# ---- design 1 ----
[src/rtl/mux21_behavioral.sv]
// Behavioral 2:1 selector with a monitoring shadow stage.
// The shadow registers observe Y only; they never feed back into the mux path.
module mux21_behavioral #(
  parameter int WIDTH = 1,
  parameter int CNT_W = 16
) (
  input  logic             clk,
  input  logic             rst,
  input  logic [WIDTH-1:0] I0,
  input  logic [WIDTH-1:0] I1,
  input  logic             S0,
  output logic [WIDTH-1:0] Y,
  output logic [WIDTH-1:0] Y_q,
  output logic             chg,
  output logic [CNT_W-1:0] chg_cnt
);

  logic [WIDTH-1:0] r_yq;
  logic             r_chg;
  logic [CNT_W-1:0] r_cnt;
  logic             w_diff;
  logic             w_sat;

  // Conditional operator merges I0/I1 bitwise when S0 is X/Z in simulation.
  assign Y      = S0 ? I1 : I0;
  assign w_diff = (Y != r_yq);
  assign w_sat  = &r_cnt;

  always_ff @(posedge clk) begin
    if (rst) begin
      r_yq  <= '0;
      r_chg <= 1'b0;
      r_cnt <= '0;
    end else begin
      r_yq  <= Y;
      r_chg <= w_diff;
      if (w_diff && !w_sat)
        r_cnt <= r_cnt + 1'b1;
    end
  end

  assign Y_q     = r_yq;
  assign chg     = r_chg;
  assign chg_cnt = r_cnt;

endmodule

[config.mk]
export PLATFORM = sky130hd
export DESIGN_NAME = mux21_behavioral
export DESIGN_NICKNAME = d
export VERILOG_FILES = /design/src/rtl/mux21_behavioral.sv
export SDC_FILE = /design/constraint.sdc
export NUM_CORES = 1
export LEC_CHECK = 0
export CORE_MARGIN = 2
export CORE_UTILIZATION = 35
export DETAILED_ROUTE_END_ITERATION = 7
export GPL_ROUTABILITY_DRIVEN = 0
export PLACE_DENSITY_LB_ADDON = 0.05
export SLEW_MARGIN = 20
export SYNTH_ARGS = -nofsm -noshare
export SYNTH_HDL_FRONTEND = slang
export SYNTH_SLANG_ARGS = --single-unit
[constraint.sdc]
create_clock -name clk -period 2.4 [get_ports clk]
set_clock_uncertainty 0.1 [all_clocks]
set_input_delay 0.24 -clock clk [delete_from_list [all_inputs] [get_ports clk]]
set_output_delay 0.24 -clock clk [all_outputs]
set_load 0.1 [all_outputs]
# ---- design 2 ----
===== config.mk =====
export PLATFORM = sky130hd
export DESIGN_NAME = fan_timer_fsm
export DESIGN_NICKNAME = d
export VERILOG_FILES = /design/src/rtl/fan_timer_fsm.sv
export SDC_FILE = /design/constraint.sdc
export NUM_CORES = 1
export LEC_CHECK = 0
export ABC_AREA = 1
export CAP_MARGIN = 20
export CORE_UTILIZATION = 25
export CTS_CLUSTER_DIAMETER = 40
export DETAILED_ROUTE_END_ITERATION = 7
export PLACE_DENSITY = 0.39
export SLEW_MARGIN = 20
export SYNTH_ARGS = -nofsm -noshare
export SYNTH_HDL_FRONTEND = slang
export SYNTH_SLANG_ARGS = --single-unit

===== constraint.sdc =====
create_clock -name i_clk -period 3.6 [get_ports i_clk]
set_input_delay 0.9 -clock i_clk [delete_from_list [all_inputs] [get_ports i_clk]]
set_output_delay 0.9 -clock i_clk [all_outputs]
set_load 0.1 [all_outputs]

===== src/rtl/fan_timer_fsm.sv =====
// Fan power/speed and countdown-timer control driven by debounced button pulses.
// Optional build macro FAN_SPEED_MEMORY_EN keeps the speed level across power-off.
module fan_timer_fsm #(
    parameter int TICK_DIV     = 100_000_000,
    parameter int TIMER_STEP_S = 3,
    parameter int TIMER_MAX_S  = 9
) (
    input  logic       i_clk,
    input  logic       i_reset,
    input  logic       i_btn_power,
    input  logic       i_btn_speed,
    input  logic       i_btn_timer,
    output logic       o_FANOnOff,
    output logic       o_TIMEROnOff,
    output logic [3:0] o_1000_value,
    output logic [7:0] o_remain_s
);

    localparam int PRE_W = $clog2(TICK_DIV);
    localparam logic [PRE_W-1:0] PRE_LAST = PRE_W'(TICK_DIV - 1);
    localparam logic [PRE_W-1:0] PRE_ONE  = PRE_W'(1);
    localparam logic [7:0]       STEP_S   = 8'(TIMER_STEP_S);
    localparam logic [7:0]       MAX_S    = 8'(TIMER_MAX_S);

    typedef enum logic {S_OFF, S_ON}   fan_state_t;
    typedef enum logic {T_IDLE, T_RUN} tmr_state_t;

    fan_state_t       fan_state, fan_state_n;
    tmr_state_t       tmr_state, tmr_state_n;
    logic [1:0]       spd, spd_n;
    logic [7:0]       remain, remain_n;
    logic [PRE_W-1:0] pre, pre_n;
    logic             tick;

    // Extension is summed one bit wider so the ceiling clamp cannot be defeated by wrap.
    function automatic logic [7:0] sat_extend(input logic [7:0] r);
        logic [8:0] sum;
        sum = {1'b0, r} + {1'b0, STEP_S};
        if (sum > {1'b0, MAX_S})
            return MAX_S;
        return sum[7:0];
    endfunction

    always_ff @(posedge i_clk or posedge i_reset) begin
        if (i_reset) begin
            fan_state <= S_OFF;
            tmr_state <= T_IDLE;
            spd       <= 2'd1;
            remain    <= 8'd0;
            pre       <= '0;
        end else begin
            fan_state <= fan_state_n;
            tmr_state <= tmr_state_n;
            spd       <= spd_n;
            remain    <= remain_n;
            pre       <= pre_n;
        end
    end

    assign tick = (tmr_state == T_RUN) && (pre == PRE_LAST);

    always_comb begin
        fan_state_n = fan_state;
        tmr_state_n = tmr_state;
        spd_n       = spd;
        remain_n    = remain;
        pre_n       = pre;

        if (tmr_state == T_RUN)
            pre_n = tick ? '0 : pre + PRE_ONE;

        if (fan_state == S_OFF) begin
            if (i_btn_power) begin
                fan_state_n = S_ON;
`ifdef FAN_SPEED_MEMORY_EN
                spd_n = spd;
`else
                spd_n = 2'd1;
`endif
            end
        end else if (i_btn_power) begin
            fan_state_n = S_OFF;
            tmr_state_n = T_IDLE;
            remain_n    = 8'd0;
            pre_n       = '0;
        end else begin
            if (i_btn_speed)
                spd_n = (spd == 2'd3) ? 2'd1 : spd + 2'd1;

            // A timer press wins over a coincident tick, so a press can never let it expire.
            if (i_btn_timer) begin
                if (tmr_state == T_IDLE) begin
                    tmr_state_n = T_RUN;
                    remain_n    = STEP_S;
                    pre_n       = '0;
                end else if (remain < MAX_S) begin
                    remain_n = sat_extend(remain);
                end else begin
                    tmr_state_n = T_IDLE;
                    remain_n    = 8'd0;
                    pre_n       = '0;
                end
            end else if (tick) begin
                if (remain == 8'd1) begin
                    fan_state_n = S_OFF;
                    tmr_state_n = T_IDLE;
                    remain_n    = 8'd0;
                    pre_n       = '0;
                end else begin
                    remain_n = remain - 8'd1;
                end
            end
        end
    end

    assign o_FANOnOff   = (fan_state == S_ON);
    assign o_TIMEROnOff = (tmr_state == T_RUN);
    assign o_1000_value = (fan_state == S_ON) ? {2'b00, spd} : 4'd0;
    assign o_remain_s   = remain;

endmodule


# ---- design 3 ----
$ cat config.mk
export PLATFORM = sky130hd
export DESIGN_NAME = fetch_unit
export DESIGN_NICKNAME = d
export VERILOG_FILES = /design/src/rtl/fetch_pkg.sv /design/src/rtl/fetch_hold_buf.sv /design/src/rtl/fetch_unit.sv
export SDC_FILE = /design/constraint.sdc
export NUM_CORES = 1
export LEC_CHECK = 0
export CAP_MARGIN = 20
export CORE_MARGIN = 2
export CORE_UTILIZATION = 45
export DETAILED_ROUTE_END_ITERATION = 16
export PLACE_DENSITY = 0.76
export RECOVER_POWER = 25
export SKIP_LAST_GASP = 1
export SLEW_MARGIN = 20
export SYNTH_ARGS = -nofsm -noshare
export SYNTH_HDL_FRONTEND = slang
export SYNTH_SLANG_ARGS = --single-unit
$ cat constraint.sdc
create_clock -name clk -period 4.1 [get_ports clk]
set_input_delay 0.82 -clock clk [delete_from_list [all_inputs] [get_ports clk]]
set_output_delay 0.82 -clock clk [all_outputs]
set_load 0.01 [all_outputs]
$ cat src/rtl/fetch_pkg.sv
// rtl/fetch_pkg.sv - shared types and constants for the instruction-fetch stage
//
// Purpose: widths, fetch FSM state encoding and the {pc, instr} packet type
//          used by fetch_unit and its hold buffer.
// Ports:   none (package).
package fetch_pkg;

  localparam int XLEN_DEFAULT = 32;
  localparam int WORD_BYTES   = 4;

  typedef enum logic {
    FETCH = 1'b0,
    HOLD  = 1'b1
  } fetch_state_t;

  typedef struct packed {
    logic [31:0] pc;
    logic [31:0] instr;
  } fetch_pkt_t;

endpackage

$ cat src/rtl/fetch_hold_buf.sv
// rtl/fetch_hold_buf.sv - one-entry {pc, instr} buffer used while decode stalls
//
// Purpose: captures the instruction that was presented but not accepted, so the
//          memory read port can be released while decode applies backpressure.
// Ports:
//   clk, reset        clock, asynchronous active-high reset
//   capture           load in_pc/in_instr at the next rising edge
//   release_en        entry consumed by decode; clear it
//   flush             redirect in progress; discard the entry
//   in_pc, in_instr   packet to capture
//   hold_pc, hold_instr  current buffer contents
module fetch_hold_buf
  import fetch_pkg::*;
(
  input  logic        clk,
  input  logic        reset,
  input  logic        capture,
  input  logic        release_en,
  input  logic        flush,
  input  logic [31:0] in_pc,
  input  logic [31:0] in_instr,
  output logic [31:0] hold_pc,
  output logic [31:0] hold_instr
);

  fetch_pkt_t pkt_q;
  fetch_pkt_t pkt_d;

  // Flush/release win over capture; the FSM never asserts them together,
  // but discarding is the safe outcome if it ever did.
  always_comb begin
    pkt_d = pkt_q;
    if (flush || release_en) begin
      pkt_d = '0;
    end else if (capture) begin
      pkt_d.pc    = in_pc;
      pkt_d.instr = in_instr;
    end
  end

  always_ff @(posedge clk or posedge reset) begin
    if (reset) begin
      pkt_q <= '0;
    end else begin
      pkt_q <= pkt_d;
    end
  end

  assign hold_pc    = pkt_q.pc;
  assign hold_instr = pkt_q.instr;

endmodule

$ cat src/rtl/fetch_unit.sv
// rtl/fetch_unit.sv - instruction-fetch stage in front of a 1-cycle sync-read imem
//
// Purpose: issues word-aligned fetch addresses, pairs each returned word with
//          its PC and presents it to decode over valid/ready, with a one-entry
//          hold buffer for backpressure and zero-bubble redirects.
// Ports:
//   clk, reset                     clock, asynchronous active-high reset
//   imem_addr                      fetch address (bits [1:0] always 0)
//   imem_rdata                     word for the address sampled last edge
//   redirect_valid, redirect_pc    branch/jump/trap redirect request
//   if_valid, if_ready             handshake to decode
//   if_pc, if_instr                presented instruction (0 when not valid)
module fetch_unit
  import fetch_pkg::*;
#(
  parameter int          XLEN     = XLEN_DEFAULT,
  parameter logic [31:0] RESET_PC = 32'h0000_0000
) (
  input  logic            clk,
  input  logic            reset,
  output logic [XLEN-1:0] imem_addr,
  input  logic [XLEN-1:0] imem_rdata,
  input  logic            redirect_valid,
  input  logic [XLEN-1:0] redirect_pc,
  output logic            if_valid,
  input  logic            if_ready,
  output logic [XLEN-1:0] if_pc,
  output logic [XLEN-1:0] if_instr
);

  localparam logic [XLEN-1:0] PC_STEP = XLEN'(WORD_BYTES);

  fetch_state_t    state_q, state_d;
  logic [XLEN-1:0] fetch_pc_q, fetch_pc_d;
  logic            req_valid_q, req_valid_d;
  logic [XLEN-1:0] req_pc_q, req_pc_d;

  logic            hold_capture;
  logic            hold_release;
  logic            hold_flush;
  logic [XLEN-1:0] hold_pc;
  logic [XLEN-1:0] hold_instr;
  logic [XLEN-1:0] redirect_tgt;
  logic            out_valid;

  assign redirect_tgt = {redirect_pc[XLEN-1:2], 2'b00};

  // A redirect bypasses fetch_pc so the target is read in the same cycle.
  assign imem_addr = redirect_valid ? redirect_tgt : fetch_pc_q;

  always_comb begin
    state_d      = state_q;
    fetch_pc_d   = fetch_pc_q;
    req_valid_d  = req_valid_q;
    req_pc_d     = req_pc_q;
    hold_capture = 1'b0;
    hold_release = 1'b0;
    hold_flush   = 1'b0;

    if (redirect_valid) begin
      state_d     = FETCH;
      req_valid_d = 1'b1;
      req_pc_d    = redirect_tgt;
      fetch_pc_d  = redirect_tgt + PC_STEP;
      hold_flush  = 1'b1;
    end else if (state_q == FETCH) begin
      if (req_valid_q && !if_ready) begin
        // Park the unaccepted word; the read issued this edge is dropped and
        // fetch_pc still points at it, so it is reissued on release.
        state_d      = HOLD;
        req_valid_d  = 1'b0;
        hold_capture = 1'b1;
      end else begin
        req_valid_d = 1'b1;
        req_pc_d    = fetch_pc_q;
        fetch_pc_d  = fetch_pc_q + PC_STEP;
      end
    end else if (if_ready) begin
      // Held word consumed; issue the next fetch on the same edge (no bubble).
      state_d      = FETCH;
      req_valid_d  = 1'b1;
      req_pc_d     = fetch_pc_q;
      fetch_pc_d   = fetch_pc_q + PC_STEP;
      hold_release = 1'b1;
    end
  end

  always_ff @(posedge clk or posedge reset) begin
    if (reset) begin
      state_q     <= FETCH;
      fetch_pc_q  <= XLEN'(RESET_PC);
      req_valid_q <= 1'b0;
      req_pc_q    <= '0;
    end else begin
      state_q     <= state_d;
      fetch_pc_q  <= fetch_pc_d;
      req_valid_q <= req_valid_d;
      req_pc_q    <= req_pc_d;
    end
  end

  fetch_hold_buf u_hold_buf (
    .clk        (clk),
    .reset      (reset),
    .capture    (hold_capture),
    .release_en (hold_release),
    .flush      (hold_flush),
    .in_pc      (req_pc_q),
    .in_instr   (imem_rdata),
    .hold_pc    (hold_pc),
    .hold_instr (hold_instr)
  );

  always_comb begin
    if (state_q == FETCH) begin
      out_valid = req_valid_q & ~redirect_valid;
    end else begin
      out_valid = ~redirect_valid;
    end
  end

  always_comb begin
    if_valid = out_valid;
    if_pc    = '0;
    if_instr = '0;
    if (out_valid) begin
      if (state_q == FETCH) begin
        if_pc    = req_pc_q;
        if_instr = imem_rdata;
      end else begin
        if_pc    = hold_pc;
        if_instr = hold_instr;
      end
    end
  end

endmodule

# ---- design 4 ----
File: config.mk
export PLATFORM = sky130hd
export DESIGN_NAME = sensor_display_sequencer_flat
export DESIGN_NICKNAME = d
export VERILOG_FILES = /design/src/rtl/sensor_display_sequencer_if.sv /design/src/rtl/sensor_display_sequencer.sv /design/src/flat_wrapper.sv
export SDC_FILE = /design/constraint.sdc
export NUM_CORES = 1
export LEC_CHECK = 0
export CAP_MARGIN = 20
export CORE_ASPECT_RATIO = 1.75
export CORE_UTILIZATION = 50
export CTS_BUF_LIST = sky130_fd_sc_hd__clkbuf_8
export CTS_CLUSTER_DIAMETER = 60
export DETAILED_ROUTE_END_ITERATION = 16
export PLACE_DENSITY = 0.72
export SYNTH_ARGS = -nofsm -noshare
export SYNTH_HDL_FRONTEND = slang
export SYNTH_SLANG_ARGS = --single-unit
File: constraint.sdc
create_clock -name CLK100MHZ -period 5.1 [get_ports CLK100MHZ]
set_input_delay 0.765 -clock CLK100MHZ [delete_from_list [all_inputs] [get_ports CLK100MHZ]]
set_output_delay 0.765 -clock CLK100MHZ [all_outputs]
set_load 0.01 [all_outputs]
File: src/rtl/sensor_display_sequencer_if.sv
// rtl/sensor_display_sequencer_if.sv - sample handshake and display bus for sensor_display_sequencer
//
// Signals:
//   rh_raw, temp_raw  raw sensor pair (producer -> sequencer)
//   sample_valid      raw pair valid this cycle
//   sample_ready      sequencer can accept a pair this cycle
//   RH_Value          committed RH, 4 BCD digits
//   Temp_Value        committed temperature, 4 BCD digits
//   disp_update       one-cycle pulse announcing a display change
//   busy              sequencer not idle
// Modports: master = sensor/display side, slave = sequencer.

interface sensor_display_sequencer_if;
    logic [15:0] rh_raw;
    logic [15:0] temp_raw;
    logic        sample_valid;
    logic        sample_ready;
    logic [15:0] RH_Value;
    logic [15:0] Temp_Value;
    logic        disp_update;
    logic        busy;

    modport master (
        output rh_raw, temp_raw, sample_valid,
        input  sample_ready, RH_Value, Temp_Value, disp_update, busy
    );

    modport slave (
        input  rh_raw, temp_raw, sample_valid,
        output sample_ready, RH_Value, Temp_Value, disp_update, busy
    );
endinterface

File: src/rtl/sensor_display_sequencer.sv
// rtl/sensor_display_sequencer.sv - rate-limited binary-to-BCD sequencer feeding the seven-segment display
//
// Ports:
//   CLK100MHZ   system clock
//   CPU_RESETN  asynchronous active-low reset
//   sd_if       sensor_display_sequencer_if.slave (sample handshake in, BCD display words out)
// Parameters:
//   REFRESH_CYCLES  cycles held after each commit before the next sample is accepted (>= 1)
//   BCD_MAX         clamp ceiling for raw values
// Optional feature macro: SIGNED_TEMP_EN (two's complement temperature with minus glyph)

module sensor_display_sequencer #(
    parameter int unsigned REFRESH_CYCLES = 50000000,
    parameter int unsigned BCD_MAX        = 9999
) (
    input logic                       CLK100MHZ,
    input logic                       CPU_RESETN,
    sensor_display_sequencer_if.slave sd_if
);
    localparam int              TW           = $clog2(REFRESH_CYCLES + 1);
    localparam logic [15:0]     MAX16        = 16'(BCD_MAX);
    localparam logic [TW-1:0]   REFRESH_LOAD = TW'(REFRESH_CYCLES);
    localparam logic [TW-1:0]   TIMER_ONE    = TW'(1);

    typedef enum logic [2:0] {IDLE, CONV_RH, CONV_TEMP, COMMIT, HOLD} state_t;

    state_t        state_q;
    logic [15:0]   bcd_q;
    logic [15:0]   bin_q;
    logic [15:0]   rh_bcd_q;
    logic [15:0]   temp_bin_q;
    logic [3:0]    cnt_q;
    logic [TW-1:0] timer_q;
    logic [15:0]   rh_value_q;
    logic [15:0]   temp_value_q;
    logic          sample_ready_q;
    logic          busy_q;
    logic          disp_update_q;

    logic [15:0]   rh_clamp_d;
    logic [15:0]   temp_clamp_d;
    logic [15:0]   bcd_adj_d;
    logic [15:0]   bcd_d;
    logic [15:0]   bin_d;
    logic [15:0]   temp_word_d;

`ifdef SIGNED_TEMP_EN
    logic          neg_q;
    logic          temp_neg_d;
    logic [15:0]   temp_mag_d;
`endif

    function automatic logic [3:0] add3(input logic [3:0] n);
        return (n >= 4'd5) ? n + 4'd3 : n;
    endfunction

    always_comb begin
        rh_clamp_d = (sd_if.rh_raw > MAX16) ? MAX16 : sd_if.rh_raw;
`ifdef SIGNED_TEMP_EN
        temp_neg_d = sd_if.temp_raw[15];
        temp_mag_d = temp_neg_d ? (16'd0 - sd_if.temp_raw) : sd_if.temp_raw;
        // Only three digits remain once the leftmost one shows the minus glyph.
        if (temp_neg_d) begin
            temp_clamp_d = (temp_mag_d > 16'd999) ? 16'd999 : temp_mag_d;
        end else begin
            temp_clamp_d = (temp_mag_d > MAX16) ? MAX16 : temp_mag_d;
        end
        temp_word_d = neg_q ? {4'hF, bcd_q[11:0]} : bcd_q;
`else
        temp_clamp_d = (sd_if.temp_raw > MAX16) ? MAX16 : sd_if.temp_raw;
        temp_word_d  = bcd_q;
`endif
        // One double-dabble step: correct nibbles, then shift the next binary bit in.
        bcd_adj_d      = {add3(bcd_q[15:12]), add3(bcd_q[11:8]), add3(bcd_q[7:4]), add3(bcd_q[3:0])};
        {bcd_d, bin_d} = {bcd_adj_d, bin_q} << 1;
    end

    always_ff @(posedge CLK100MHZ or negedge CPU_RESETN) begin
        if (!CPU_RESETN) begin
            state_q        <= IDLE;
            bcd_q          <= 16'h0000;
            bin_q          <= 16'h0000;
            rh_bcd_q       <= 16'h0000;
            temp_bin_q     <= 16'h0000;
            cnt_q          <= 4'd0;
            timer_q        <= '0;
            rh_value_q     <= 16'h0000;
            temp_value_q   <= 16'h0000;
            sample_ready_q <= 1'b1;
            busy_q         <= 1'b0;
            disp_update_q  <= 1'b0;
`ifdef SIGNED_TEMP_EN
            neg_q          <= 1'b0;
`endif
        end else begin
            case (state_q)
                IDLE: begin
                    if (sd_if.sample_valid) begin
                        bin_q          <= rh_clamp_d;
                        temp_bin_q     <= temp_clamp_d;
                        bcd_q          <= 16'h0000;
                        cnt_q          <= 4'd15;
                        sample_ready_q <= 1'b0;
                        busy_q         <= 1'b1;
                        state_q        <= CONV_RH;
`ifdef SIGNED_TEMP_EN
                        neg_q          <= temp_neg_d;
`endif
                    end
                end
                CONV_RH: begin
                    if (cnt_q == 4'd0) begin
                        // Park the RH result and reuse the shifter for temperature.
                        rh_bcd_q <= bcd_d;
                        bcd_q    <= 16'h0000;
                        bin_q    <= temp_bin_q;
                        cnt_q    <= 4'd15;
                        state_q  <= CONV_TEMP;
                    end else begin
                        bcd_q <= bcd_d;
                        bin_q <= bin_d;
                        cnt_q <= cnt_q - 4'd1;
                    end
                end
                CONV_TEMP: begin
                    bcd_q <= bcd_d;
                    bin_q <= bin_d;
                    cnt_q <= cnt_q - 4'd1;
                    if (cnt_q == 4'd0) begin
                        state_q <= COMMIT;
                    end
                end
                COMMIT: begin
                    disp_update_q <= 1'b1;
                    timer_q       <= REFRESH_LOAD;
                    state_q       <= HOLD;
                end
                HOLD: begin
                    // Both words land together on the edge that ends the update pulse.
                    if (disp_update_q) begin
                        rh_value_q    <= rh_bcd_q;
                        temp_value_q  <= temp_word_d;
                        disp_update_q <= 1'b0;
                    end
                    if (timer_q == TIMER_ONE) begin
                        timer_q        <= '0;
                        sample_ready_q <= 1'b1;
                        busy_q         <= 1'b0;
                        state_q        <= IDLE;
                    end else begin
                        timer_q <= timer_q - TIMER_ONE;
                    end
                end
                default: state_q <= IDLE;
            endcase
        end
    end

    assign sd_if.sample_ready = sample_ready_q;
    assign sd_if.busy         = busy_q;
    assign sd_if.disp_update  = disp_update_q;
    assign sd_if.RH_Value     = rh_value_q;
    assign sd_if.Temp_Value   = temp_value_q;

endmodule

File: src/flat_wrapper.sv
// flat-port wrapper written by rule: the top's interface ports become plain ports
module sensor_display_sequencer_flat 
#(
    parameter int unsigned REFRESH_CYCLES = 50000000,
    parameter int unsigned BCD_MAX        = 9999
)
  (CLK100MHZ, CPU_RESETN, sd_if_rh_raw, sd_if_temp_raw, sd_if_sample_valid, sd_if_sample_ready, sd_if_RH_Value, sd_if_Temp_Value, sd_if_disp_update, sd_if_busy);
  sensor_display_sequencer_if sd_if_i ();
  input logic CLK100MHZ;
  input logic CPU_RESETN;
  input wire logic [$bits(sd_if_i.rh_raw)-1:0] sd_if_rh_raw;
  input wire logic [$bits(sd_if_i.temp_raw)-1:0] sd_if_temp_raw;
  input wire logic [$bits(sd_if_i.sample_valid)-1:0] sd_if_sample_valid;
  output wire logic [$bits(sd_if_i.sample_ready)-1:0] sd_if_sample_ready;
  output wire logic [$bits(sd_if_i.RH_Value)-1:0] sd_if_RH_Value;
  output wire logic [$bits(sd_if_i.Temp_Value)-1:0] sd_if_Temp_Value;
  output wire logic [$bits(sd_if_i.disp_update)-1:0] sd_if_disp_update;
  output wire logic [$bits(sd_if_i.busy)-1:0] sd_if_busy;
  assign sd_if_i.rh_raw = sd_if_rh_raw;
  assign sd_if_i.temp_raw = sd_if_temp_raw;
  assign sd_if_i.sample_valid = sd_if_sample_valid;
  assign sd_if_sample_ready = sd_if_i.sample_ready;
  assign sd_if_RH_Value = sd_if_i.RH_Value;
  assign sd_if_Temp_Value = sd_if_i.Temp_Value;
  assign sd_if_disp_update = sd_if_i.disp_update;
  assign sd_if_busy = sd_if_i.busy;
  sensor_display_sequencer #(.REFRESH_CYCLES(REFRESH_CYCLES), .BCD_MAX(BCD_MAX)) u_core (.CLK100MHZ(CLK100MHZ), .CPU_RESETN(CPU_RESETN), .sd_if(sd_if_i));
endmodule
# ---- design 5 ----
## src/rtl/uart_rx_if.sv

```systemverilog
// uart_rx_if: serial line in, received byte with new-data/frame-error pulses and busy out.
interface uart_rx_if;
  logic       rx;
  logic [7:0] data_out;
  logic       new_data;
  logic       frame_err;
  logic       busy;
  modport master (output rx, input data_out, new_data, frame_err, busy);
  modport slave  (input rx, output data_out, new_data, frame_err, busy);
endinterface

```

## src/rtl/uart_rx.sv

```systemverilog
// uart_rx: 8N1 LSB-first UART receiver producing one clean single-cycle pulse per frame.
module uart_rx #(
  parameter int CLKS_PER_BIT = 5208
) (
  input  logic     clk,
  input  logic     rst_n,
  uart_rx_if.slave u
);
  localparam int HALF_BIT = CLKS_PER_BIT / 2;
  localparam int CW = $clog2(CLKS_PER_BIT);
  typedef enum logic [2:0] {IDLE, START, DATA, STOP, WAIT_HIGH} state_t;
  state_t        state_q;
  logic [CW-1:0] cnt_q;
  logic [2:0]    idx_q;
  logic [7:0]    shift_q, data_q;
  logic          new_q, err_q, busy_q, meta_q, rx_s_q;
  logic          bit_end, half_end;
  assign bit_end  = cnt_q == CW'(CLKS_PER_BIT - 1);
  assign half_end = cnt_q == CW'(HALF_BIT - 1);
  assign u.data_out  = data_q;
  assign u.new_data  = new_q;
  assign u.frame_err = err_q;
  assign u.busy      = busy_q;
  // Synchronizer flops idle high so reset never looks like a start bit.
  always_ff @(posedge clk or negedge rst_n)
    if (!rst_n) begin
      state_q <= IDLE;
      cnt_q   <= '0;
      idx_q   <= '0;
      shift_q <= '0;
      data_q  <= '0;
      new_q   <= 1'b0;
      err_q   <= 1'b0;
      busy_q  <= 1'b0;
      meta_q  <= 1'b1;
      rx_s_q  <= 1'b1;
    end else begin
      meta_q <= u.rx;
      rx_s_q <= meta_q;
      new_q  <= 1'b0;
      err_q  <= 1'b0;
      cnt_q  <= cnt_q + 1'b1;
      case (state_q)
        IDLE: if (!rx_s_q) begin
          state_q <= START;
          busy_q  <= 1'b1;
          cnt_q   <= '0;
        end
        START: if (half_end) begin
          state_q <= rx_s_q ? IDLE : DATA;
          busy_q  <= !rx_s_q;
          cnt_q   <= '0;
          idx_q   <= '0;
        end
        DATA: if (bit_end) begin
          shift_q[idx_q] <= rx_s_q;
          idx_q          <= idx_q + 1'b1;
          cnt_q          <= '0;
          if (idx_q == 3'd7) state_q <= STOP;
        end
        STOP: if (bit_end) begin
          cnt_q <= '0;
          if (rx_s_q) begin
            data_q  <= shift_q;
            new_q   <= 1'b1;
            busy_q  <= 1'b0;
            state_q <= IDLE;
          end else begin
            err_q   <= 1'b1;
            state_q <= WAIT_HIGH;
          end
        end
        WAIT_HIGH: if (rx_s_q) begin
          state_q <= IDLE;
          busy_q  <= 1'b0;
          cnt_q   <= '0;
        end
        default: begin
          state_q <= IDLE;
          busy_q  <= 1'b0;
        end
      endcase
    end
endmodule

```

## src/flat_wrapper.sv

```systemverilog
// flat-port wrapper written by rule: the top's interface ports become plain ports
module uart_rx_flat 
#(
  parameter int CLKS_PER_BIT = 5208
)
  (clk, rst_n, u_rx, u_data_out, u_new_data, u_frame_err, u_busy);
  uart_rx_if u_i ();
  input  logic clk;
  input  logic rst_n;
  input wire logic [$bits(u_i.rx)-1:0] u_rx;
  output wire logic [$bits(u_i.data_out)-1:0] u_data_out;
  output wire logic [$bits(u_i.new_data)-1:0] u_new_data;
  output wire logic [$bits(u_i.frame_err)-1:0] u_frame_err;
  output wire logic [$bits(u_i.busy)-1:0] u_busy;
  assign u_i.rx = u_rx;
  assign u_data_out = u_i.data_out;
  assign u_new_data = u_i.new_data;
  assign u_frame_err = u_i.frame_err;
  assign u_busy = u_i.busy;
  uart_rx #(.CLKS_PER_BIT(CLKS_PER_BIT)) u_core (.clk(clk), .rst_n(rst_n), .u(u_i));
endmodule
```

## config.mk

```make
export PLATFORM = sky130hd
export DESIGN_NAME = uart_rx_flat
export DESIGN_NICKNAME = d
export VERILOG_FILES = /design/src/rtl/uart_rx_if.sv /design/src/rtl/uart_rx.sv /design/src/flat_wrapper.sv
export SDC_FILE = /design/constraint.sdc
export NUM_CORES = 1
export LEC_CHECK = 0
export ABC_AREA = 1
export ABC_CLOCK_PERIOD_IN_PS = 2100
export CAP_MARGIN = 20
export CORE_UTILIZATION = 35
export CTS_CLUSTER_SIZE = 12
export DETAILED_ROUTE_END_ITERATION = 6
export DONT_BUFFER_PORTS = 1
export GPL_TIMING_DRIVEN = 0
export PLACE_DENSITY_LB_ADDON = 0.05
export SLEW_MARGIN = 20
export SYNTH_ARGS = -nofsm -noshare
export SYNTH_HDL_FRONTEND = slang
export SYNTH_SLANG_ARGS = --single-unit
```

## constraint.sdc

```tcl
create_clock -name clk -period 2.1 [get_ports clk]
set_input_delay 0.42 -clock clk [delete_from_list [all_inputs] [get_ports clk]]
set_output_delay 0.42 -clock clk [all_outputs]
set_load 0.02 [all_outputs]
```

**Design 3: local utilization**

12 x 12 tiles, from black (low) to pale yellow (high), 0 to 100% covered.
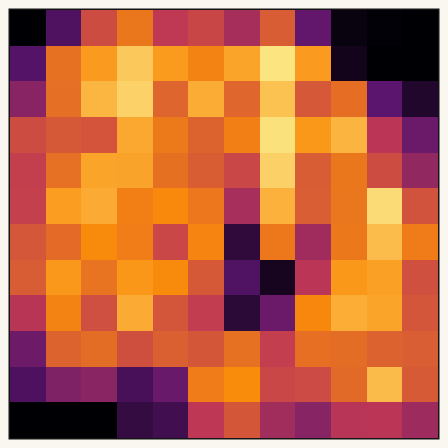
fullest tile: 94%
mean over tiles: 56%
nearly empty tiles: 5.6%
emptiest ninth of the die: north-east
tiles over 75% full: 22%
fraction of the core area occupied by cells at floorplan: 0.456
Core Box Area: 14400 um^2

==> ci_impl_report.md, design 3 <==
### Yosys + OpenROAD results

| Metric | Value |
|---|---|
| Average wire length per cell after detail routing | between 15 and 20 um |
| CTS tree | done |
| Total cell area reported by yosys after synthesis | 6580 um^2 |
| Slowest cell on crit path | dfrtp_4 |
| Pin count of the biggest net entering global routing | 92 |
| Delay-heaviest family, CP | buffers and inverters |
| Multi-input combinational cell area | 3220 um^2 |
| Class of the most critical hold timing path | reg2reg |
| Final critical-path share of the clock period | 0.893 |
| Combinational cell fraction of total power | 0.231 |
| First drt pass iteration count | 5 |
| Hold Violations, Final | 0 |
| Worst-case clock buffer depth | 2 |
| Final net count | 879 |
| Data required time at the worst endpoint | around 3300 ps |
| Layout Area Growth over Synthesis | 35.8% |
| M1 wire length | 8.21 mm |
| DR vias/cell | 5.72 |
| Timing endpoint of the critical path | if_pc[19] |
| Leakage power total | 3.86 nW |
| Flop count | 124 |
| Share of total power consumed by net switching | 0.287 |
| Sequential fraction of total cell area | 0.348 |
| Heaviest power group | sequential cells |
| RSZ-0062 raised after global routing | false |
| Late-Pin Clk Latency | between 400 and 500 ps |
| Adder-cell share of the synthesized area | 0.00190 |
| Run status | complete, no violations |
| Number of antenna repair diodes | 0 |
| Total of hold buffers inserted after clock tree synthesis | 0 |
| Worst setup path startpoint | state_q |
| Cell total after placement | about 1000 |
| Number of clock buffers in the layout | 24 |
| Cell depth of the worst setup path | 4 |
| Internal Dissipation | 2.66 mW |
| Met3 routed WL | ~1.1 mm |
| Kind of critical path | reg2out |
| NetSw | 1.07 mW |
| Drc violations | 0 |
| # port buffers | 158 |
| Worst path bufs/invs | 2 |
| Via count of the first global-routing pass | a little under 6k |
| First-pass GRT wire length | 30.0 mm |
| Portion of total power attributed to the clock network | 0.370 |
| Warnings from Yosys | 0 |
## design 3: flip-flops by register name, summed over array words and instances, names as in the netlist
signal and count:
fetch_pc_q 30, req_pc_q 30, req_valid_q 1, state_q 1, u_hold_buf.hold_instr 32, u_hold_buf.hold_pc 30
## design 3: worst min path at each step
stage	endpoint	slack, ps	depth (start not counted)
finish	u_hold_buf.hold_instr[12]	500	1
global route	u_hold_buf.hold_instr[16]	520	1
CTS	fetch_pc_q[30]	500	2
detailed placement	u_hold_buf.hold_instr[12]	480	1
global placement	fetch_pc_q[30]	460	2
floorplan	fetch_pc_q[30]	450	2
## design 3: cells in the mapped netlist (7+ instances only)
master | instances | share of area
dfrtp_1 | 124 | 0.47
nor2_1 | 113 | 0.064
mux2i_1 | 86 | 0.13
a22o_1 | 62 | 0.083
clkbuf_1 | 33 | 0.019
a21oi_1 | 32 | 0.024
nand2_1 | 28 | 0.016
nand3_1 | 21 | 0.016
inv_1 | 20 | 0.011
xnor2_1 | 15 | 0.020
nand4_1 | 11 | 0.010
mux2_2 | 10 | 0.017
nand3b_1 | 8 | 0.0091
o21a_1 | 8 | 0.0091
a22oi_1 | 7 | 0.0080
o31ai_1 | 7 | 0.0080
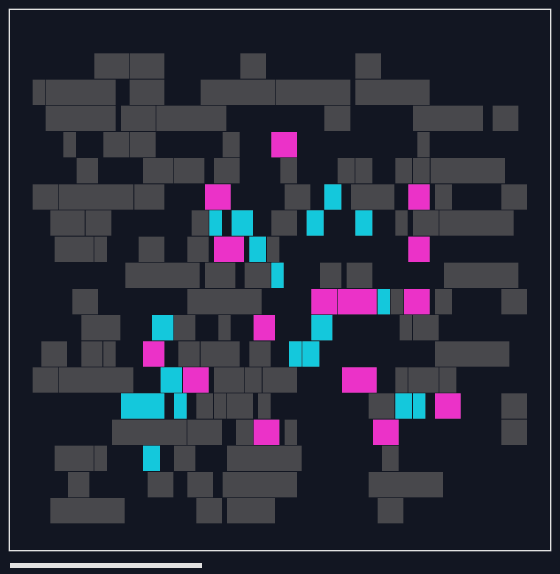
**Above:** design 1 (selected gate families).
The bar under the picture is 20 um long.
| color | family | cells |
|---|---|---|
| cyan | NAND gates | 18 |
| magenta | AND and OR gates | 15 |
most common logic cell in the routed design: buf_4
count of non-filler cells in the finished layout: 169
share of the final layout cell area in multi-input gates: 0.434

==> ci_impl_report.md, design 1 <==
### Yosys + OpenROAD results

| Metric | Value |
|---|---|
| Run status | complete, no violations |
| Top cells by instance count after synthesis | dfxtp_1, a21oi_1, nor2_1, or4_1, nand3_1 |
| Main flop type | dfxtp_1 |
| Initial antenna violation count | 0 |
| Registers, synthesis | 18 |
| Power in sequential cells | 0.314 mW |
| Highest achievable clock rate | 507 MHz |
| Syn nets | 119 |
| Final net count | 146 |
| Detailed Place HPWL | 1.62 mm |
| H-tree level count | 1 |
| Via count of the first global-routing pass | 905 |
| Area of the die | 3150 um^2 |
| Number of standard cells reported by yosys | 113 |
| Power in combinational cells | 0.146 mW |
| Maximum Capacitance Violations | 0 |
| Hold Violations, Final | 0 |
| GR Overflow Total | 0 |
| DR iter-0 viols | 22 |
| Total cell area reported by yosys after synthesis | around 950 um^2 |
| Post-detailed-route count of antenna-violating nets | 0 |
| Number of antenna repair diodes | 0 |
| Proportion of power drawn by flip-flops and latches | 0.482 |
| Slew of the pin with the lowest slew margin | 364 ps |
| Total chip power | 0.651 mW |
| Vias | 960 |
| Main area contributors | dfxtp_1, or4_1, a21oi_1 |
| Number of placement rows | 18 |
| Max-slew violation count | 0 |
| Register-to-register setup slack | between 400 and 500 ps |
| Number of top-level design ports | 24 |
| Met3 routing resource usage after global routing | 0.0326 |
| Combinational cell fraction of total power | 0.224 |
| Total wirelength of the detailed-routed design | 2.38 mm |
| Setup_tns | 0 ps |
| Routed wl met2 | 1.14 mm |
| Layout Area Growth over Synthesis | 32.6% |
| Clock root buffer master | clkbuf_4 |
==> design 1: cell families after synthesis <==
logic type,share of synthesized area
compound gates,0.166
xor+xnor,0.0184
fa+ha+maj,0.0131
buf+inv,0.0460
flops,0.378
mux,0.0578
simple gates,0.321
==> design 1: cell type report <==
| type | count | area share |
|---|---|---|
| multi-input combinational | 84 | 0.434 |
| sequential | 18 | 0.301 |
| timing repair buffer | 27 | 0.188 |
| tap | 30 | 0.0297 |
| clock buffer | 4 | 0.0287 |
| inverter | 6 | 0.0178 |
==> design 1: critical path: stages, from the launching register on <==
cell and delay, ps:
dfxtp_2 400, nand4_2 190, or4_4 600, or4_1 470
a21oi_1 140
==> design 1: path summary, 6_finish.rpt <==
path / to / cells past startpoint / start
setup / recovery: chg_cnt[13] / 4 / chg_cnt[10]
hold / removal: chg_cnt[15] / 2 / chg_cnt[15]
setup reg to reg: chg_cnt[13] / 4 / chg_cnt[10]
hold reg to reg: chg_cnt[15] / 2 / chg_cnt[15]
==> design 1: stage by stage <==
stage / hold WS (ps) / util
2_1_floorplan: 379 / -
3_3_place_gp: 369 / 0.486
3_5_place_dp: 369 / 0.486
4_1_cts: 389 / 0.500
5_1_grt: 400 / 0.500
6_report: 396 / 0.500
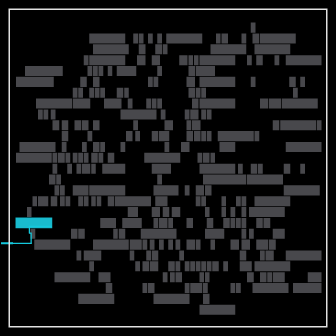
**Above:** design 5 (port wiring).
| color | port | direction | end cells | wire |
|---|---|---|---|---|
| cyan | u_busy | output | 1 | 15.1 um |

==> ci_impl_report.md, design 5 <==
### Yosys + OpenROAD results

| Metric | Value |
|---|---|
| Run status | complete, no violations |
| Routability congestion estimate | around 0.86 |
| Slew of the pin with the lowest slew margin | 473 ps |
| Post-detailed-route count of antenna-violating nets | 0 |
| Main area contributors | dfrtp_1, nand2_1, inv_1 |
| Synth Seq Share | 0.481 |
| GR peak layer | met2 |
| Highest achievable clock rate | 550 MHz |
| GRT Resource Usage Total | 0.161 |
| Final net count | 279 |
| DR iter-0 viols | 70 |
| Flop count | 40 |
| Post-synthesis share of cell area spent on and-or and or-and gates | 0.0749 |
| H-tree level count | 2 |
| Number of gates resized after CTS | 0 |
| Worst-case headroom to the max-slew limit | 0.685 |
| Routed wl met2 | ~1.8 mm |
| Die outline height | around 79 um |
-- design 5: critical path, delay by kind of cell (launching register included) --
family,cells,cell delay [ps]
buffers and inverters,1,160
flip-flops,1,380
AND-OR/OR-AND,1,70
AND/OR/NAND/NOR,6,810
adder cells (fa/ha/maj),1,260
-- design 5: logic make-up (layout without fill, tap and decap cells) --
logic type,count (synthesis),after routing
AND-OR/OR-AND,30,30
AND/OR/NAND/NOR,143,143
buffers and inverters,40,50
XOR/XNOR,8,8
adder cells (fa/ha/maj),3,3
flip-flops,40,40
-- design 5: where the power goes --
group / internal, mW / switching, mW
Clock: 0.352 / 0.278
Sequential: 0.773 / 0.00171
Combinational: 0.00667 / 0.0207
-- design 5: state kept, by name (all words and copies together), names as in the netlist --
name and flops:
u_core.cnt_q 13, u_core.shift_q 8, u_core.idx_q 3, u_core.u.busy 1, u_core.meta_q 1, u_core.u.new_data 1
u_core.state_q 3, u_core.u.frame_err 1, u_core.u.data_out 8, u_core.rx_s_q 1
-- design 5: timing repair --
item | in CTS | in global routing
endpoints found under the hold margin | 40 | 0
hold buffers | 2 | 0
setup buffers | 0 | 0
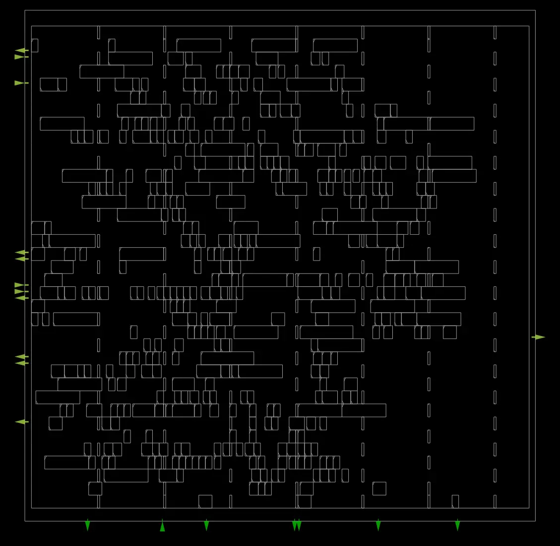
**Above:** design 2 (placement view).
flop count: 39
count of non-filler cells in the finished layout: 558

**Design 2: selected gate families**

The bar under the picture is 20 um long.
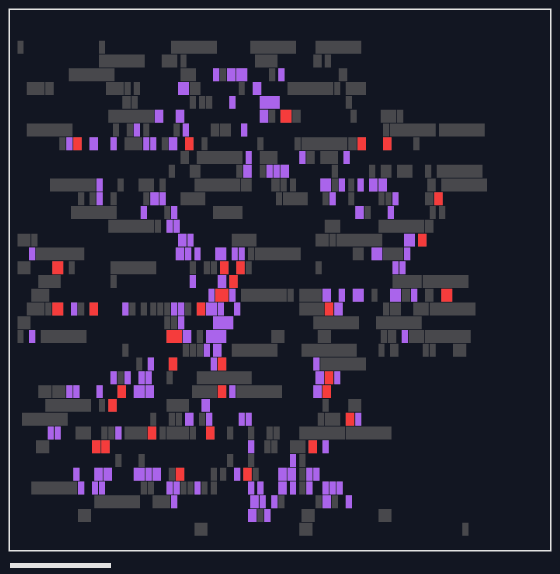
| color | family | cells |
|---|---|---|
| red | inverting AOI/OAI gates | 33 |
| purple | NAND gates | 144 |
share of the final layout cell area in multi-input gates: 0.479
most common logic cell in the routed design: nand2_1

==> ci_impl_report.md, design 2 <==
### Yosys + OpenROAD results

| Metric | Value |
|---|---|
| Kind of launch point of the worst setup path | flop |
| Core Box Area | ~10000 um^2 |
| Proportion of power drawn by flip-flops and latches | 0.294 |
| RSZ-0062 raised after global routing | false |
| GR peak layer | met1 |
| CTS sink count | 39 |
| Run status | complete, no violations |
| Delay-heaviest family, CP | simple AND/OR/NAND/NOR gates |
| Worst hold path stage count | 2 |
| Startpoint of the worst-slack reg-to-reg timing path | o_remain_s[0] |
| Class of the most critical hold timing path | reg2reg |
| Main flop type | dfrtp_1 |
| OpenROAD warning count | 28 |
| Worst Hold End | spd[0] |
| Die x size | 107 um |
| GRT met2 Usage | 0.194 |
design 2: sequential cells by signal, indices dropped and copies added, names as in the netlist:
| name | cells |
|---|---|
| spd | 2 |
| pre | 27 |
| o_TIMEROnOff | 1 |
| o_FANOnOff | 1 |
| o_remain_s | 8 |
design 2: area by class of cell:
class | count | area [um^2] | area share
Tap cell | 136 | 170 | 0.0544
Clock buffer | 6 | 72.6 | 0.0232
Multi-Input combinational cell | 304 | 1500 | 0.479
Inverter | 52 | 196 | 0.0628
Clock inverter | 2 | 60.1 | 0.0192
Timing Repair Buffer | 19 | 153 | 0.0488
Sequential cell | 39 | 977 | 0.312
design 2: metrics by stage:
stage | util | instance area (um^2)
after floorplan | - | 2740
after global placement | 0.286 | 3000
after detailed placement | 0.286 | 3000
after CTS | 0.299 | 3130
after global routing | 0.299 | 3130
final | 0.299 | 3130
design 2: logic make-up after synthesis:
kind of cell             Yosys count  share of synthesized area
adder cells (fa/ha/maj)            5                     0.0229
XOR/XNOR                          11                     0.0352
AND-OR/OR-AND                     33                     0.0644
buffers and inverters             61                     0.0964
AND/OR/NAND/NOR                  253                      0.423
other                              1                    0.00137
flip-flops                        39                      0.357
**Design 4: placement view**

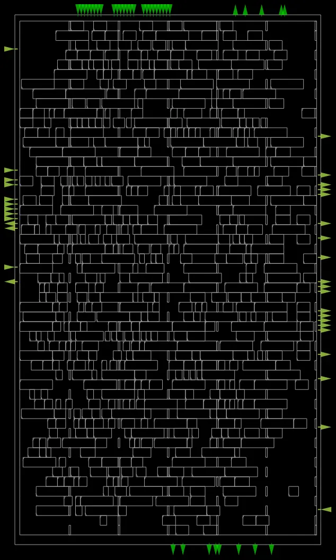
layout filler cell count: 996
TAP cells: 165
Layout Utilization: 0.616
number of placement rows: 53
Core Box Area: 12000 um^2

==> ci_impl_report.md, design 4 <==
### Yosys + OpenROAD results

| Metric | Value |
|---|---|
| Run status | complete, no violations |
| Leakage power total | 3.16 nW |
| Met3 routed WL | 470 um |
| GRT Resource Usage Total | 0.231 |
| Slew of the pin with the lowest slew margin | 1030 ps |
| Kind of launch point of the worst setup path | flop |
| Drc violations | 0 |
| Number of gates resized after CTS | 0 |
| Post-CTS repair timing setup buffer count | 0 |
| Initial antenna violation count | 0 |
| DR vias/cell | roughly 5.9 |
| # port buffers | 69 |
| RSZ-0062 raised after global routing | false |
| Worst Slack Setup Final | 2370 ps |
| Cell count after synthesis | 555 |
| Vias | ~4.7k |
| Data arrival time of the critical path | 3060 ps |
| Kind of critical path | reg2reg |
| Met3 routing resource usage after global routing | 0.0516 |
| Pin count of the biggest net entering global routing | 53 |
| Period minus WS final | 2730 ps |
| Layout Cell Area excl Fill | 7400 um^2 |
| Main flop type | dfrtp_1 |
| CTS tree | done |
## design 4: cells by family (layout without fill, tap and decap cells)
kind of cell	after synthesis	after routing	synth area share
buf+inv	43	126	0.0301
mux	45	45	0.0817
compound gates	167	167	0.188
xor+xnor	6	6	0.00855
flops	132	132	0.538
simple gates	151	151	0.131
fa+ha+maj	11	11	0.0224
## design 4: flip-flops by register name, summed over array words and instances, names as in the netlist
name / cells
u_core.sd_if.disp_update: 1
u_core.bin_q: 16
u_core.rh_bcd_q: 16
u_core.sd_if.busy: 1
u_core.state_q: 3
u_core.temp_bin_q: 16
u_core.sd_if.sample_ready: 1
u_core.sd_if.Temp_Value: 16
u_core.cnt_q: 4
u_core.bcd_q: 16
u_core.sd_if.RH_Value: 16
u_core.timer_q: 26
## design 4: worst max-delay path, cell delays in order, from the launching register on
cell and delay, ps:
dfrtp_1 420, nor4_1 500, nand4_2 280, nor4b_2 710
buf_4 250, o21ai_0 90, a221o_1 360
## design 4: layout make-up
class | count | area share
clock inverters | 13 | 0.0200
clock buffers | 19 | 0.0354
well taps | 165 | 0.0279
flip-flops and latches | 132 | 0.447
multi-input cells | 380 | 0.360
repair buffers | 77 | 0.101
inverters | 17 | 0.00863

# ---- design 6 ----
**Design 6: selected gate families**

The bar under the picture is 20 um long.
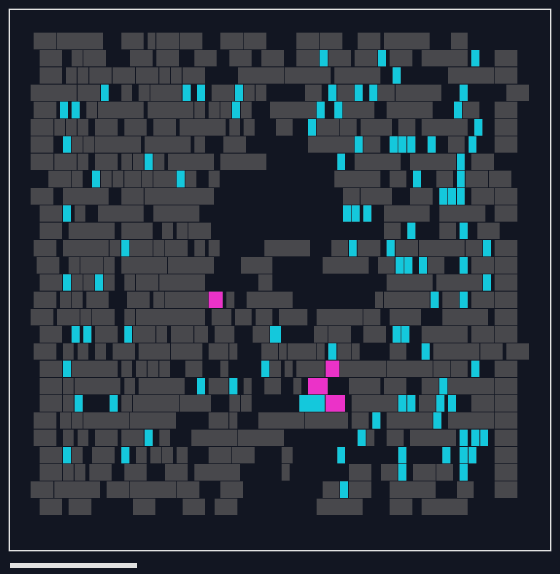

File: src/rtl/mem_arb.sv
// Round-robin two-requester arbiter and access sequencer for a single-port memory.
// Optional power-on clear sweep enabled by defining MEM_ARB_CLEAR_EN.
module mem_arb #(
  parameter int unsigned aw = 8,
  parameter int unsigned dw = 16
) (
  input  logic          clk,
  input  logic          rst,
  input  logic          p0_req,
  input  logic          p0_we,
  input  logic [aw-1:0] p0_addr,
  input  logic [dw-1:0] p0_wdata,
  output logic          p0_ack,
  output logic [dw-1:0] p0_rdata,
  input  logic          p1_req,
  input  logic          p1_we,
  input  logic [aw-1:0] p1_addr,
  input  logic [dw-1:0] p1_wdata,
  output logic          p1_ack,
  output logic [dw-1:0] p1_rdata,
  output logic [aw-1:0] mem_addr,
  output logic [dw-1:0] mem_wdata,
  output logic          mem_wex,
  output logic          mem_rex,
  input  logic [dw-1:0] mem_rdata,
  output logic          busy
);

`ifdef MEM_ARB_CLEAR_EN
  typedef enum logic [1:0] {StIdle, StAccess, StDone, StClear} state_e;
  localparam logic [aw-1:0] AddrMax = '1;
`else
  typedef enum logic [1:0] {StIdle, StAccess, StDone} state_e;
`endif

  state_e        state_q, state_d;
  logic          lg_q, lg_d;
  logic          gnt_q, gnt_d;
  logic          we_q, we_d;
  logic [aw-1:0] addr_q, addr_d;
  logic [dw-1:0] wdata_q, wdata_d;
  logic          wex_q, wex_d;
  logic          rex_q, rex_d;
  logic          ack0_q, ack0_d;
  logic          ack1_q, ack1_d;
  logic [dw-1:0] rd0_q, rd0_d;
  logic [dw-1:0] rd1_q, rd1_d;
  logic          gnt;

  always_ff @(posedge clk) begin
    if (!rst) begin
`ifdef MEM_ARB_CLEAR_EN
      state_q <= StClear;
      wex_q   <= 1'b0;
`else
      state_q <= StIdle;
      wex_q   <= 1'b1;
`endif
      lg_q    <= 1'b1;
      gnt_q   <= 1'b0;
      we_q    <= 1'b0;
      addr_q  <= '0;
      wdata_q <= '0;
      rex_q   <= 1'b1;
      ack0_q  <= 1'b0;
      ack1_q  <= 1'b0;
      rd0_q   <= '0;
      rd1_q   <= '0;
    end else begin
      state_q <= state_d;
      lg_q    <= lg_d;
      gnt_q   <= gnt_d;
      we_q    <= we_d;
      addr_q  <= addr_d;
      wdata_q <= wdata_d;
      wex_q   <= wex_d;
      rex_q   <= rex_d;
      ack0_q  <= ack0_d;
      ack1_q  <= ack1_d;
      rd0_q   <= rd0_d;
      rd1_q   <= rd1_d;
    end
  end

  always_comb begin
    state_d = state_q;
    lg_d    = lg_q;
    gnt_d   = gnt_q;
    we_d    = we_q;
    addr_d  = addr_q;
    wdata_d = wdata_q;
    wex_d   = wex_q;
    rex_d   = rex_q;
    ack0_d  = ack0_q;
    ack1_d  = ack1_q;
    rd0_d   = rd0_q;
    rd1_d   = rd1_q;
    gnt     = 1'b0;

    case (state_q)
      StIdle: begin
        wex_d = 1'b1;
        rex_d = 1'b1;
        if (p0_req || p1_req) begin
          // On contention the requester that did not win last time goes next.
          gnt     = (p0_req && p1_req) ? ~lg_q : p1_req;
          addr_d  = gnt ? p1_addr : p0_addr;
          wdata_d = gnt ? p1_wdata : p0_wdata;
          we_d    = gnt ? p1_we : p0_we;
          wex_d   = ~we_d;
          rex_d   = we_d;
          lg_d    = gnt;
          gnt_d   = gnt;
          state_d = StAccess;
        end
      end
      StAccess: begin
        if (!we_q) begin
          if (gnt_q) rd1_d = mem_rdata;
          else       rd0_d = mem_rdata;
        end
        wex_d   = 1'b1;
        rex_d   = 1'b1;
        ack0_d  = ~gnt_q;
        ack1_d  = gnt_q;
        state_d = StDone;
      end
      StDone: begin
        ack0_d  = 1'b0;
        ack1_d  = 1'b0;
        state_d = StIdle;
      end
`ifdef MEM_ARB_CLEAR_EN
      StClear: begin
        wdata_d = '0;
        if (addr_q == AddrMax) begin
          wex_d   = 1'b1;
          addr_d  = '0;
          state_d = StIdle;
        end else begin
          wex_d  = 1'b0;
          addr_d = addr_q + 1'b1;
        end
      end
`endif
      default: state_d = StIdle;
    endcase
  end

  assign mem_addr  = addr_q;
  assign mem_wdata = wdata_q;
  assign mem_wex   = wex_q;
  assign mem_rex   = rex_q;
  assign p0_ack    = ack0_q;
  assign p1_ack    = ack1_q;
  assign p0_rdata  = rd0_q;
  assign p1_rdata  = rd1_q;
  assign busy      = (state_q != StIdle);

endmodule

File: config.mk
export PLATFORM = sky130hd
export DESIGN_NAME = mem_arb
export DESIGN_NICKNAME = d
export VERILOG_FILES = /design/src/rtl/mem_arb.sv
export SDC_FILE = /design/constraint.sdc
export NUM_CORES = 1
export LEC_CHECK = 0
export CORE_MARGIN = 3
export CORE_UTILIZATION = 43
export CTS_CLUSTER_SIZE = 14
export DETAILED_ROUTE_END_ITERATION = 6
export GPL_ROUTABILITY_DRIVEN = 1
export PLACE_DENSITY = 0.84
export RECOVER_POWER = 25
export SLEW_MARGIN = 15
export SYNTH_ARGS = -nofsm -noshare
export SYNTH_HDL_FRONTEND = slang
export SYNTH_SLANG_ARGS = --single-unit
File: constraint.sdc
create_clock -name clk -period 2.5 [get_ports clk]
set_input_delay 0.5 -clock clk [delete_from_list [all_inputs] [get_ports clk]]
set_output_delay 0.5 -clock clk [all_outputs]
set_load 0.01 [all_outputs]
# ---- design 7 ----
### config.mk
export PLATFORM = sky130hd
export DESIGN_NAME = memory_dreq_issuer_flat
export DESIGN_NICKNAME = d
export VERILOG_FILES = /design/src/rtl/memory_dreq_issuer_if.sv /design/src/rtl/memory_dreq_issuer.sv /design/src/flat_wrapper.sv
export SDC_FILE = /design/constraint.sdc
export NUM_CORES = 1
export LEC_CHECK = 0
export ABC_AREA = 1
export CORE_MARGIN = 5
export CORE_UTILIZATION = 39
export CTS_CLUSTER_SIZE = 8
export DETAILED_ROUTE_END_ITERATION = 16
export HOLD_SLACK_MARGIN = 0.08
export PLACE_DENSITY = 0.7
export REMOVE_ABC_BUFFERS = 1
export SLEW_MARGIN = 20
export SYNTH_ARGS = -nofsm -noshare
export SYNTH_HDL_FRONTEND = slang
export SYNTH_SLANG_ARGS = --single-unit
### constraint.sdc
create_clock -name clk -period 5.4 [get_ports clk]
set_input_delay 1.08 -clock clk [delete_from_list [all_inputs] [get_ports clk]]
set_output_delay 1.08 -clock clk [all_outputs]
set_load 0.01 [all_outputs]
### src/rtl/memory_dreq_issuer_if.sv
// Handshake bundle for memory_dreq_issuer: MEM-stage op in, data-bus
// request/response, and completion out. master = issuer, slave = environment.
interface memory_dreq_issuer_if #(
    parameter int ADDR_W = 32,
    parameter int DATA_W = 32
);
    logic              in_valid;
    logic              in_ready;
    logic [ADDR_W-1:0] in_addr;
    logic [1:0]        in_msize;
    logic              in_write;
    logic [1:0]        in_part;
    logic [DATA_W-1:0] in_wdata;
    logic              flush;

    logic              dreq_valid;
    logic [ADDR_W-1:0] dreq_addr;
    logic [1:0]        dreq_size;
    logic [3:0]        dreq_strobe;
    logic [DATA_W-1:0] dreq_data;
    logic              dresp_addr_ok;
    logic              dresp_data_ok;
    logic [DATA_W-1:0] dresp_data;

    logic              out_valid;
    logic [DATA_W-1:0] out_rdata;
    logic [1:0]        out_offset;
    logic              out_exc;

    modport master (
        input  in_valid, in_addr, in_msize, in_write, in_part, in_wdata,
        input  flush,
        output in_ready,
        output dreq_valid, dreq_addr, dreq_size, dreq_strobe, dreq_data,
        input  dresp_addr_ok, dresp_data_ok, dresp_data,
        output out_valid, out_rdata, out_offset, out_exc
    );

    modport slave (
        output in_valid, in_addr, in_msize, in_write, in_part, in_wdata,
        output flush,
        input  in_ready,
        input  dreq_valid, dreq_addr, dreq_size, dreq_strobe, dreq_data,
        output dresp_addr_ok, dresp_data_ok, dresp_data,
        input  out_valid, out_rdata, out_offset, out_exc
    );
endinterface

### src/rtl/memory_dreq_issuer.sv
// MEM-stage data-bus request builder: aligns SB/SH/SW/SWL/SWR strobes and data.
// Optional MEM_ADDR_EXC_EN: misaligned normal half/word ops raise out_exc, no bus access.
module memory_dreq_issuer #(
    parameter int ADDR_W = 32,
    parameter int DATA_W = 32
) (
    input  logic                 clk,
    input  logic                 reset,
    memory_dreq_issuer_if.master bus
);

    typedef enum logic [1:0] {
        IDLE = 2'd0,
        REQ  = 2'd1,
        WAIT = 2'd2,
        DONE = 2'd3
    } state_t;

    state_t state;

    logic              is_wr;
    logic              flushed;
    logic [1:0]        off;
    logic              is_l;
    logic              is_r;
    logic [4:0]        sh_l;
    logic [4:0]        sh_r;
    logic              accept;

    logic [ADDR_W-1:0] c_addr;
    logic [1:0]        c_size;
    logic [3:0]        c_strobe;
    logic [DATA_W-1:0] c_data;
    logic              c_exc;

    assign off    = bus.in_addr[1:0];
    assign is_l   = (bus.in_part == 2'b01);
    assign is_r   = (bus.in_part == 2'b10);
    assign sh_l   = {~off, 3'b000};
    assign sh_r   = {off, 3'b000};
    assign accept = bus.in_valid && bus.in_ready;

    always_comb begin
        c_addr   = bus.in_addr;
        c_size   = bus.in_msize;
        c_strobe = 4'b0000;
        c_data   = '0;
        unique case (1'b1)
            is_l: begin
                c_addr   = {bus.in_addr[ADDR_W-1:2], 2'b00};
                c_size   = 2'b10;
                c_strobe = 4'b1111 >> ~off;
                c_data   = bus.in_wdata >> sh_l;
            end
            is_r: begin
                c_addr   = {bus.in_addr[ADDR_W-1:2], 2'b00};
                c_size   = 2'b10;
                c_strobe = 4'b1111 << off;
                c_data   = bus.in_wdata << sh_r;
            end
            default: begin
                case (bus.in_msize)
                    2'b00: begin
                        c_strobe = 4'b0001 << off;
                        c_data   = {4{bus.in_wdata[7:0]}};
                    end
                    2'b01: begin
                        c_strobe = 4'b0011 << off;
                        c_data   = {2{bus.in_wdata[15:0]}};
                    end
                    default: begin
                        c_strobe = 4'b1111;
                        c_data   = bus.in_wdata;
                    end
                endcase
            end
        endcase
        // loads never write a lane and carry no payload
        if (!bus.in_write) begin
            c_strobe = 4'b0000;
            c_data   = '0;
        end
    end

`ifdef MEM_ADDR_EXC_EN
    always_comb begin
        c_exc = !is_l && !is_r &&
                ((bus.in_msize == 2'b01 && off[0]) ||
                 (bus.in_msize[1] && off != 2'b00));
    end
`else
    assign c_exc = 1'b0;
`endif

    always_ff @(posedge clk or posedge reset) begin
        if (reset) begin
            state           <= IDLE;
            is_wr           <= 1'b0;
            flushed         <= 1'b0;
            bus.in_ready    <= 1'b1;
            bus.dreq_valid  <= 1'b0;
            bus.dreq_addr   <= '0;
            bus.dreq_size   <= 2'b00;
            bus.dreq_strobe <= 4'b0000;
            bus.dreq_data   <= '0;
            bus.out_valid   <= 1'b0;
            bus.out_rdata   <= '0;
            bus.out_offset  <= 2'b00;
            bus.out_exc     <= 1'b0;
        end else begin
            unique case (state)
                IDLE: begin
                    if (accept) begin
                        is_wr          <= bus.in_write;
                        flushed        <= 1'b0;
                        bus.in_ready   <= 1'b0;
                        bus.out_offset <= off;
                        if (c_exc) begin
                            state         <= DONE;
                            bus.out_valid <= 1'b1;
                            bus.out_exc   <= 1'b1;
                            bus.out_rdata <= '0;
                        end else begin
                            state           <= REQ;
                            bus.dreq_valid  <= 1'b1;
                            bus.dreq_addr   <= c_addr;
                            bus.dreq_size   <= c_size;
                            bus.dreq_strobe <= c_strobe;
                            bus.dreq_data   <= c_data;
                        end
                    end
                end
                REQ: begin
                    if (bus.flush) begin
                        flushed <= 1'b1;
                    end
                    // data_ok alone is not a completion until the address is taken
                    if (bus.dresp_addr_ok) begin
                        bus.dreq_valid <= 1'b0;
                        if (!bus.dresp_data_ok) begin
                            state <= WAIT;
                        end else if (flushed || bus.flush) begin
                            state        <= IDLE;
                            bus.in_ready <= 1'b1;
                        end else begin
                            state         <= DONE;
                            bus.out_valid <= 1'b1;
                            bus.out_rdata <= is_wr ? '0 : bus.dresp_data;
                        end
                    end
                end
                WAIT: begin
                    if (bus.flush) begin
                        flushed <= 1'b1;
                    end
                    if (bus.dresp_data_ok) begin
                        if (flushed || bus.flush) begin
                            state        <= IDLE;
                            bus.in_ready <= 1'b1;
                        end else begin
                            state         <= DONE;
                            bus.out_valid <= 1'b1;
                            bus.out_rdata <= is_wr ? '0 : bus.dresp_data;
                        end
                    end
                end
                DONE: begin
                    state         <= IDLE;
                    bus.out_valid <= 1'b0;
                    bus.out_exc   <= 1'b0;
                    bus.in_ready  <= 1'b1;
                end
                default: begin
                    state        <= IDLE;
                    bus.in_ready <= 1'b1;
                end
            endcase
        end
    end

endmodule

### src/flat_wrapper.sv
// flat-port wrapper written by rule: the top's interface ports become plain ports
module memory_dreq_issuer_flat 
#(
    parameter int ADDR_W = 32,
    parameter int DATA_W = 32
)
  (clk, reset, bus_in_valid, bus_in_addr, bus_in_msize, bus_in_write, bus_in_part, bus_in_wdata, bus_flush, bus_in_ready, bus_dreq_valid, bus_dreq_addr, bus_dreq_size, bus_dreq_strobe, bus_dreq_data, bus_dresp_addr_ok, bus_dresp_data_ok, bus_dresp_data, bus_out_valid, bus_out_rdata, bus_out_offset, bus_out_exc);
  memory_dreq_issuer_if #(.ADDR_W(ADDR_W), .DATA_W(DATA_W)) bus_i ();
  input  logic clk;
  input  logic reset;
  input wire logic [$bits(bus_i.in_valid)-1:0] bus_in_valid;
  input wire logic [$bits(bus_i.in_addr)-1:0] bus_in_addr;
  input wire logic [$bits(bus_i.in_msize)-1:0] bus_in_msize;
  input wire logic [$bits(bus_i.in_write)-1:0] bus_in_write;
  input wire logic [$bits(bus_i.in_part)-1:0] bus_in_part;
  input wire logic [$bits(bus_i.in_wdata)-1:0] bus_in_wdata;
  input wire logic [$bits(bus_i.flush)-1:0] bus_flush;
  output wire logic [$bits(bus_i.in_ready)-1:0] bus_in_ready;
  output wire logic [$bits(bus_i.dreq_valid)-1:0] bus_dreq_valid;
  output wire logic [$bits(bus_i.dreq_addr)-1:0] bus_dreq_addr;
  output wire logic [$bits(bus_i.dreq_size)-1:0] bus_dreq_size;
  output wire logic [$bits(bus_i.dreq_strobe)-1:0] bus_dreq_strobe;
  output wire logic [$bits(bus_i.dreq_data)-1:0] bus_dreq_data;
  input wire logic [$bits(bus_i.dresp_addr_ok)-1:0] bus_dresp_addr_ok;
  input wire logic [$bits(bus_i.dresp_data_ok)-1:0] bus_dresp_data_ok;
  input wire logic [$bits(bus_i.dresp_data)-1:0] bus_dresp_data;
  output wire logic [$bits(bus_i.out_valid)-1:0] bus_out_valid;
  output wire logic [$bits(bus_i.out_rdata)-1:0] bus_out_rdata;
  output wire logic [$bits(bus_i.out_offset)-1:0] bus_out_offset;
  output wire logic [$bits(bus_i.out_exc)-1:0] bus_out_exc;
  assign bus_i.in_valid = bus_in_valid;
  assign bus_i.in_addr = bus_in_addr;
  assign bus_i.in_msize = bus_in_msize;
  assign bus_i.in_write = bus_in_write;
  assign bus_i.in_part = bus_in_part;
  assign bus_i.in_wdata = bus_in_wdata;
  assign bus_i.flush = bus_flush;
  assign bus_in_ready = bus_i.in_ready;
  assign bus_dreq_valid = bus_i.dreq_valid;
  assign bus_dreq_addr = bus_i.dreq_addr;
  assign bus_dreq_size = bus_i.dreq_size;
  assign bus_dreq_strobe = bus_i.dreq_strobe;
  assign bus_dreq_data = bus_i.dreq_data;
  assign bus_i.dresp_addr_ok = bus_dresp_addr_ok;
  assign bus_i.dresp_data_ok = bus_dresp_data_ok;
  assign bus_i.dresp_data = bus_dresp_data;
  assign bus_out_valid = bus_i.out_valid;
  assign bus_out_rdata = bus_i.out_rdata;
  assign bus_out_offset = bus_i.out_offset;
  assign bus_out_exc = bus_i.out_exc;
  memory_dreq_issuer #(.ADDR_W(ADDR_W), .DATA_W(DATA_W)) u_core (.clk(clk), .reset(reset), .bus(bus_i));
endmodule

==> gallery <==
Placement view.
(a)
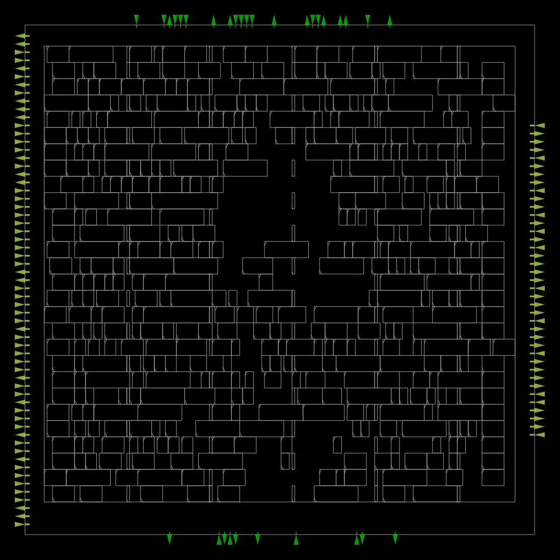
(b)
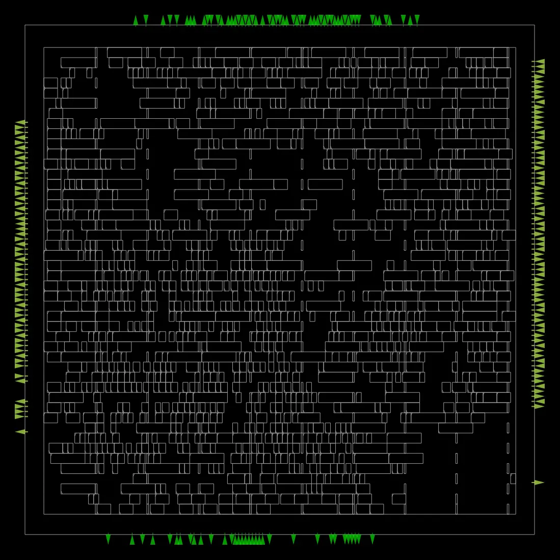
For design 7, see (b).
For design 6, see (a).
Of these, highest utilization: (a)
Of these, most sequential cells: (b)

**Design 6: met3 routing**

The bar under the picture is 20 um long.
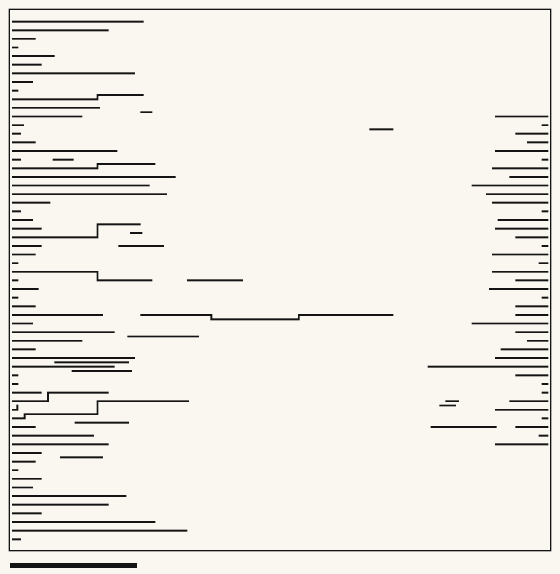
main direction: horizontal
share of all routed wire: 12%
wire length on this layer: 936 um
longest straight run: 27.4 um
nets with wire on the layer: 110

Notes on 'selected gate families' of design 6 above:
| color | family | cells |
|---|---|---|
| cyan | NAND gates | 94 |
| magenta | AND and OR gates | 4 |
most common logic cell in the routed design: clkdlybuf4s50_1
count of non-filler cells in the finished layout: 528
share of the final layout cell area in multi-input gates: 0.290

==> ci_impl_report.md, design 6 <==
### Yosys + OpenROAD results

| Metric | Value |
|---|---|
| Run status | complete, no violations |
| Power in sequential cells | 1.18 mW |
| Setup violators final | 0 |
| Setup_tns | 0 ps |
| Multi-input combinational cell area | 1220 um^2 |
| M1 wire length | roughly 3.1 mm |
| First-pass GRT wire length | 12.2 mm |
| Pin count of the biggest net entering global routing | 35 |
| Worst setup path startpoint | state_q[0] |
| Routed wl met2 | 3.42 mm |
| Detailed Place HPWL | 5.37 mm |
| Power Clock | 0.993 mW |
| Data required time at the worst endpoint | 2000 ps |
| Core Box Area | 5990 um^2 |
| Dominant logic cell types in the final layout | clkdlybuf4s50_1, nand2_1, dfxtp_1 |
| Worst ir drop on vdd | 0.396 mV |
| Portion of total power attributed to the clock network | 0.355 |
| Kind of critical path | reg2out |
| Average wire length per cell after detail routing | between 10 and 15 um |
| Clock skew | about 9.5 ps |
| Power in combinational cells | 0.623 mW |
| Fraction of the core area occupied by cells at floorplan | 0.449 |
| DR vias/cell | 5.09 |
| Mapped Avg Cell Area | roughly 8.2 um^2 |
| Drc violations | 0 |
| Post-detailed-route count of antenna-violating nets | 0 |
| Timing endpoint of the critical path | busy |
| Endpoint kind of the worst setup timing path | output pin |
| TAP cells | 75 |
| Syn nets | 400 |
| CTS tree | done |
| Maximum Capacitance Violations | 0 |
| Number of placement rows | 28 |
-- design 6: metrics by stage --
stage	setup WS (ps)	power, mW	area, um^2	hold WS [ps]
after floorplan	1030	1.49	2690	469
after global placement	481	1.82	3990	441
after detailed placement	413	1.83	3990	446
after CTS	362	2.83	4210	455
after global routing	276	2.94	4210	482
final	389	2.80	4210	461
-- design 6: critical path, cell delays in order, from the launching register on --
cell and delay [ps]:
dfxtp_1 350, inv_1 80, ha_1 220, inv_1 90
clkdlybuf4s50_1 550
-- design 6: flip-flops by register name (all words and copies together), names as in the netlist, 2 cells and up --
register	flops
state_q	2
mem_addr	8
p1_rdata	16
p0_rdata	16
mem_wdata	16
-- design 6: cell families (layout without fill, tap and decap cells) --
group                    after synthesis  in the layout  share of synthesized area
AND-OR/OR-AND                        121            121                      0.273
multiplexers                           1              1                    0.00372
adder cells (fa/ha/maj)                3              3                     0.0139
buffers and inverters                 33            159                     0.0637
AND/OR/NAND/NOR                      104            104                      0.162
flip-flops                            65             65                      0.483
-- design 6: metal layers --
layer  track usage  vias to the layer above
li1              -                     1338
met1         0.248                     1215
met2         0.335                      125
met3        0.0981                        9
met4        0.0734                        0
met5             0                        -
**Design 7: selected gate families**

The bar under the picture is 50 um long.
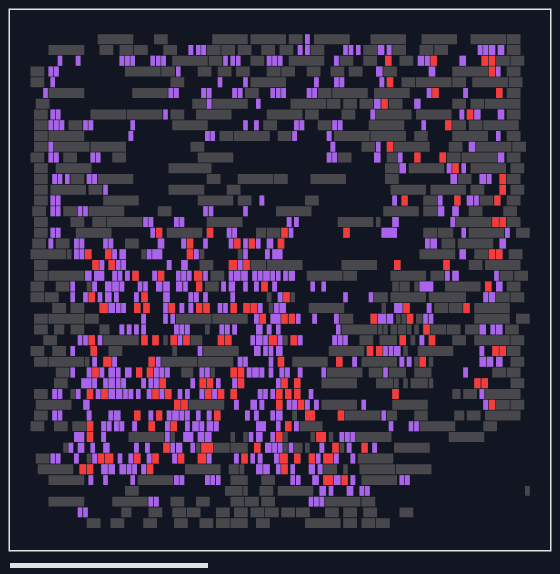
| color | family | cells |
|---|---|---|
| red | inverting AOI/OAI gates | 151 |
| purple | NAND gates | 497 |
most common logic cell in the routed design: nand2_1
count of non-filler cells in the finished layout: 1277

==> ci_impl_report.md, design 7 <==
### Yosys + OpenROAD results

| Metric | Value |
|---|---|
| Total cell area reported by yosys after synthesis | 6250 um^2 |
| Initial antenna violation count | 1 |
| Ratio of cells with drive above 1 in the final layout | 0.0415 |
| Top cells by instance count after synthesis | nand2_1, dfrtp_1, nand3_1, a21oi_1, o21ai_0 |
| Leakage power total | 4.29 nW |
| Critical path fanouts, max | 57 |
| NetSw | 1.44 mW |
| Slowest cell on crit path | clkdlybuf4s50_1 |
| Data arrival time of the critical path | around 3600 ps |
| Hold Startpoint | u_core.bus.dreq_data[11] |
| Proportion of power drawn by flip-flops and latches | 0.359 |
| Post-synth ARST share | 1.00 |
| Count of cells along the worst register-to-register path | 8 |
| RSZ-0062 raised after global routing | false |
| Largest registers ranked by flip-flop count | u_core.bus.dreq_addr x32, u_core.bus.dreq_data x32, u_core.bus.out_rdata x32 |
| Synth mux share | 0 |
| Area of the die | 18700 um^2 |
| Startpoint of the worst-slack reg-to-reg timing path | u_core.state[0] |
| OpenROAD warning count | 32 |
| Main flop type | dfrtp_1 |
| Layout Area Growth over Synthesis | 39.4% |
| Cell count after synthesis | 879 |
| Combinational family with the most area after synthesis | simple AND/OR/NAND/NOR gates |
| Late-Pin Clk Latency | 360 ps |
| First drt pass iteration count | 5 |
| Run status | complete, no violations |
| Detailed Place HPWL | between 10 and 15 mm |
| Die x size | 137 um |
| Number of placement rows | 46 |
| Met3 routing resource usage after global routing | 0.0518 |
| Period minus WS final | 3300 ps |
| Hold Violations, Final | 0 |
[design 7: tightest hold or removal path: cells and delay by family, from the launching register on]
family | cells | cell delay [ps]
flops | 1 | 340
simple gates | 2 | 100
[design 7: through the flow]
step,utilization,power [mW],hold slack [ps],instance area (um^2)
finish,0.550,3.92,477,8710
floorplan,-,2.20,507,5960
detailed placement,0.532,3.25,464,8420
global placement,0.532,3.23,460,8420
CTS,0.550,3.97,484,8710
global route,0.550,4.20,502,8710
[design 7: worst max-delay path by stage]
stage                              start                         to  slack (ps)  cells past startpoint
after global placement    bus_in_part[0]  u_core.bus.dreq_strobe[2]        1840                      9
after CTS                 bus_in_part[0]  u_core.bus.dreq_strobe[2]        2170                      9
final                     bus_in_part[0]  u_core.bus.dreq_strobe[2]        2100                      9
after floorplan                    reset    u_core.bus.dreq_addr[0]        1390                      1
after detailed placement  bus_in_part[0]  u_core.bus.dreq_strobe[2]        1790                      9
after global routing      bus_in_part[0]  u_core.bus.dreq_strobe[3]        1980                      9
[design 7: cell type report]
class	instances	area [um^2]
clock inverter	6	67.6
sequential	111	2780
clock buffer	9	225
fill	1495	7120
timing repair buffer	220	2180
tap	216	270
multi-input combinational	675	3030
inverter	40	154

# ---- design 8 ----
**Design 8: port wiring**

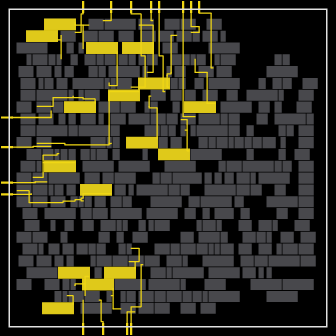

===== config.mk =====
export PLATFORM = sky130hd
export DESIGN_NAME = wb_dual_write_seq
export DESIGN_NICKNAME = d
export VERILOG_FILES = /design/src/rtl/wb_dual_write_seq.sv
export SDC_FILE = /design/constraint.sdc
export NUM_CORES = 1
export LEC_CHECK = 0
export ABC_AREA = 0
export CORE_UTILIZATION = 48
export DETAILED_ROUTE_END_ITERATION = 6
export PLACE_DENSITY = 0.84
export SLEW_MARGIN = 20
export SYNTH_ARGS = -nofsm -noshare
export SYNTH_HDL_FRONTEND = slang
export SYNTH_SLANG_ARGS = --single-unit

===== constraint.sdc =====
create_clock -name clk -period 2.45 [get_ports clk]
set_input_delay 0.49 -clock clk [delete_from_list [all_inputs] [get_ports clk]]
set_output_delay 0.49 -clock clk [all_outputs]
set_load 0.005 [all_outputs]

===== src/rtl/wb_dual_write_seq.sv =====
// Writeback sequencer: turns registered ALU results into register-file writes on one port.
// Multiply/divide produce two writes (rd then HI_REG) and stall upstream for one cycle.
module wb_dual_write_seq #(
  parameter int unsigned     DATA_W    = 16,
  parameter int unsigned     ADDR_W    = 4,
  parameter logic [ADDR_W-1:0] HI_REG  = 4'd15,
  parameter logic [3:0]      MULT_CODE = 4'b0010,
  parameter logic [3:0]      DIV_CODE  = 4'b0011
) (
  input  logic              clk,
  input  logic              rst,
  input  logic              in_valid,
  output logic              in_ready,
  input  logic [DATA_W-1:0] in_op1,
  input  logic [DATA_W-1:0] in_r15,
  input  logic [3:0]        in_control,
  input  logic [ADDR_W-1:0] in_rd,
  input  logic              in_wr_en,
  input  logic              flush,
  output logic              rf_we,
  output logic [ADDR_W-1:0] rf_waddr,
  output logic [DATA_W-1:0] rf_wdata,
  output logic [15:0]       retired
);

  // state | meaning
  // IDLE  | no write on the outputs
  // WR1   | first (or only) write of an instruction on the outputs
  // WR2   | HI_REG write of a dual op on the outputs
  typedef enum logic [1:0] {IDLE, WR1, WR2} state_t;

  state_t              r_state;
  logic                r_pend_dual;
  logic [DATA_W-1:0]   r_r15;
  logic                r_rf_we;
  logic [ADDR_W-1:0]   r_rf_waddr;
  logic [DATA_W-1:0]   r_rf_wdata;
  logic [15:0]         r_retired;

  logic w_dual;
  logic w_accept;
  logic w_last_write;

  assign w_dual   = (in_control == MULT_CODE) || (in_control == DIV_CODE);
  assign in_ready = !flush && !((r_state == WR1) && r_pend_dual);
  assign w_accept = in_valid && in_ready;
  // The last write of an instruction is already on the outputs, so it retires even under flush.
  assign w_last_write = ((r_state == WR1) && !r_pend_dual) || (r_state == WR2);

  always_ff @(posedge clk) begin
    if (rst) begin
      r_state     <= IDLE;
      r_pend_dual <= 1'b0;
      r_r15       <= '0;
      r_rf_we     <= 1'b0;
      r_rf_waddr  <= '0;
      r_rf_wdata  <= '0;
      r_retired   <= '0;
    end else begin
      if (w_last_write)
        r_retired <= r_retired + 16'd1;

      if (flush) begin
        r_state <= IDLE;
        r_rf_we <= 1'b0;
      end else if (w_accept) begin
        r_state     <= WR1;
        r_rf_we     <= w_dual || in_wr_en;
        r_rf_waddr  <= in_rd;
        r_rf_wdata  <= in_op1;
        r_pend_dual <= w_dual;
        r_r15       <= in_r15;
      end else if ((r_state == WR1) && r_pend_dual) begin
        r_state    <= WR2;
        r_rf_we    <= 1'b1;
        r_rf_waddr <= HI_REG;
        r_rf_wdata <= r_r15;
      end else begin
        r_state <= IDLE;
        r_rf_we <= 1'b0;
      end
    end
  end

  assign rf_we    = r_rf_we;
  assign rf_waddr = r_rf_waddr;
  assign rf_wdata = r_rf_wdata;
  assign retired  = r_retired;

endmodule

# ---- design 9 ----
===== config.mk =====
export PLATFORM = sky130hd
export DESIGN_NAME = compl1_deser
export DESIGN_NICKNAME = d
export VERILOG_FILES = /design/src/rtl/compl1_deser.sv
export SDC_FILE = /design/constraint.sdc
export NUM_CORES = 1
export LEC_CHECK = 0
export CAP_MARGIN = 5
export CORE_AREA = 2 2 46 48
export DETAILED_ROUTE_END_ITERATION = 6
export DIE_AREA = 0 0 48 50
export PLACE_DENSITY = 0.73
export SLEW_MARGIN = 5
export SYNTH_ARGS = -nofsm -noshare
export SYNTH_HDL_FRONTEND = slang
export SYNTH_SLANG_ARGS = --single-unit

===== constraint.sdc =====
create_clock -name clk -period 1.7 [get_ports clk]
set_input_delay 0.34 -clock clk [delete_from_list [all_inputs] [get_ports clk]]
set_output_delay 0.34 -clock clk [all_outputs]
set_load 0.005 [all_outputs]

===== src/rtl/compl1_deser.sv =====
// Serial deserializer for complement-encoded frames: start(0), cpl flag, W data bits LSB first,
// optional even parity bit (enabled by defining COMPL1_PARITY_EN); outputs the restored word.
module compl1_deser #(
    parameter int W = 4
) (
    input  logic         clk,
    input  logic         rst,
    input  logic         sin,
    input  logic         sin_valid,
    output logic [W-1:0] Out,
    output logic         cpl,
    output logic         out_valid,
    output logic         err,
    output logic         busy,
    output logic [2:0]   dbg_state
);

    localparam int CW = $clog2(W + 1);

    typedef enum logic [2:0] {
        IDLE = 3'd0,
        FLAG = 3'd1,
        DATA = 3'd2,
`ifdef COMPL1_PARITY_EN
        PAR  = 3'd3,
`endif
        DONE = 3'd4
    } state_t;

    // Handshake: sin is consumed only on rising edges where sin_valid=1; out_valid is a
    // single-cycle strobe with no back-pressure, Out/cpl/err are meaningful while it is high.
    state_t         state;
    logic           flag;
    logic [W-1:0]   data;
    logic [W-1:0]   data_next;
    logic [CW-1:0]  bit_cnt;

    always_comb begin
        data_next = data;
        for (int i = 0; i < W; i++) begin
            if (bit_cnt == CW'(i)) data_next[i] = sin;
        end
    end

`ifdef COMPL1_PARITY_EN
    // Received parity bit must equal the XOR of flag and data for an even total.
    logic par_mismatch;
    assign par_mismatch = sin ^ (^{flag, data});
`endif

    always_ff @(posedge clk) begin
        if (rst) begin
            state     <= IDLE;
            flag      <= 1'b0;
            data      <= '0;
            bit_cnt   <= '0;
            Out       <= '0;
            cpl       <= 1'b0;
            out_valid <= 1'b0;
            err       <= 1'b0;
        end else begin
            out_valid <= 1'b0;
            err       <= 1'b0;
            case (state)
                IDLE: begin
                    if (sin_valid && !sin) state <= FLAG;
                end
                FLAG: begin
                    if (sin_valid) begin
                        flag    <= sin;
                        bit_cnt <= '0;
                        data    <= '0;
                        state   <= DATA;
                    end
                end
                DATA: begin
                    if (sin_valid) begin
                        data <= data_next;
                        if (bit_cnt == CW'(W - 1)) begin
`ifdef COMPL1_PARITY_EN
                            state     <= PAR;
`else
                            state     <= DONE;
                            Out       <= data_next ^ {W{flag}};
                            cpl       <= flag;
                            out_valid <= 1'b1;
`endif
                        end else begin
                            bit_cnt <= bit_cnt + CW'(1);
                        end
                    end
                end
`ifdef COMPL1_PARITY_EN
                PAR: begin
                    if (sin_valid) begin
                        state     <= DONE;
                        Out       <= data ^ {W{flag}};
                        cpl       <= flag;
                        out_valid <= 1'b1;
                        err       <= par_mismatch;
                    end
                end
`endif
                // Any bit offered during DONE is dropped; the next start bit is taken from IDLE.
                DONE:    state <= IDLE;
                default: state <= IDLE;
            endcase
        end
    end

    assign busy      = (state != IDLE);
    assign dbg_state = state;

endmodule


# ---- design 10 ----
`src/rtl/cpu_pkg.sv`:
```
// Shared CPU constants and types.
// CP0 indices, exception codes and ERET FSM states.
package cpu_pkg;

  localparam logic [4:0] EXC_RI = 5'd10;
  localparam logic [4:0] EXC_OV = 5'd12;

  localparam logic [4:0] CP0_STATUS = 5'd12;
  localparam logic [4:0] CP0_CAUSE  = 5'd13;
  localparam logic [4:0] CP0_EPC    = 5'd14;

  localparam int EXL_BIT = 1;

  localparam logic [1:0] DRAIN_DEPTH = 2'd2;

  typedef enum logic [1:0] {
    S_IDLE     = 2'd0,
    S_DRAIN    = 2'd1,
    S_REDIRECT = 2'd2
  } eret_state_e;

endpackage

```
`src/rtl/cp0_eret_unit.sv`:
```
// CP0 Status/Cause/EPC registers and ERET sequencer.
// Drains IF/ID for a fixed depth, then redirects to EPC.
module cp0_eret_unit
  import cpu_pkg::*;
(
  input  logic        clk,
  input  logic        rst_n,
  input  logic        excptn_valid,
  input  logic [4:0]  excptn_cause,
  input  logic [31:0] excptn_pc,
  input  logic        eret_ID,
  input  logic        mtc0_en,
  input  logic [4:0]  cp0_addr,
  input  logic [31:0] cp0_wdata,
  output logic [31:0] cp0_rdata,
  output logic        exl,
  output logic        eret_stall,
  output logic        eret_flush,
  output logic        load_eret_pc,
  output logic [31:0] eret_pc,
  output logic        eret_illegal
);

  eret_state_e state_q, state_d;
  logic [1:0]  cnt_q, cnt_d;
  logic [31:0] epc_q, epc_d;
  logic [4:0]  cause_q, cause_d;
  logic [1:0]  status_q, status_d;
  logic        stall_q, stall_d;
  logic        redir_q, redir_d;
  logic        ill_q, ill_d;
  logic        wr_status;
  logic        wr_epc;

  // Next-state for the ERET FSM and CP0 registers.
  always_comb begin
    state_d   = state_q;
    cnt_d     = cnt_q;
    epc_d     = epc_q;
    cause_d   = cause_q;
    status_d  = status_q;
    wr_status = mtc0_en && (cp0_addr == CP0_STATUS);
    wr_epc    = mtc0_en && (cp0_addr == CP0_EPC);
    ill_d     = 1'b0;

    unique case (state_q)
      S_IDLE: begin
        if (eret_ID && !excptn_valid) begin
          if (status_q[EXL_BIT]) begin
            state_d = S_DRAIN;
            cnt_d   = DRAIN_DEPTH;
          end else begin
            ill_d = 1'b1;
          end
        end
      end
      S_DRAIN: begin
        cnt_d = cnt_q - 2'd1;
        if (cnt_q == 2'd1) begin
          state_d = S_REDIRECT;
        end
      end
      S_REDIRECT: state_d = S_IDLE;
      default:    state_d = S_IDLE;
    endcase

    if (wr_status) begin
      status_d = cp0_wdata[1:0];
    end
    if (state_q == S_REDIRECT) begin
      status_d[EXL_BIT] = 1'b0;
    end
    if (wr_epc) begin
      epc_d = cp0_wdata;
    end

    // Exception wins; nested ones keep the original EPC.
    if (excptn_valid) begin
      state_d           = S_IDLE;
      cnt_d             = 2'd0;
      cause_d           = excptn_cause;
      status_d[EXL_BIT] = 1'b1;
      epc_d = status_q[EXL_BIT] ? epc_q : excptn_pc;
    end

    stall_d = (state_d == S_DRAIN);
    redir_d = (state_d == S_REDIRECT);
  end

  // State and output registers with synchronous reset.
  always_ff @(posedge clk) begin
    if (!rst_n) begin
      state_q  <= S_IDLE;
      cnt_q    <= 2'd0;
      epc_q    <= 32'd0;
      cause_q  <= 5'd0;
      status_q <= 2'd0;
      stall_q  <= 1'b0;
      redir_q  <= 1'b0;
      ill_q    <= 1'b0;
    end else begin
      state_q  <= state_d;
      cnt_q    <= cnt_d;
      epc_q    <= epc_d;
      cause_q  <= cause_d;
      status_q <= status_d;
      stall_q  <= stall_d;
      redir_q  <= redir_d;
      ill_q    <= ill_d;
    end
  end

  // Combinational CP0 read port.
  always_comb begin
    cp0_rdata = 32'd0;
    case (cp0_addr)
      CP0_STATUS: cp0_rdata = {30'd0, status_q};
      CP0_CAUSE:  cp0_rdata = {25'd0, cause_q, 2'b00};
      CP0_EPC:    cp0_rdata = epc_q;
      default:    cp0_rdata = 32'd0;
    endcase
  end

  assign exl          = status_q[EXL_BIT];
  assign eret_stall   = stall_q;
  assign eret_flush   = redir_q;
  assign load_eret_pc = redir_q;
  assign eret_pc      = epc_q;
  assign eret_illegal = ill_q;

endmodule
```
`config.mk`:
```
export PLATFORM = sky130hd
export DESIGN_NAME = cp0_eret_unit
export DESIGN_NICKNAME = d
export VERILOG_FILES = /design/src/rtl/cpu_pkg.sv /design/src/rtl/cp0_eret_unit.sv
export SDC_FILE = /design/constraint.sdc
export NUM_CORES = 1
export LEC_CHECK = 0
export CORE_MARGIN = 2
export CORE_UTILIZATION = 41
export DETAILED_ROUTE_END_ITERATION = 10
export PLACE_DENSITY = 0.95
export SYNTH_ARGS = -nofsm -noshare
export SYNTH_HDL_FRONTEND = slang
export SYNTH_SLANG_ARGS = --single-unit
```
`constraint.sdc`:
```
create_clock -name clk -period 2.05 [get_ports clk]
set_input_delay 0.205 -clock clk [delete_from_list [all_inputs] [get_ports clk]]
set_output_delay 0.205 -clock clk [all_outputs]
set_load 0.02 [all_outputs]
```

## Gallery

Selected gate families.
image #1
The bar under the picture is 10 um long.
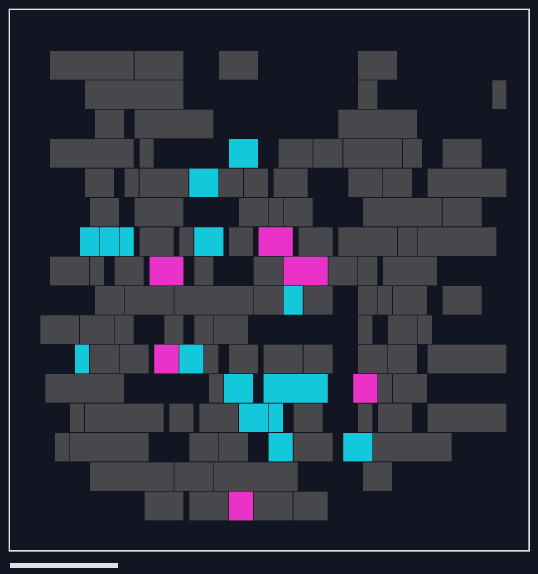
image #2
The bar under the picture is 20 um long.
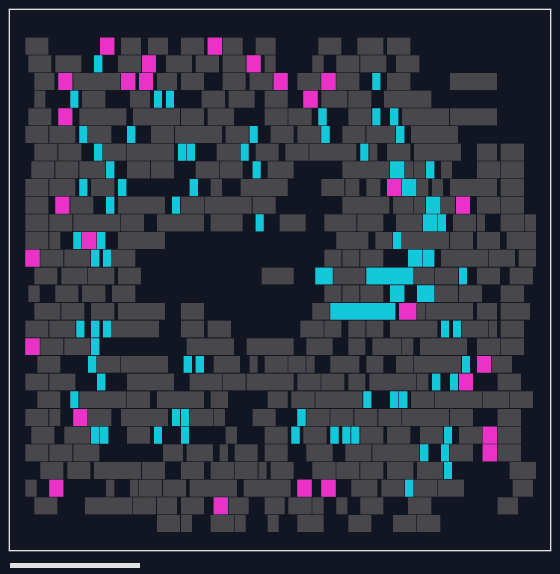
image #3
The bar under the picture is 20 um long.
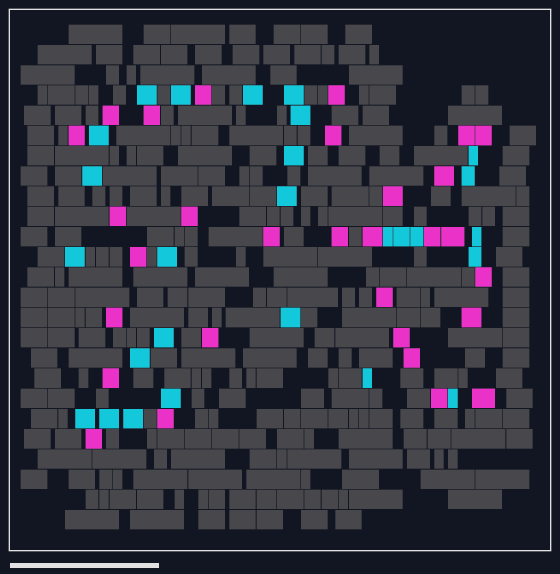
| picture | from |
|---|---|
| image #2 | design 10 |
| image #3 | design 8 |
| image #1 | design 9 |
Of these, smallest die: image #1
Of these, most cells: image #2

Key to image #2:
| color | family | cells |
|---|---|---|
| magenta | AND and OR gates | 27 |
| cyan | NAND gates | 78 |

**Design 9: placement view**

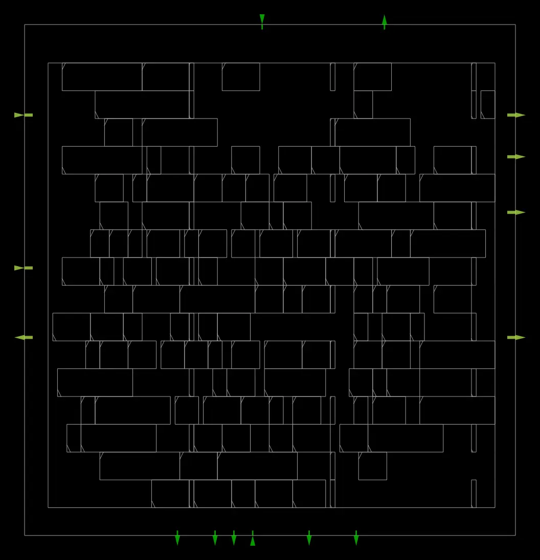
sequential fraction of total cell area: 0.278
count of non-filler cells in the finished layout: 149
number of placement rows: 16

==> ci_impl_report.md, design 9 <==
### Yosys + OpenROAD results

| Metric | Value |
|---|---|
| Register-to-register setup slack | 120 ps |
| Layout Utilization | 0.614 |
| Dominant logic cell types in the final layout | dfxtp_1, clkdlybuf4s50_1, buf_4 |
| Worst setup path startpoint | dbg_state[2] |
| Detailed Place HPWL | between 1.5 and 2 mm |
| Core Box Area | 1900 um^2 |
| Synth Seq Share | 0.355 |
| Internal Dissipation | 0.549 mW |
| Timing endpoint of the critical path | dbg_state[2] |
| CTS tree | done |
| Met3 routing resource usage after global routing | 0.0769 |
| Kind of critical path | reg2out |
| Endpoint kind of the worst setup timing path | output pin |
| Hold Violations, Final | 0 |
| GRT met2 Usage | 0.287 |
| Clock root buffer master | clkbuf_4 |
| Layout Area Growth over Synthesis | 29.5% |
| Yosys top cell by instances | dfxtp_1 |
| Power Clock | 0.255 mW |
| First drt pass iteration count | 4 |
| Power density relative to cell area | 615 nW/um^2 |
| Proportion of power drawn by flip-flops and latches | 0.535 |
| Setup violators final | 0 |
| Main flop type | dfxtp_1 |
| Run status | complete, no violations |
| Post-detailed-route count of antenna-violating nets | 0 |
design 9: kinds of logic (layout without fill, tap and decap cells):
family,Yosys count,after routing,share of synthesized area
and+or+nand+nor,31,31,0.223
AOI/OAI and AO/OA,29,29,0.246
buffers and inverters,17,38,0.0818
DFF,16,16,0.355
adders and majority gates,5,5,0.0693
other,1,1,0.00416
xor gates and xnor gates,1,1,0.00971
muxes,1,1,0.0111
design 9: registers in the layout, summed over array words and instances, names as in the netlist:
signal / count
Out: 4
bit_cnt: 3
cpl: 1
data: 3
dbg_state: 3
flag: 1
out_valid: 1
design 9: cell type report:
cell class	instances	area, um^2	area share
Clock buffer	4	36.3	0.0310
Inverter	9	33.8	0.0289
Multi-Input combinational cell	68	520	0.445
Sequential cell	16	325	0.278
Tap cell	27	33.8	0.0289
Timing Repair Buffer	25	219	0.187
design 9: how the worst min path moves through the flow:
stage,start,to,slack (ps),cells after the start
floorplan,cpl,cpl,470,2
global route,cpl,cpl,520,2
finish,cpl,cpl,490,2
CTS,cpl,cpl,490,2
global placement,cpl,cpl,470,2
detailed placement,cpl,cpl,480,2
design 9: timing repair:
action,in CTS,in global routing
endpoints found under the setup margin,3,3
gates resized,4,4
pin swaps,0,0
**Design 10: met3 routing**

The bar under the picture is 20 um long.
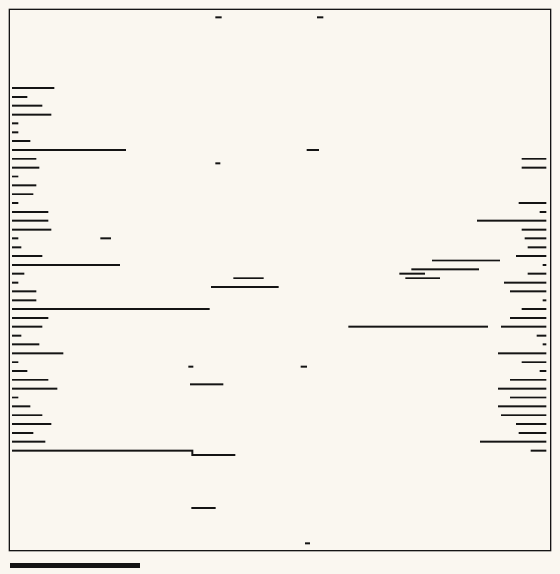
wire length on this layer: 434 um
longest straight run: 30.1 um
met3 routing resource usage after global routing: 0.0437
Vias: 2472
total wirelength of the detailed-routed design: 7.19 mm

**Design 10: port wiring**

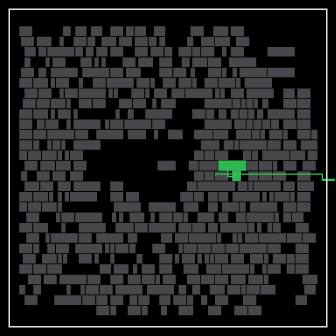
| color | port | direction | end cells | wire |
|---|---|---|---|---|
| green | mtc0_en | input | 2 | 35.1 um |
# port buffers: 147
number of top-level design ports: 148

==> ci_impl_report.md, design 10 <==
### Yosys + OpenROAD results

| Metric | Value |
|---|---|
| Run status | complete, no violations |
| Worst path bufs/invs | 4 |
| Dominant logic cell types in the final layout | clkdlybuf4s50_1, nand2_1, dfxtp_1 |
| Count of library flops with an enable pin | 0 |
| Post-synthesis share of cell area spent on and-or and or-and gates | 0.0400 |
| Worst-case clock buffer depth | 2 |
| Die x size | between 80 and 90 um |
| Worst Hold End | status_q[1] |
| Worst hold path stage count | 3 |
| Area of the die | ~7000 um^2 |
| Worst-case hold slack | 233 ps |
| Worst ir drop on vdd | roughly 0.36 mV |
| GR Overflow Total | 0 |
| Main flop type | dfxtp_1 |
| Synth mux share | 0.297 |
| Kind of critical path | in2out |
| Initial antenna violation count | 0 |
| Class of the most critical hold timing path | in2reg |
| Post-detailed-route count of antenna-violating nets | 0 |
| M1 wire length | 2.78 mm |
| Adder-cell share of the synthesized area | 0.00488 |
| Slowest cell on crit path | clkdlybuf4s50_1 |
| Topmost layer with routed signal wires | met4 |
| GRT Resource Usage Total | 0.205 |
| Synth Seq Share | 0.359 |
| Total cell area reported by yosys after synthesis | 2560 um^2 |
| GRT met2 Usage | 0.391 |
| Worst setup path startpoint | cp0_addr[4] |
| Worst Slack Setup Final | 81.8 ps |
| Syn nets | 358 |
| Mapped Avg Cell Area | between 9 and 10 um^2 |
| GR peak layer | met2 |
| Core Box Area | about 6000 um^2 |
| Post-synth ARST share | 0 |
| Pin count of the biggest net entering global routing | 35 |
| Final net count | a little over 500 |
| Number of standard cells reported by yosys | 278 |
| Cell total after placement | ~490 |
| Hold Violations, Final | 0 |
| Cell count after synthesis | ~280 |
| Number of distinct library cell variants in the gate-level netlist after synthesis | 33 |
| Number of clock buffers in the layout | 6 |
| Inverters | 4 |
| Critical R2R Capture | eret_pc[23] |
==> design 10: power breakdown <==
| group | total, mW | switching, mW | internal (mW) |
|---|---|---|---|
| Clock | 0.559 | 0.288 | 0.271 |
| Sequential | 0.994 | 0.0434 | 0.951 |
| Combinational | 0.576 | 0.237 | 0.340 |
==> design 10: state kept, by name (all words and copies together), names as in the netlist <==
signal / cells
eret_pc: 32
state_q: 2
eret_flush: 1
status_q: 2
eret_stall: 1
cnt_q: 2
eret_illegal: 1
cause_q: 5
==> design 10: what timing repair did <==
item	CTS	global route
hold buffers	0	0
gates resized	52	18
hold endpoints to repair	0	0
setup endpoints to repair	30	27
buffers inserted	1	1
pin swaps	1	0
==> design 10: per-stage QoR <==
step	instance area [um^2]	util	power, mW	TNS [ps]
after floorplan	2560	-	1.30	0
after global placement	4070	0.680	1.57	-5720
after detailed placement	4070	0.680	1.59	-7290
after CTS	4170	0.696	2.15	0
after global routing	4120	0.687	2.24	-54.1
final	4120	0.687	2.13	0
**Design 8: local utilization**

7 x 7 tiles, from black (low) to pale yellow (high), 0 to 100% covered.
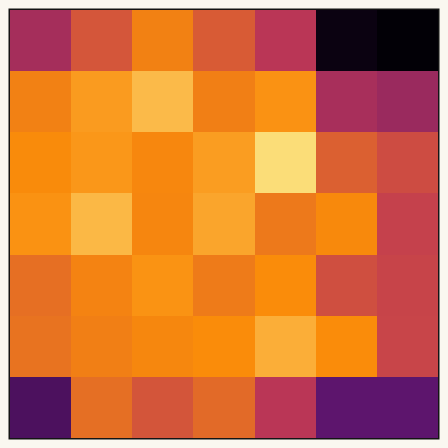
emptiest ninth of the die: north-east
tiles over 75% full: 22%
nearly empty tiles: 2.0%
fullest tile: 93%

## Picture notes: 'port wiring' of design 8
| color | port | direction | end cells | wire |
|---|---|---|---|---|
| yellow | rf_wdata | output | 16 | 395 um |

==> ci_impl_report.md, design 8 <==
### Yosys + OpenROAD results

| Metric | Value |
|---|---|
| Total wirelength of the detailed-routed design | 5.51 mm |
| OpenROAD warning count | 27 |
| Registers, synthesis | 56 |
| TAP cells | 67 |
| Post-CTS repair timing setup buffer count | 0 |
| ClkCell Share | 0.0277 |
| Endpoint kind of the worst setup timing path | output pin |
| Worst-case headroom to the max-slew limit | 0.708 |
| Setup_tns | 0 ps |
| Routability congestion estimate | 0.780 |
| Synthesized area | 2400 um^2 |
| Class of the most critical hold timing path | reg2reg |
| Number of standard cells reported by yosys | 273 |
| Met3 routing resource usage after global routing | 0.0470 |
| Ratio of cells with drive above 1 in the final layout | 0.102 |
| Main area contributors | dfxtp_1, nor2_1, mux2i_1 |
| Vias | 2173 |
| Sequential fraction of total cell area | 0.331 |
| Drc violations | 0 |
| Warnings from Yosys | 0 |
| Main flop type | dfxtp_1 |
| Pin count of the biggest net entering global routing | 40 |
| Via count of the first global-routing pass | about 2.1k |
| Run status | complete, no violations |
| Cell type contributing the most total cell area after synthesis | dfxtp_1 |
| GRT met2 Usage | 0.383 |
| Initial antenna violation count | 0 |
| DR vias/cell | 5.19 |
| Total of hold buffers inserted after clock tree synthesis | 0 |
| Proportion of netlist area held by the largest area contributor | 0.468 |
| Number of placement rows | 25 |
| Number of distinct library cell variants in the gate-level netlist after synthesis | 32 |
| Number of top-level design ports | between 80 and 90 |
| Max-slew violation count | 0 |
| Data arrival time of the critical path | approximately 1600 ps |
| Area of the die | 5280 um^2 |
| Adder-cell share of the synthesized area | 0.00522 |
| Syn nets | 319 |
| Hold Violations, Final | 0 |
| Worst-case clock buffer depth | 2 |
| Layout Area Growth over Synthesis | 41.3% |
| Kind of launch point of the worst setup path | input pin |
| Inverters | 1 |
| GRT Resource Usage Total | 0.219 |
| Clock skew | 10.5 ps |
| Mapped Avg Cell Area | 8.78 um^2 |
-- design 8: where the power goes --
group / switching, mW / total, mW / internal [mW]
logic: 0.0930 / 0.244 / 0.151
clock network: 0.291 / 0.522 / 0.230
registers: 0.0192 / 0.966 / 0.947
-- design 8: through the flow --
step	instance area, um^2	instances	util	hold slack (ps)
floorplan	2400	273	-	456
global placement	3290	411	0.692	457
detailed placement	3290	411	0.692	479
CTS	3380	419	0.712	497
global route	3380	419	0.712	525
finish	3380	419	0.712	493
-- design 8: worst paths after layout --
path	depth (start not counted)	end	startpoint	slack (ps)
min reg2reg	2	rf_wdata[4]	rf_wdata[4]	490
max reg2reg	6	r_r15[12]	r_state[1]	770
min	2	rf_wdata[4]	rf_wdata[4]	490
max	3	in_ready	flush	340
-- design 8: routing by layer --
metal,up-vias,routed length [um]
li1,1110,-
met1,992,2500
met2,67,2670
met3,4,306
met4,0,41
met5,-,0
-- design 8: worst max-delay path, cell delays in order --
cell,delay (ps)
clkdlybuf4s50_1,450
nor2b_1,160
clkdlybuf4s50_1,520

# ---- design 11 ----
==> src/rtl/width_conv_16to8.sv <==
// Splits 16-bit FWFT words into low-then-high bytes and groups them into packets of PKT_WORDS words.
// Define WCONV_CHECKSUM_EN to append a 16-bit sum-of-words trailer (low byte first) to each packet.
module width_conv_16to8 #(
  parameter int unsigned PKT_WORDS = 256
) (
  input  logic        CLK,
  input  logic        RESET,
  input  logic [15:0] din,
  input  logic        empty,
  output logic        rd_en,
  output logic [7:0]  dout,
  output logic        wr_en,
  input  logic        full,
  output logic        pkt_end,
  input  logic [7:0]  app_mode,
  output logic [7:0]  app_status
);

  typedef enum logic [1:0] {
    S_LO = 2'd0,
    S_HI = 2'd1,
    S_CL = 2'd2,
    S_CH = 2'd3
  } state_t;

  localparam logic [15:0] LAST_WORD = 16'(PKT_WORDS - 1);

  state_t      state_q, state_d;
  logic [7:0]  word_hi_q, word_hi_d;
  logic [15:0] word_cnt_q, word_cnt_d;
  logic [7:0]  pkt_cnt_q, pkt_cnt_d;
`ifdef WCONV_CHECKSUM_EN
  logic [15:0] csum_q, csum_d;
`endif

  logic mode_ok;
  logic wr, rd, last_byte;

  assign mode_ok    = (app_mode == 8'h00) || (app_mode == 8'h01);
  assign app_status = pkt_cnt_q;

  // NOTE: every signal written below gets a default first, so no path leaves one unassigned and no latch is inferred.
  always_comb begin
    state_d    = state_q;
    word_hi_d  = word_hi_q;
    word_cnt_d = word_cnt_q;
    pkt_cnt_d  = pkt_cnt_q;
`ifdef WCONV_CHECKSUM_EN
    csum_d     = csum_q;
`endif
    dout       = din[7:0];
    wr         = 1'b0;
    rd         = 1'b0;
    last_byte  = 1'b0;

    case (state_q)
      S_LO: begin
        dout = din[7:0];
        wr   = ~empty & ~full & mode_ok;
        rd   = wr;
        if (wr) begin
          word_hi_d = din[15:8];
`ifdef WCONV_CHECKSUM_EN
          csum_d    = csum_q + din;
`endif
          state_d   = S_HI;
        end
      end
      // The high byte of a split word always completes, whatever app_mode says.
      S_HI: begin
        dout = word_hi_q;
        wr   = ~full;
        if (wr) begin
          if (word_cnt_q != LAST_WORD) begin
            word_cnt_d = word_cnt_q + 16'd1;
            state_d    = S_LO;
          end else begin
            word_cnt_d = '0;
`ifdef WCONV_CHECKSUM_EN
            state_d    = S_CL;
`else
            last_byte  = 1'b1;
            pkt_cnt_d  = pkt_cnt_q + 8'd1;
            state_d    = S_LO;
`endif
          end
        end
      end
`ifdef WCONV_CHECKSUM_EN
      S_CL: begin
        dout = csum_q[7:0];
        wr   = ~full;
        if (wr) state_d = S_CH;
      end
      S_CH: begin
        dout      = csum_q[15:8];
        wr        = ~full;
        last_byte = wr;
        if (wr) begin
          csum_d    = '0;
          pkt_cnt_d = pkt_cnt_q + 8'd1;
          state_d   = S_LO;
        end
      end
`endif
      default: state_d = S_LO;
    endcase
  end

  // Strobes are forced low during reset so nothing leaves the block while it is being cleared.
  assign wr_en   = wr & ~RESET;
  assign rd_en   = rd & ~RESET;
  assign pkt_end = last_byte & ~RESET;

  // NOTE: state registers use non-blocking assignments so every flop samples the pre-edge values.
  always_ff @(posedge CLK) begin
    if (RESET) begin
      state_q    <= S_LO;
      word_hi_q  <= '0;
      word_cnt_q <= '0;
      pkt_cnt_q  <= '0;
`ifdef WCONV_CHECKSUM_EN
      csum_q     <= '0;
`endif
    end else begin
      state_q    <= state_d;
      word_hi_q  <= word_hi_d;
      word_cnt_q <= word_cnt_d;
      pkt_cnt_q  <= pkt_cnt_d;
`ifdef WCONV_CHECKSUM_EN
      csum_q     <= csum_d;
`endif
    end
  end

endmodule

==> config.mk <==
export PLATFORM = sky130hd
export DESIGN_NAME = width_conv_16to8
export DESIGN_NICKNAME = d
export VERILOG_FILES = /design/src/rtl/width_conv_16to8.sv
export SDC_FILE = /design/constraint.sdc
export NUM_CORES = 1
export LEC_CHECK = 0
export CORE_MARGIN = 2
export CORE_UTILIZATION = 45
export DETAILED_ROUTE_END_ITERATION = 10
export DONT_BUFFER_PORTS = 1
export SLEW_MARGIN = 10
export SYNTH_ARGS = -nofsm -noshare
export SYNTH_HDL_FRONTEND = slang
export SYNTH_SLANG_ARGS = --single-unit
==> constraint.sdc <==
create_clock -name CLK -period 5.5 [get_ports CLK]
set_input_delay 1.65 -clock CLK [delete_from_list [all_inputs] [get_ports CLK]]
set_output_delay 1.65 -clock CLK [all_outputs]
set_load 0.02 [all_outputs]
# ---- design 12 ----
## src/rtl/dll_lock_tracker.sv

```systemverilog
// dll_lock_tracker: DLL code acquisition from a SAR, then bang-bang vote tracking
// with lock/unlock detection and rail protection.
module dll_lock_tracker #(
    parameter int SAR_CYCLES = 10,
    parameter int WIN        = 8,
    parameter int UP_TH      = 6,
    parameter int LOCK_CNT   = 4,
    parameter int UNLOCK_CNT = 3
) (
    input  logic       clk4,
    input  logic       rst_n,
    input  logic       enable,
    input  logic       comp,
    input  logic [9:0] sar_q,
    output logic       sar_restart_n,
    output logic [9:0] code,
    output logic       locked,
    output logic       range_err
);
    typedef enum logic [1:0] {IDLE, SEARCH, TRACK} state_t;
    typedef enum logic [1:0] {DIR_NONE, DIR_UP, DIR_DN} dir_t;

    localparam logic [15:0] SAR_N    = 16'(SAR_CYCLES);
    localparam logic [4:0]  WIN_LAST = 5'(WIN - 1);
    localparam logic [4:0]  UP_N     = 5'(UP_TH);
    localparam logic [4:0]  DN_N     = 5'(WIN - UP_TH);
    localparam logic [7:0]  LOCK_N   = 8'(LOCK_CNT);
    localparam logic [7:0]  UNLOCK_N = 8'(UNLOCK_CNT);

    state_t      state_q, state_d;
    dir_t        prev_dir_q, prev_dir_d, step_dir;
    logic [9:0]  code_q, code_d;
    logic        locked_q, locked_d, range_err_q, range_err_d, restart_n_q, restart_n_d;
    logic [15:0] search_cnt_q, search_cnt_d;
    logic [4:0]  samp_cnt_q, samp_cnt_d, up_cnt_q, up_cnt_d, ups;
    logic [7:0]  lock_run_q, lock_run_d, same_run_q, same_run_d;
    logic        win_end, step_up, step_dn, same_dir, opp_dir, at_rail;

    // The sample arriving this edge is part of its own window's vote.
    assign ups      = up_cnt_q + 5'(comp);
    assign win_end  = samp_cnt_q == WIN_LAST;
    assign step_up  = ups >= UP_N;
    assign step_dn  = !step_up && ups <= DN_N;
    assign step_dir = step_up ? DIR_UP : step_dn ? DIR_DN : DIR_NONE;
    assign same_dir = step_dir != DIR_NONE && step_dir == prev_dir_q;
    assign opp_dir  = step_dir != DIR_NONE && prev_dir_q != DIR_NONE && step_dir != prev_dir_q;
    assign at_rail  = (step_up && &code_q) || (step_dn && ~|code_q);

    always_comb begin
        state_d      = state_q;
        code_d       = code_q;
        locked_d     = locked_q;
        range_err_d  = range_err_q;
        restart_n_d  = 1'b1;
        search_cnt_d = search_cnt_q;
        samp_cnt_d   = samp_cnt_q;
        up_cnt_d     = up_cnt_q;
        lock_run_d   = lock_run_q;
        same_run_d   = same_run_q;
        prev_dir_d   = prev_dir_q;
        case (state_q)
            IDLE: if (enable) begin
                state_d      = SEARCH;
                restart_n_d  = 1'b0;
                search_cnt_d = '0;
                range_err_d  = 1'b0;
            end
            SEARCH: if (restart_n_q) begin
                search_cnt_d = search_cnt_q + 16'd1;
                code_d       = sar_q;
                if (search_cnt_d == SAR_N) begin
                    state_d    = TRACK;
                    samp_cnt_d = '0;
                    up_cnt_d   = '0;
                    lock_run_d = '0;
                    same_run_d = '0;
                    prev_dir_d = DIR_NONE;
                end
            end
            TRACK: begin
                samp_cnt_d = samp_cnt_q + 5'd1;
                up_cnt_d   = ups;
                if (win_end) begin
                    samp_cnt_d = '0;
                    up_cnt_d   = '0;
                    if (at_rail) begin
                        state_d      = SEARCH;
                        restart_n_d  = 1'b0;
                        search_cnt_d = '0;
                        range_err_d  = 1'b1;
                        locked_d     = 1'b0;
                        lock_run_d   = '0;
                        same_run_d   = '0;
                        prev_dir_d   = DIR_NONE;
                    end else begin
                        code_d     = step_up ? code_q + 10'd1 : step_dn ? code_q - 10'd1 : code_q;
                        prev_dir_d = step_dir == DIR_NONE ? prev_dir_q : step_dir;
                        same_run_d = step_dir == DIR_NONE ? 8'd0 : !same_dir ? 8'd1 :
                                     &same_run_q ? same_run_q : same_run_q + 8'd1;
                        lock_run_d = same_dir ? 8'd0 :
                                     (step_dir == DIR_NONE || opp_dir) && lock_run_q != LOCK_N ? lock_run_q + 8'd1 :
                                     lock_run_q;
                        if (lock_run_d == LOCK_N) locked_d = 1'b1;
                        if (locked_q && same_run_d >= UNLOCK_N) begin
                            locked_d   = 1'b0;
                            lock_run_d = '0;
                        end
                    end
                end
            end
            default: state_d = IDLE;
        endcase
        if (!enable) begin
            state_d      = IDLE;
            code_d       = code_q;
            locked_d     = 1'b0;
            range_err_d  = range_err_q;
            restart_n_d  = 1'b1;
            search_cnt_d = '0;
            samp_cnt_d   = '0;
            up_cnt_d     = '0;
            lock_run_d   = '0;
            same_run_d   = '0;
            prev_dir_d   = DIR_NONE;
        end
    end

    always_ff @(posedge clk4 or negedge rst_n) begin
        if (!rst_n) begin
            state_q      <= IDLE;
            code_q       <= 10'd512;
            locked_q     <= 1'b0;
            range_err_q  <= 1'b0;
            restart_n_q  <= 1'b1;
            search_cnt_q <= '0;
            samp_cnt_q   <= '0;
            up_cnt_q     <= '0;
            lock_run_q   <= '0;
            same_run_q   <= '0;
            prev_dir_q   <= DIR_NONE;
        end else begin
            state_q      <= state_d;
            code_q       <= code_d;
            locked_q     <= locked_d;
            range_err_q  <= range_err_d;
            restart_n_q  <= restart_n_d;
            search_cnt_q <= search_cnt_d;
            samp_cnt_q   <= samp_cnt_d;
            up_cnt_q     <= up_cnt_d;
            lock_run_q   <= lock_run_d;
            same_run_q   <= same_run_d;
            prev_dir_q   <= prev_dir_d;
        end
    end

    assign sar_restart_n = restart_n_q;
    assign code          = code_q;
    assign locked        = locked_q;
    assign range_err     = range_err_q;
endmodule
```

## config.mk

```make
export PLATFORM = sky130hd
export DESIGN_NAME = dll_lock_tracker
export DESIGN_NICKNAME = d
export VERILOG_FILES = /design/src/rtl/dll_lock_tracker.sv
export SDC_FILE = /design/constraint.sdc
export NUM_CORES = 1
export LEC_CHECK = 0
export ABC_AREA = 1
export CAP_MARGIN = 20
export CORE_ASPECT_RATIO = 1.75
export CORE_UTILIZATION = 60
export DETAILED_ROUTE_END_ITERATION = 10
export PLACE_DENSITY = 0.79
export SYNTH_ARGS = -nofsm -noshare
export SYNTH_HDL_FRONTEND = slang
export SYNTH_SLANG_ARGS = --single-unit
```

## constraint.sdc

```tcl
create_clock -name clk4 -period 3.35 [get_ports clk4]
set_clock_uncertainty 0.1 [all_clocks]
set_input_delay 0.8375 -clock clk4 [delete_from_list [all_inputs] [get_ports clk4]]
set_output_delay 0.8375 -clock clk4 [all_outputs]
set_load 0.01 [all_outputs]
```


==> gallery <==
Local utilization.
picture 1
6 x 6 tiles, from black (low) to pale yellow (high), 0 to 100% covered.
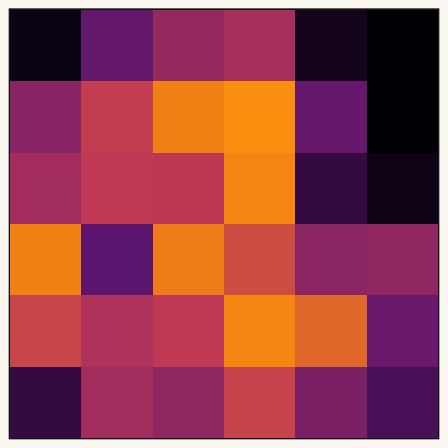
picture 2
6 x 11 tiles, from black (low) to pale yellow (high), 0 to 100% covered.
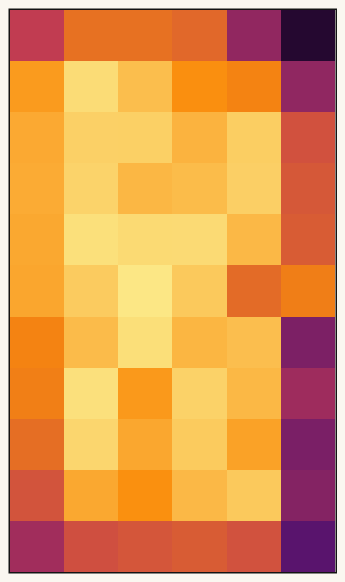
Design 12 is picture 2.
Design 11 is picture 1.

Key to picture 1:
emptiest ninth of the die: north-east
mean over tiles: 40%
nearly empty tiles: 5.6%
fullest tile: 76%

**Design 11: port wiring**

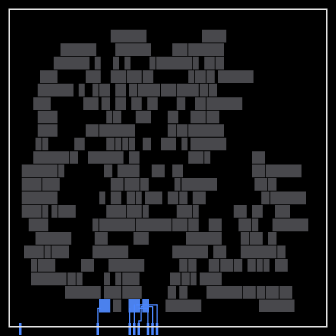
| color | port | direction | end cells | wire |
|---|---|---|---|---|
| blue | app_mode | input | 3 | 32.9 um |

==> ci_impl_report.md, design 11 <==
### Yosys + OpenROAD results

| Metric | Value |
|---|---|
| Series of cell instances along the critical path | and4b_1 -> nand2_2 -> nor3_1 |
| Met3 routed WL | 189 um |
| RSZ-0062 raised after global routing | false |
| Cell count after synthesis | ~180 |
| Layout Utilization | 0.495 |
| DR iter-0 viols | roughly 64 |
| Number of antenna repair diodes | 0 |
| Ratio of cells with drive above 1 in the final layout | 0.106 |
| Total chip power | 0.386 mW |
| Slew of the pin with the lowest slew margin | 926 ps |
| Run status | complete, no violations |
| Cell total after placement | 218 |
| Hold Violations, Final | 0 |
| Pin count of the biggest net entering global routing | 26 |
| Main flop type | dfxtp_1 |
| Met3 routing resource usage after global routing | 0.0651 |
| Core Box Area | around 3400 um^2 |
| Clock root buffer master | clkbuf_4 |
| Power Clock | 0.137 mW |
| Number of top-level design ports | 47 |
| DR vias/cell | 5.80 |
| GR peak layer | met2 |
| Worst ir drop on vdd | 0.132 mV |
| GRT Resource Usage Total | 0.169 |
| CTS tree | done |
| Final net count | 209 |
| Pre-CTS WS | approximately 1100 ps |
| Max-slew violation count | 0 |
| Most common logic cell in the routed design | dfxtp_1 |
| Drc violations | 0 |
| Heaviest power group | sequential cells |
| Vias | 1305 |
| Mapped Avg Cell Area | 8.88 um^2 |
| Detailed Place HPWL | 2.26 mm |
| Warnings from Yosys | 0 |
| Proportion of netlist area held by the largest area contributor | 0.411 |
| Cell area after placement | 1620 um^2 |
| Class of the most critical hold timing path | reg2reg |
| Post-CTS repair timing setup buffer count | 0 |
| First drt pass iteration count | 4 |
| Routed wl met2 | around 1.6 mm |
design 11: sequential cells by signal, indices dropped and copies added (netlist names):
name        cells
word_hi_q       8
word_cnt_q     16
state_q         1
app_status      8
design 11: final cells by class:
class / count / area, um^2 / share of cell area
multi-input cells: 136 / 888 / 0.530
flip-flops and latches: 33 / 661 / 0.394
well taps: 46 / 57.6 / 0.0343
clock buffers: 7 / 55.1 / 0.0328
repair buffers: 1 / 7.51 / 0.00448
inverters: 2 / 7.51 / 0.00448
design 11: worst paths after layout:
path | startpoint | to | slack [ps] | cells past startpoint
setup reg to reg | word_cnt_q[4] | word_cnt_q[8] | 3120 | 4
setup / recovery | full | pkt_end | 1080 | 3
hold / removal | word_cnt_q[0] | word_cnt_q[0] | 500 | 2
hold reg to reg | word_cnt_q[0] | word_cnt_q[0] | 500 | 2
design 11: logic make-up after synthesis:
family | count (synthesis) | share of synthesized area
buffers and inverters | 12 | 0.0358
XOR/XNOR | 12 | 0.0654
flip-flops | 33 | 0.411
AND-OR/OR-AND | 27 | 0.0966
AND/OR/NAND/NOR | 79 | 0.269
adder cells (fa/ha/maj) | 2 | 0.0156
multiplexers | 16 | 0.106
**Design 12: placement view**

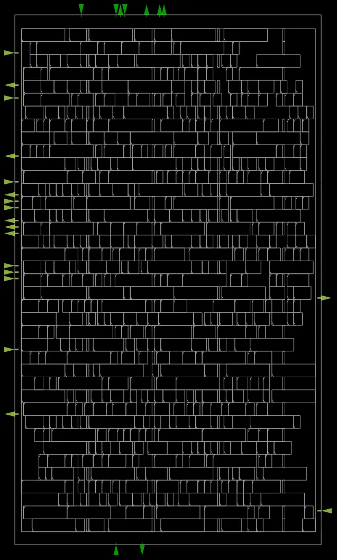
flop count: 59
number of placement rows: 39
Layout Utilization: 0.813
sequential fraction of total cell area: 0.276

==> ci_impl_report.md, design 12 <==
### Yosys + OpenROAD results

| Metric | Value |
|---|---|
| # port buffers | 26 |
| Number of top-level design ports | 27 |
| Post-detailed-route count of antenna-violating nets | 0 |
| GRT met2 Usage | 0.597 |
| Number of clock buffers in the layout | 14 |
| Cell count after synthesis | approximately 550 |
| OpenROAD warning count | 31 |
| Die x size | between 60 and 70 um |
| Average wire length per cell after detail routing | between 15 and 20 um |
| Met1 Use GR | 0.317 |
| Total chip power | 3.74 mW |
| Run status | complete, no violations |
| Multi-input gates | 411 |
| Slew of the pin with the lowest slew margin | approximately 760 ps |
| Final net count | 661 |
| Startpoint of the worst-slack reg-to-reg timing path | up_cnt_q[0] |
| Series of cell instances along the critical path | dlymetal6s2s_1 -> ha_2 -> ha_4 -> inv_1 -> nand2_1 -> nand3_2 -> nand3_4 -> inv_6 -> buf_4 -> ha_2 -> nand2_1 -> nor2_2 -> a21oi_2 -> nor2_1 -> o21ai_1 -> nand2_1 -> a21oi_1 -> o21ai_1 -> a22oi_1 |
| Ratio of cells with drive above 1 in the final layout | 0.228 |
| Critical path fanouts, max | 5 |
| Initial antenna violation count | 0 |
| Detailed Place HPWL | 7.49 mm |
| ClkCell Share | 0.0512 |
| Setup violators final | 0 |
| Vias | about 4.2k |
| Kind of launch point of the worst setup path | input pin |
| CTS sink count | 59 |
| DR iter-0 viols | 251 |
## design 12: stage by stage
stage | instances | utilization | hold slack (ps) | cell area, um^2
after floorplan | 547 | - | 353 | 4130
after global placement | 690 | 0.728 | 371 | 4800
after detailed placement | 690 | 0.728 | 385 | 4800
after CTS | 710 | 0.788 | 401 | 5190
after global routing | 713 | 0.813 | 425 | 5360
final | 713 | 0.813 | 397 | 5360
## design 12: cell usage in the layout (no fill, tap or decap), drive strengths merged, types with 13 or more instances in the layout
master / instances
nand2: 140
inv: 66
o21ai: 61
dfrtp: 57
buf: 54
nor2: 48
nand3: 41
clkdlybuf4s50: 24
ha: 20
a21oi: 19
xor2: 17
clkbuf: 14
o22ai: 13
nand4: 13
nor3: 13
## design 12: flip-flops by register name, summed over array words and instances (netlist names)
| register | cells |
|---|---|
| code | 10 |
| lock_run_q | 8 |
| locked | 1 |
| prev_dir_q | 2 |
| range_err | 1 |
| same_run_q | 8 |
| samp_cnt_q | 5 |
| sar_restart_n | 1 |
| search_cnt_q | 16 |
| state_q | 2 |
| up_cnt_q | 5 |
## design 12: power by group
group	internal [mW]	leakage [nW]	switching [mW]
clock	0.538	0.137	0.311
combinational	0.863	1.45	1.04
sequential	0.825	0.795	0.157


==> gallery <==
Local utilization.
shot_01.png
10 x 10 tiles, from black (low) to pale yellow (high), 0 to 100% covered.
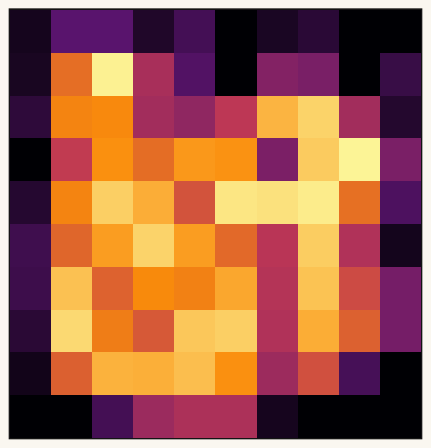
shot_02.png
14 x 14 tiles, from black (low) to pale yellow (high), 0 to 100% covered.
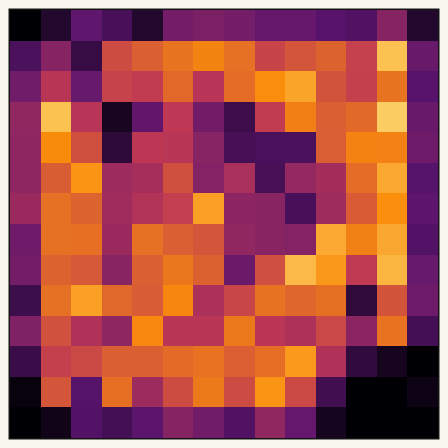
shot_03.png
11 x 11 tiles, from black (low) to pale yellow (high), 0 to 100% covered.
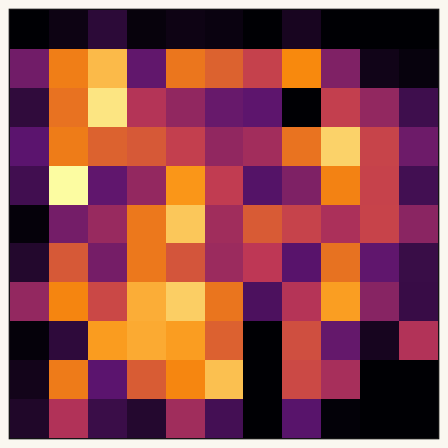
shot_04.png
8 x 8 tiles, from black (low) to pale yellow (high), 0 to 100% covered.
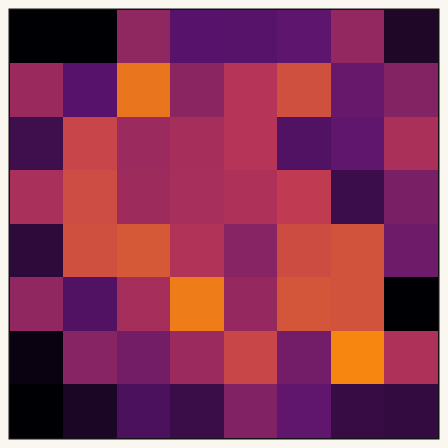
shot_05.png
11 x 11 tiles, from black (low) to pale yellow (high), 0 to 100% covered.
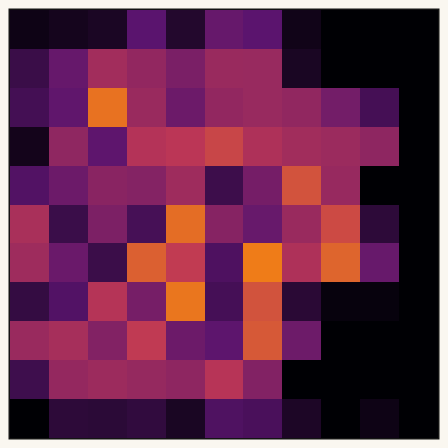
shot_06.png
9 x 15 tiles, from black (low) to pale yellow (high), 0 to 100% covered.
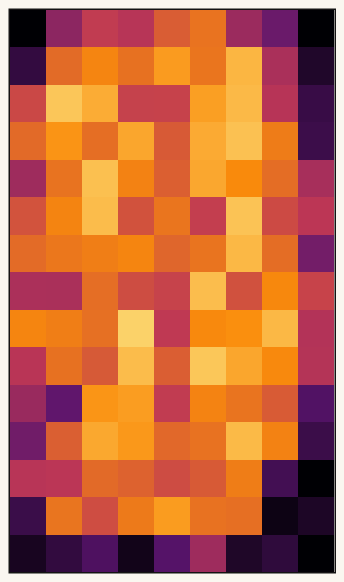
| picture | from |
|---|---|
| shot_05.png | design 2 |
| shot_04.png | design 5 |
| shot_02.png | design 7 |
| shot_01.png | design 9 |
| shot_06.png | design 4 |
| shot_03.png | design 1 |
The one with the lowest utilization is shot_05.png.

Key to shot_03.png:
densest ninth of the die: center
mean over tiles: 39%
tiles over 75% full: 11%
nearly empty tiles: 14%


==> gallery <==
Met3 routing.
panel A
The bar under the picture is 20 um long.
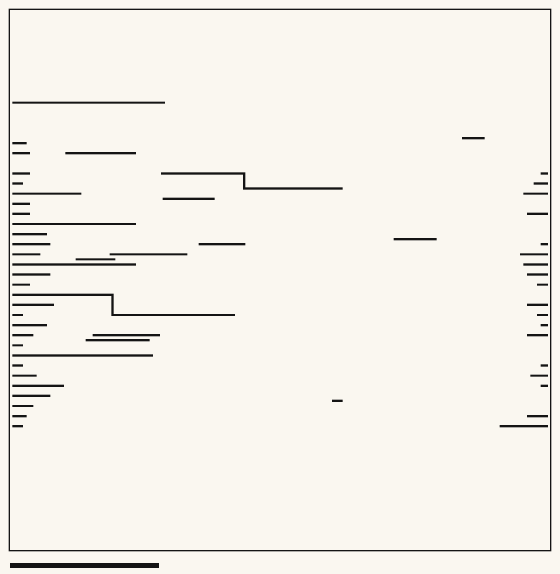
panel B
The bar under the picture is 20 um long.
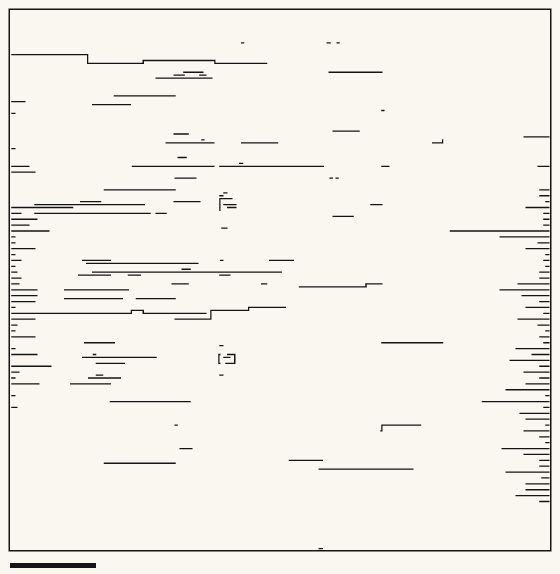
panel C
The bar under the picture is 20 um long.
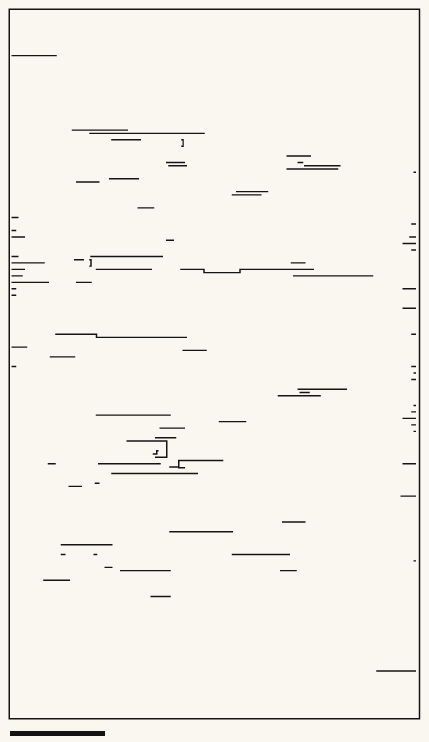
panel D
The bar under the picture is 50 um long.
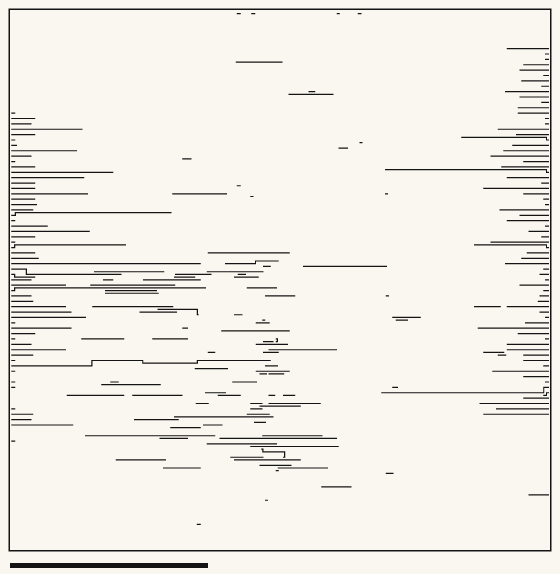
panel E
The bar under the picture is 20 um long.
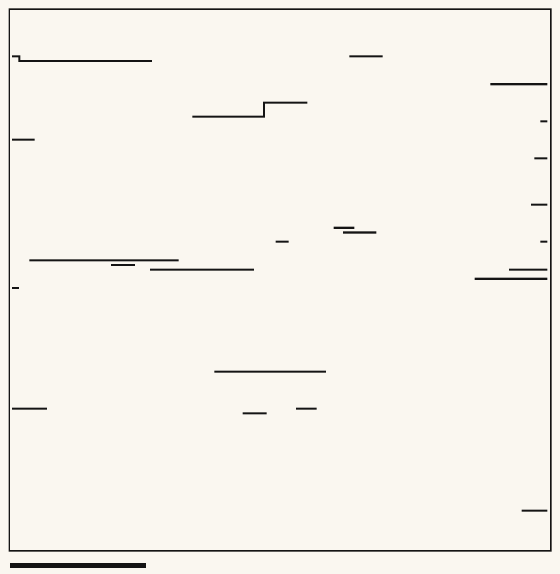
panel F
The bar under the picture is 20 um long.
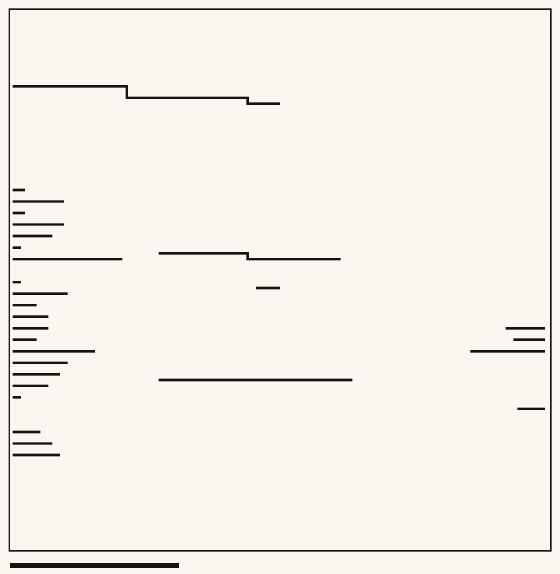
- smallest die: panel F
- largest die: panel D
- panel B = design 3
- panel C = design 4
- panel F = design 11
- panel A = design 8
- panel E = design 5
- panel D = design 7

No activity file was given, so power comes from the tool's default toggle rates.
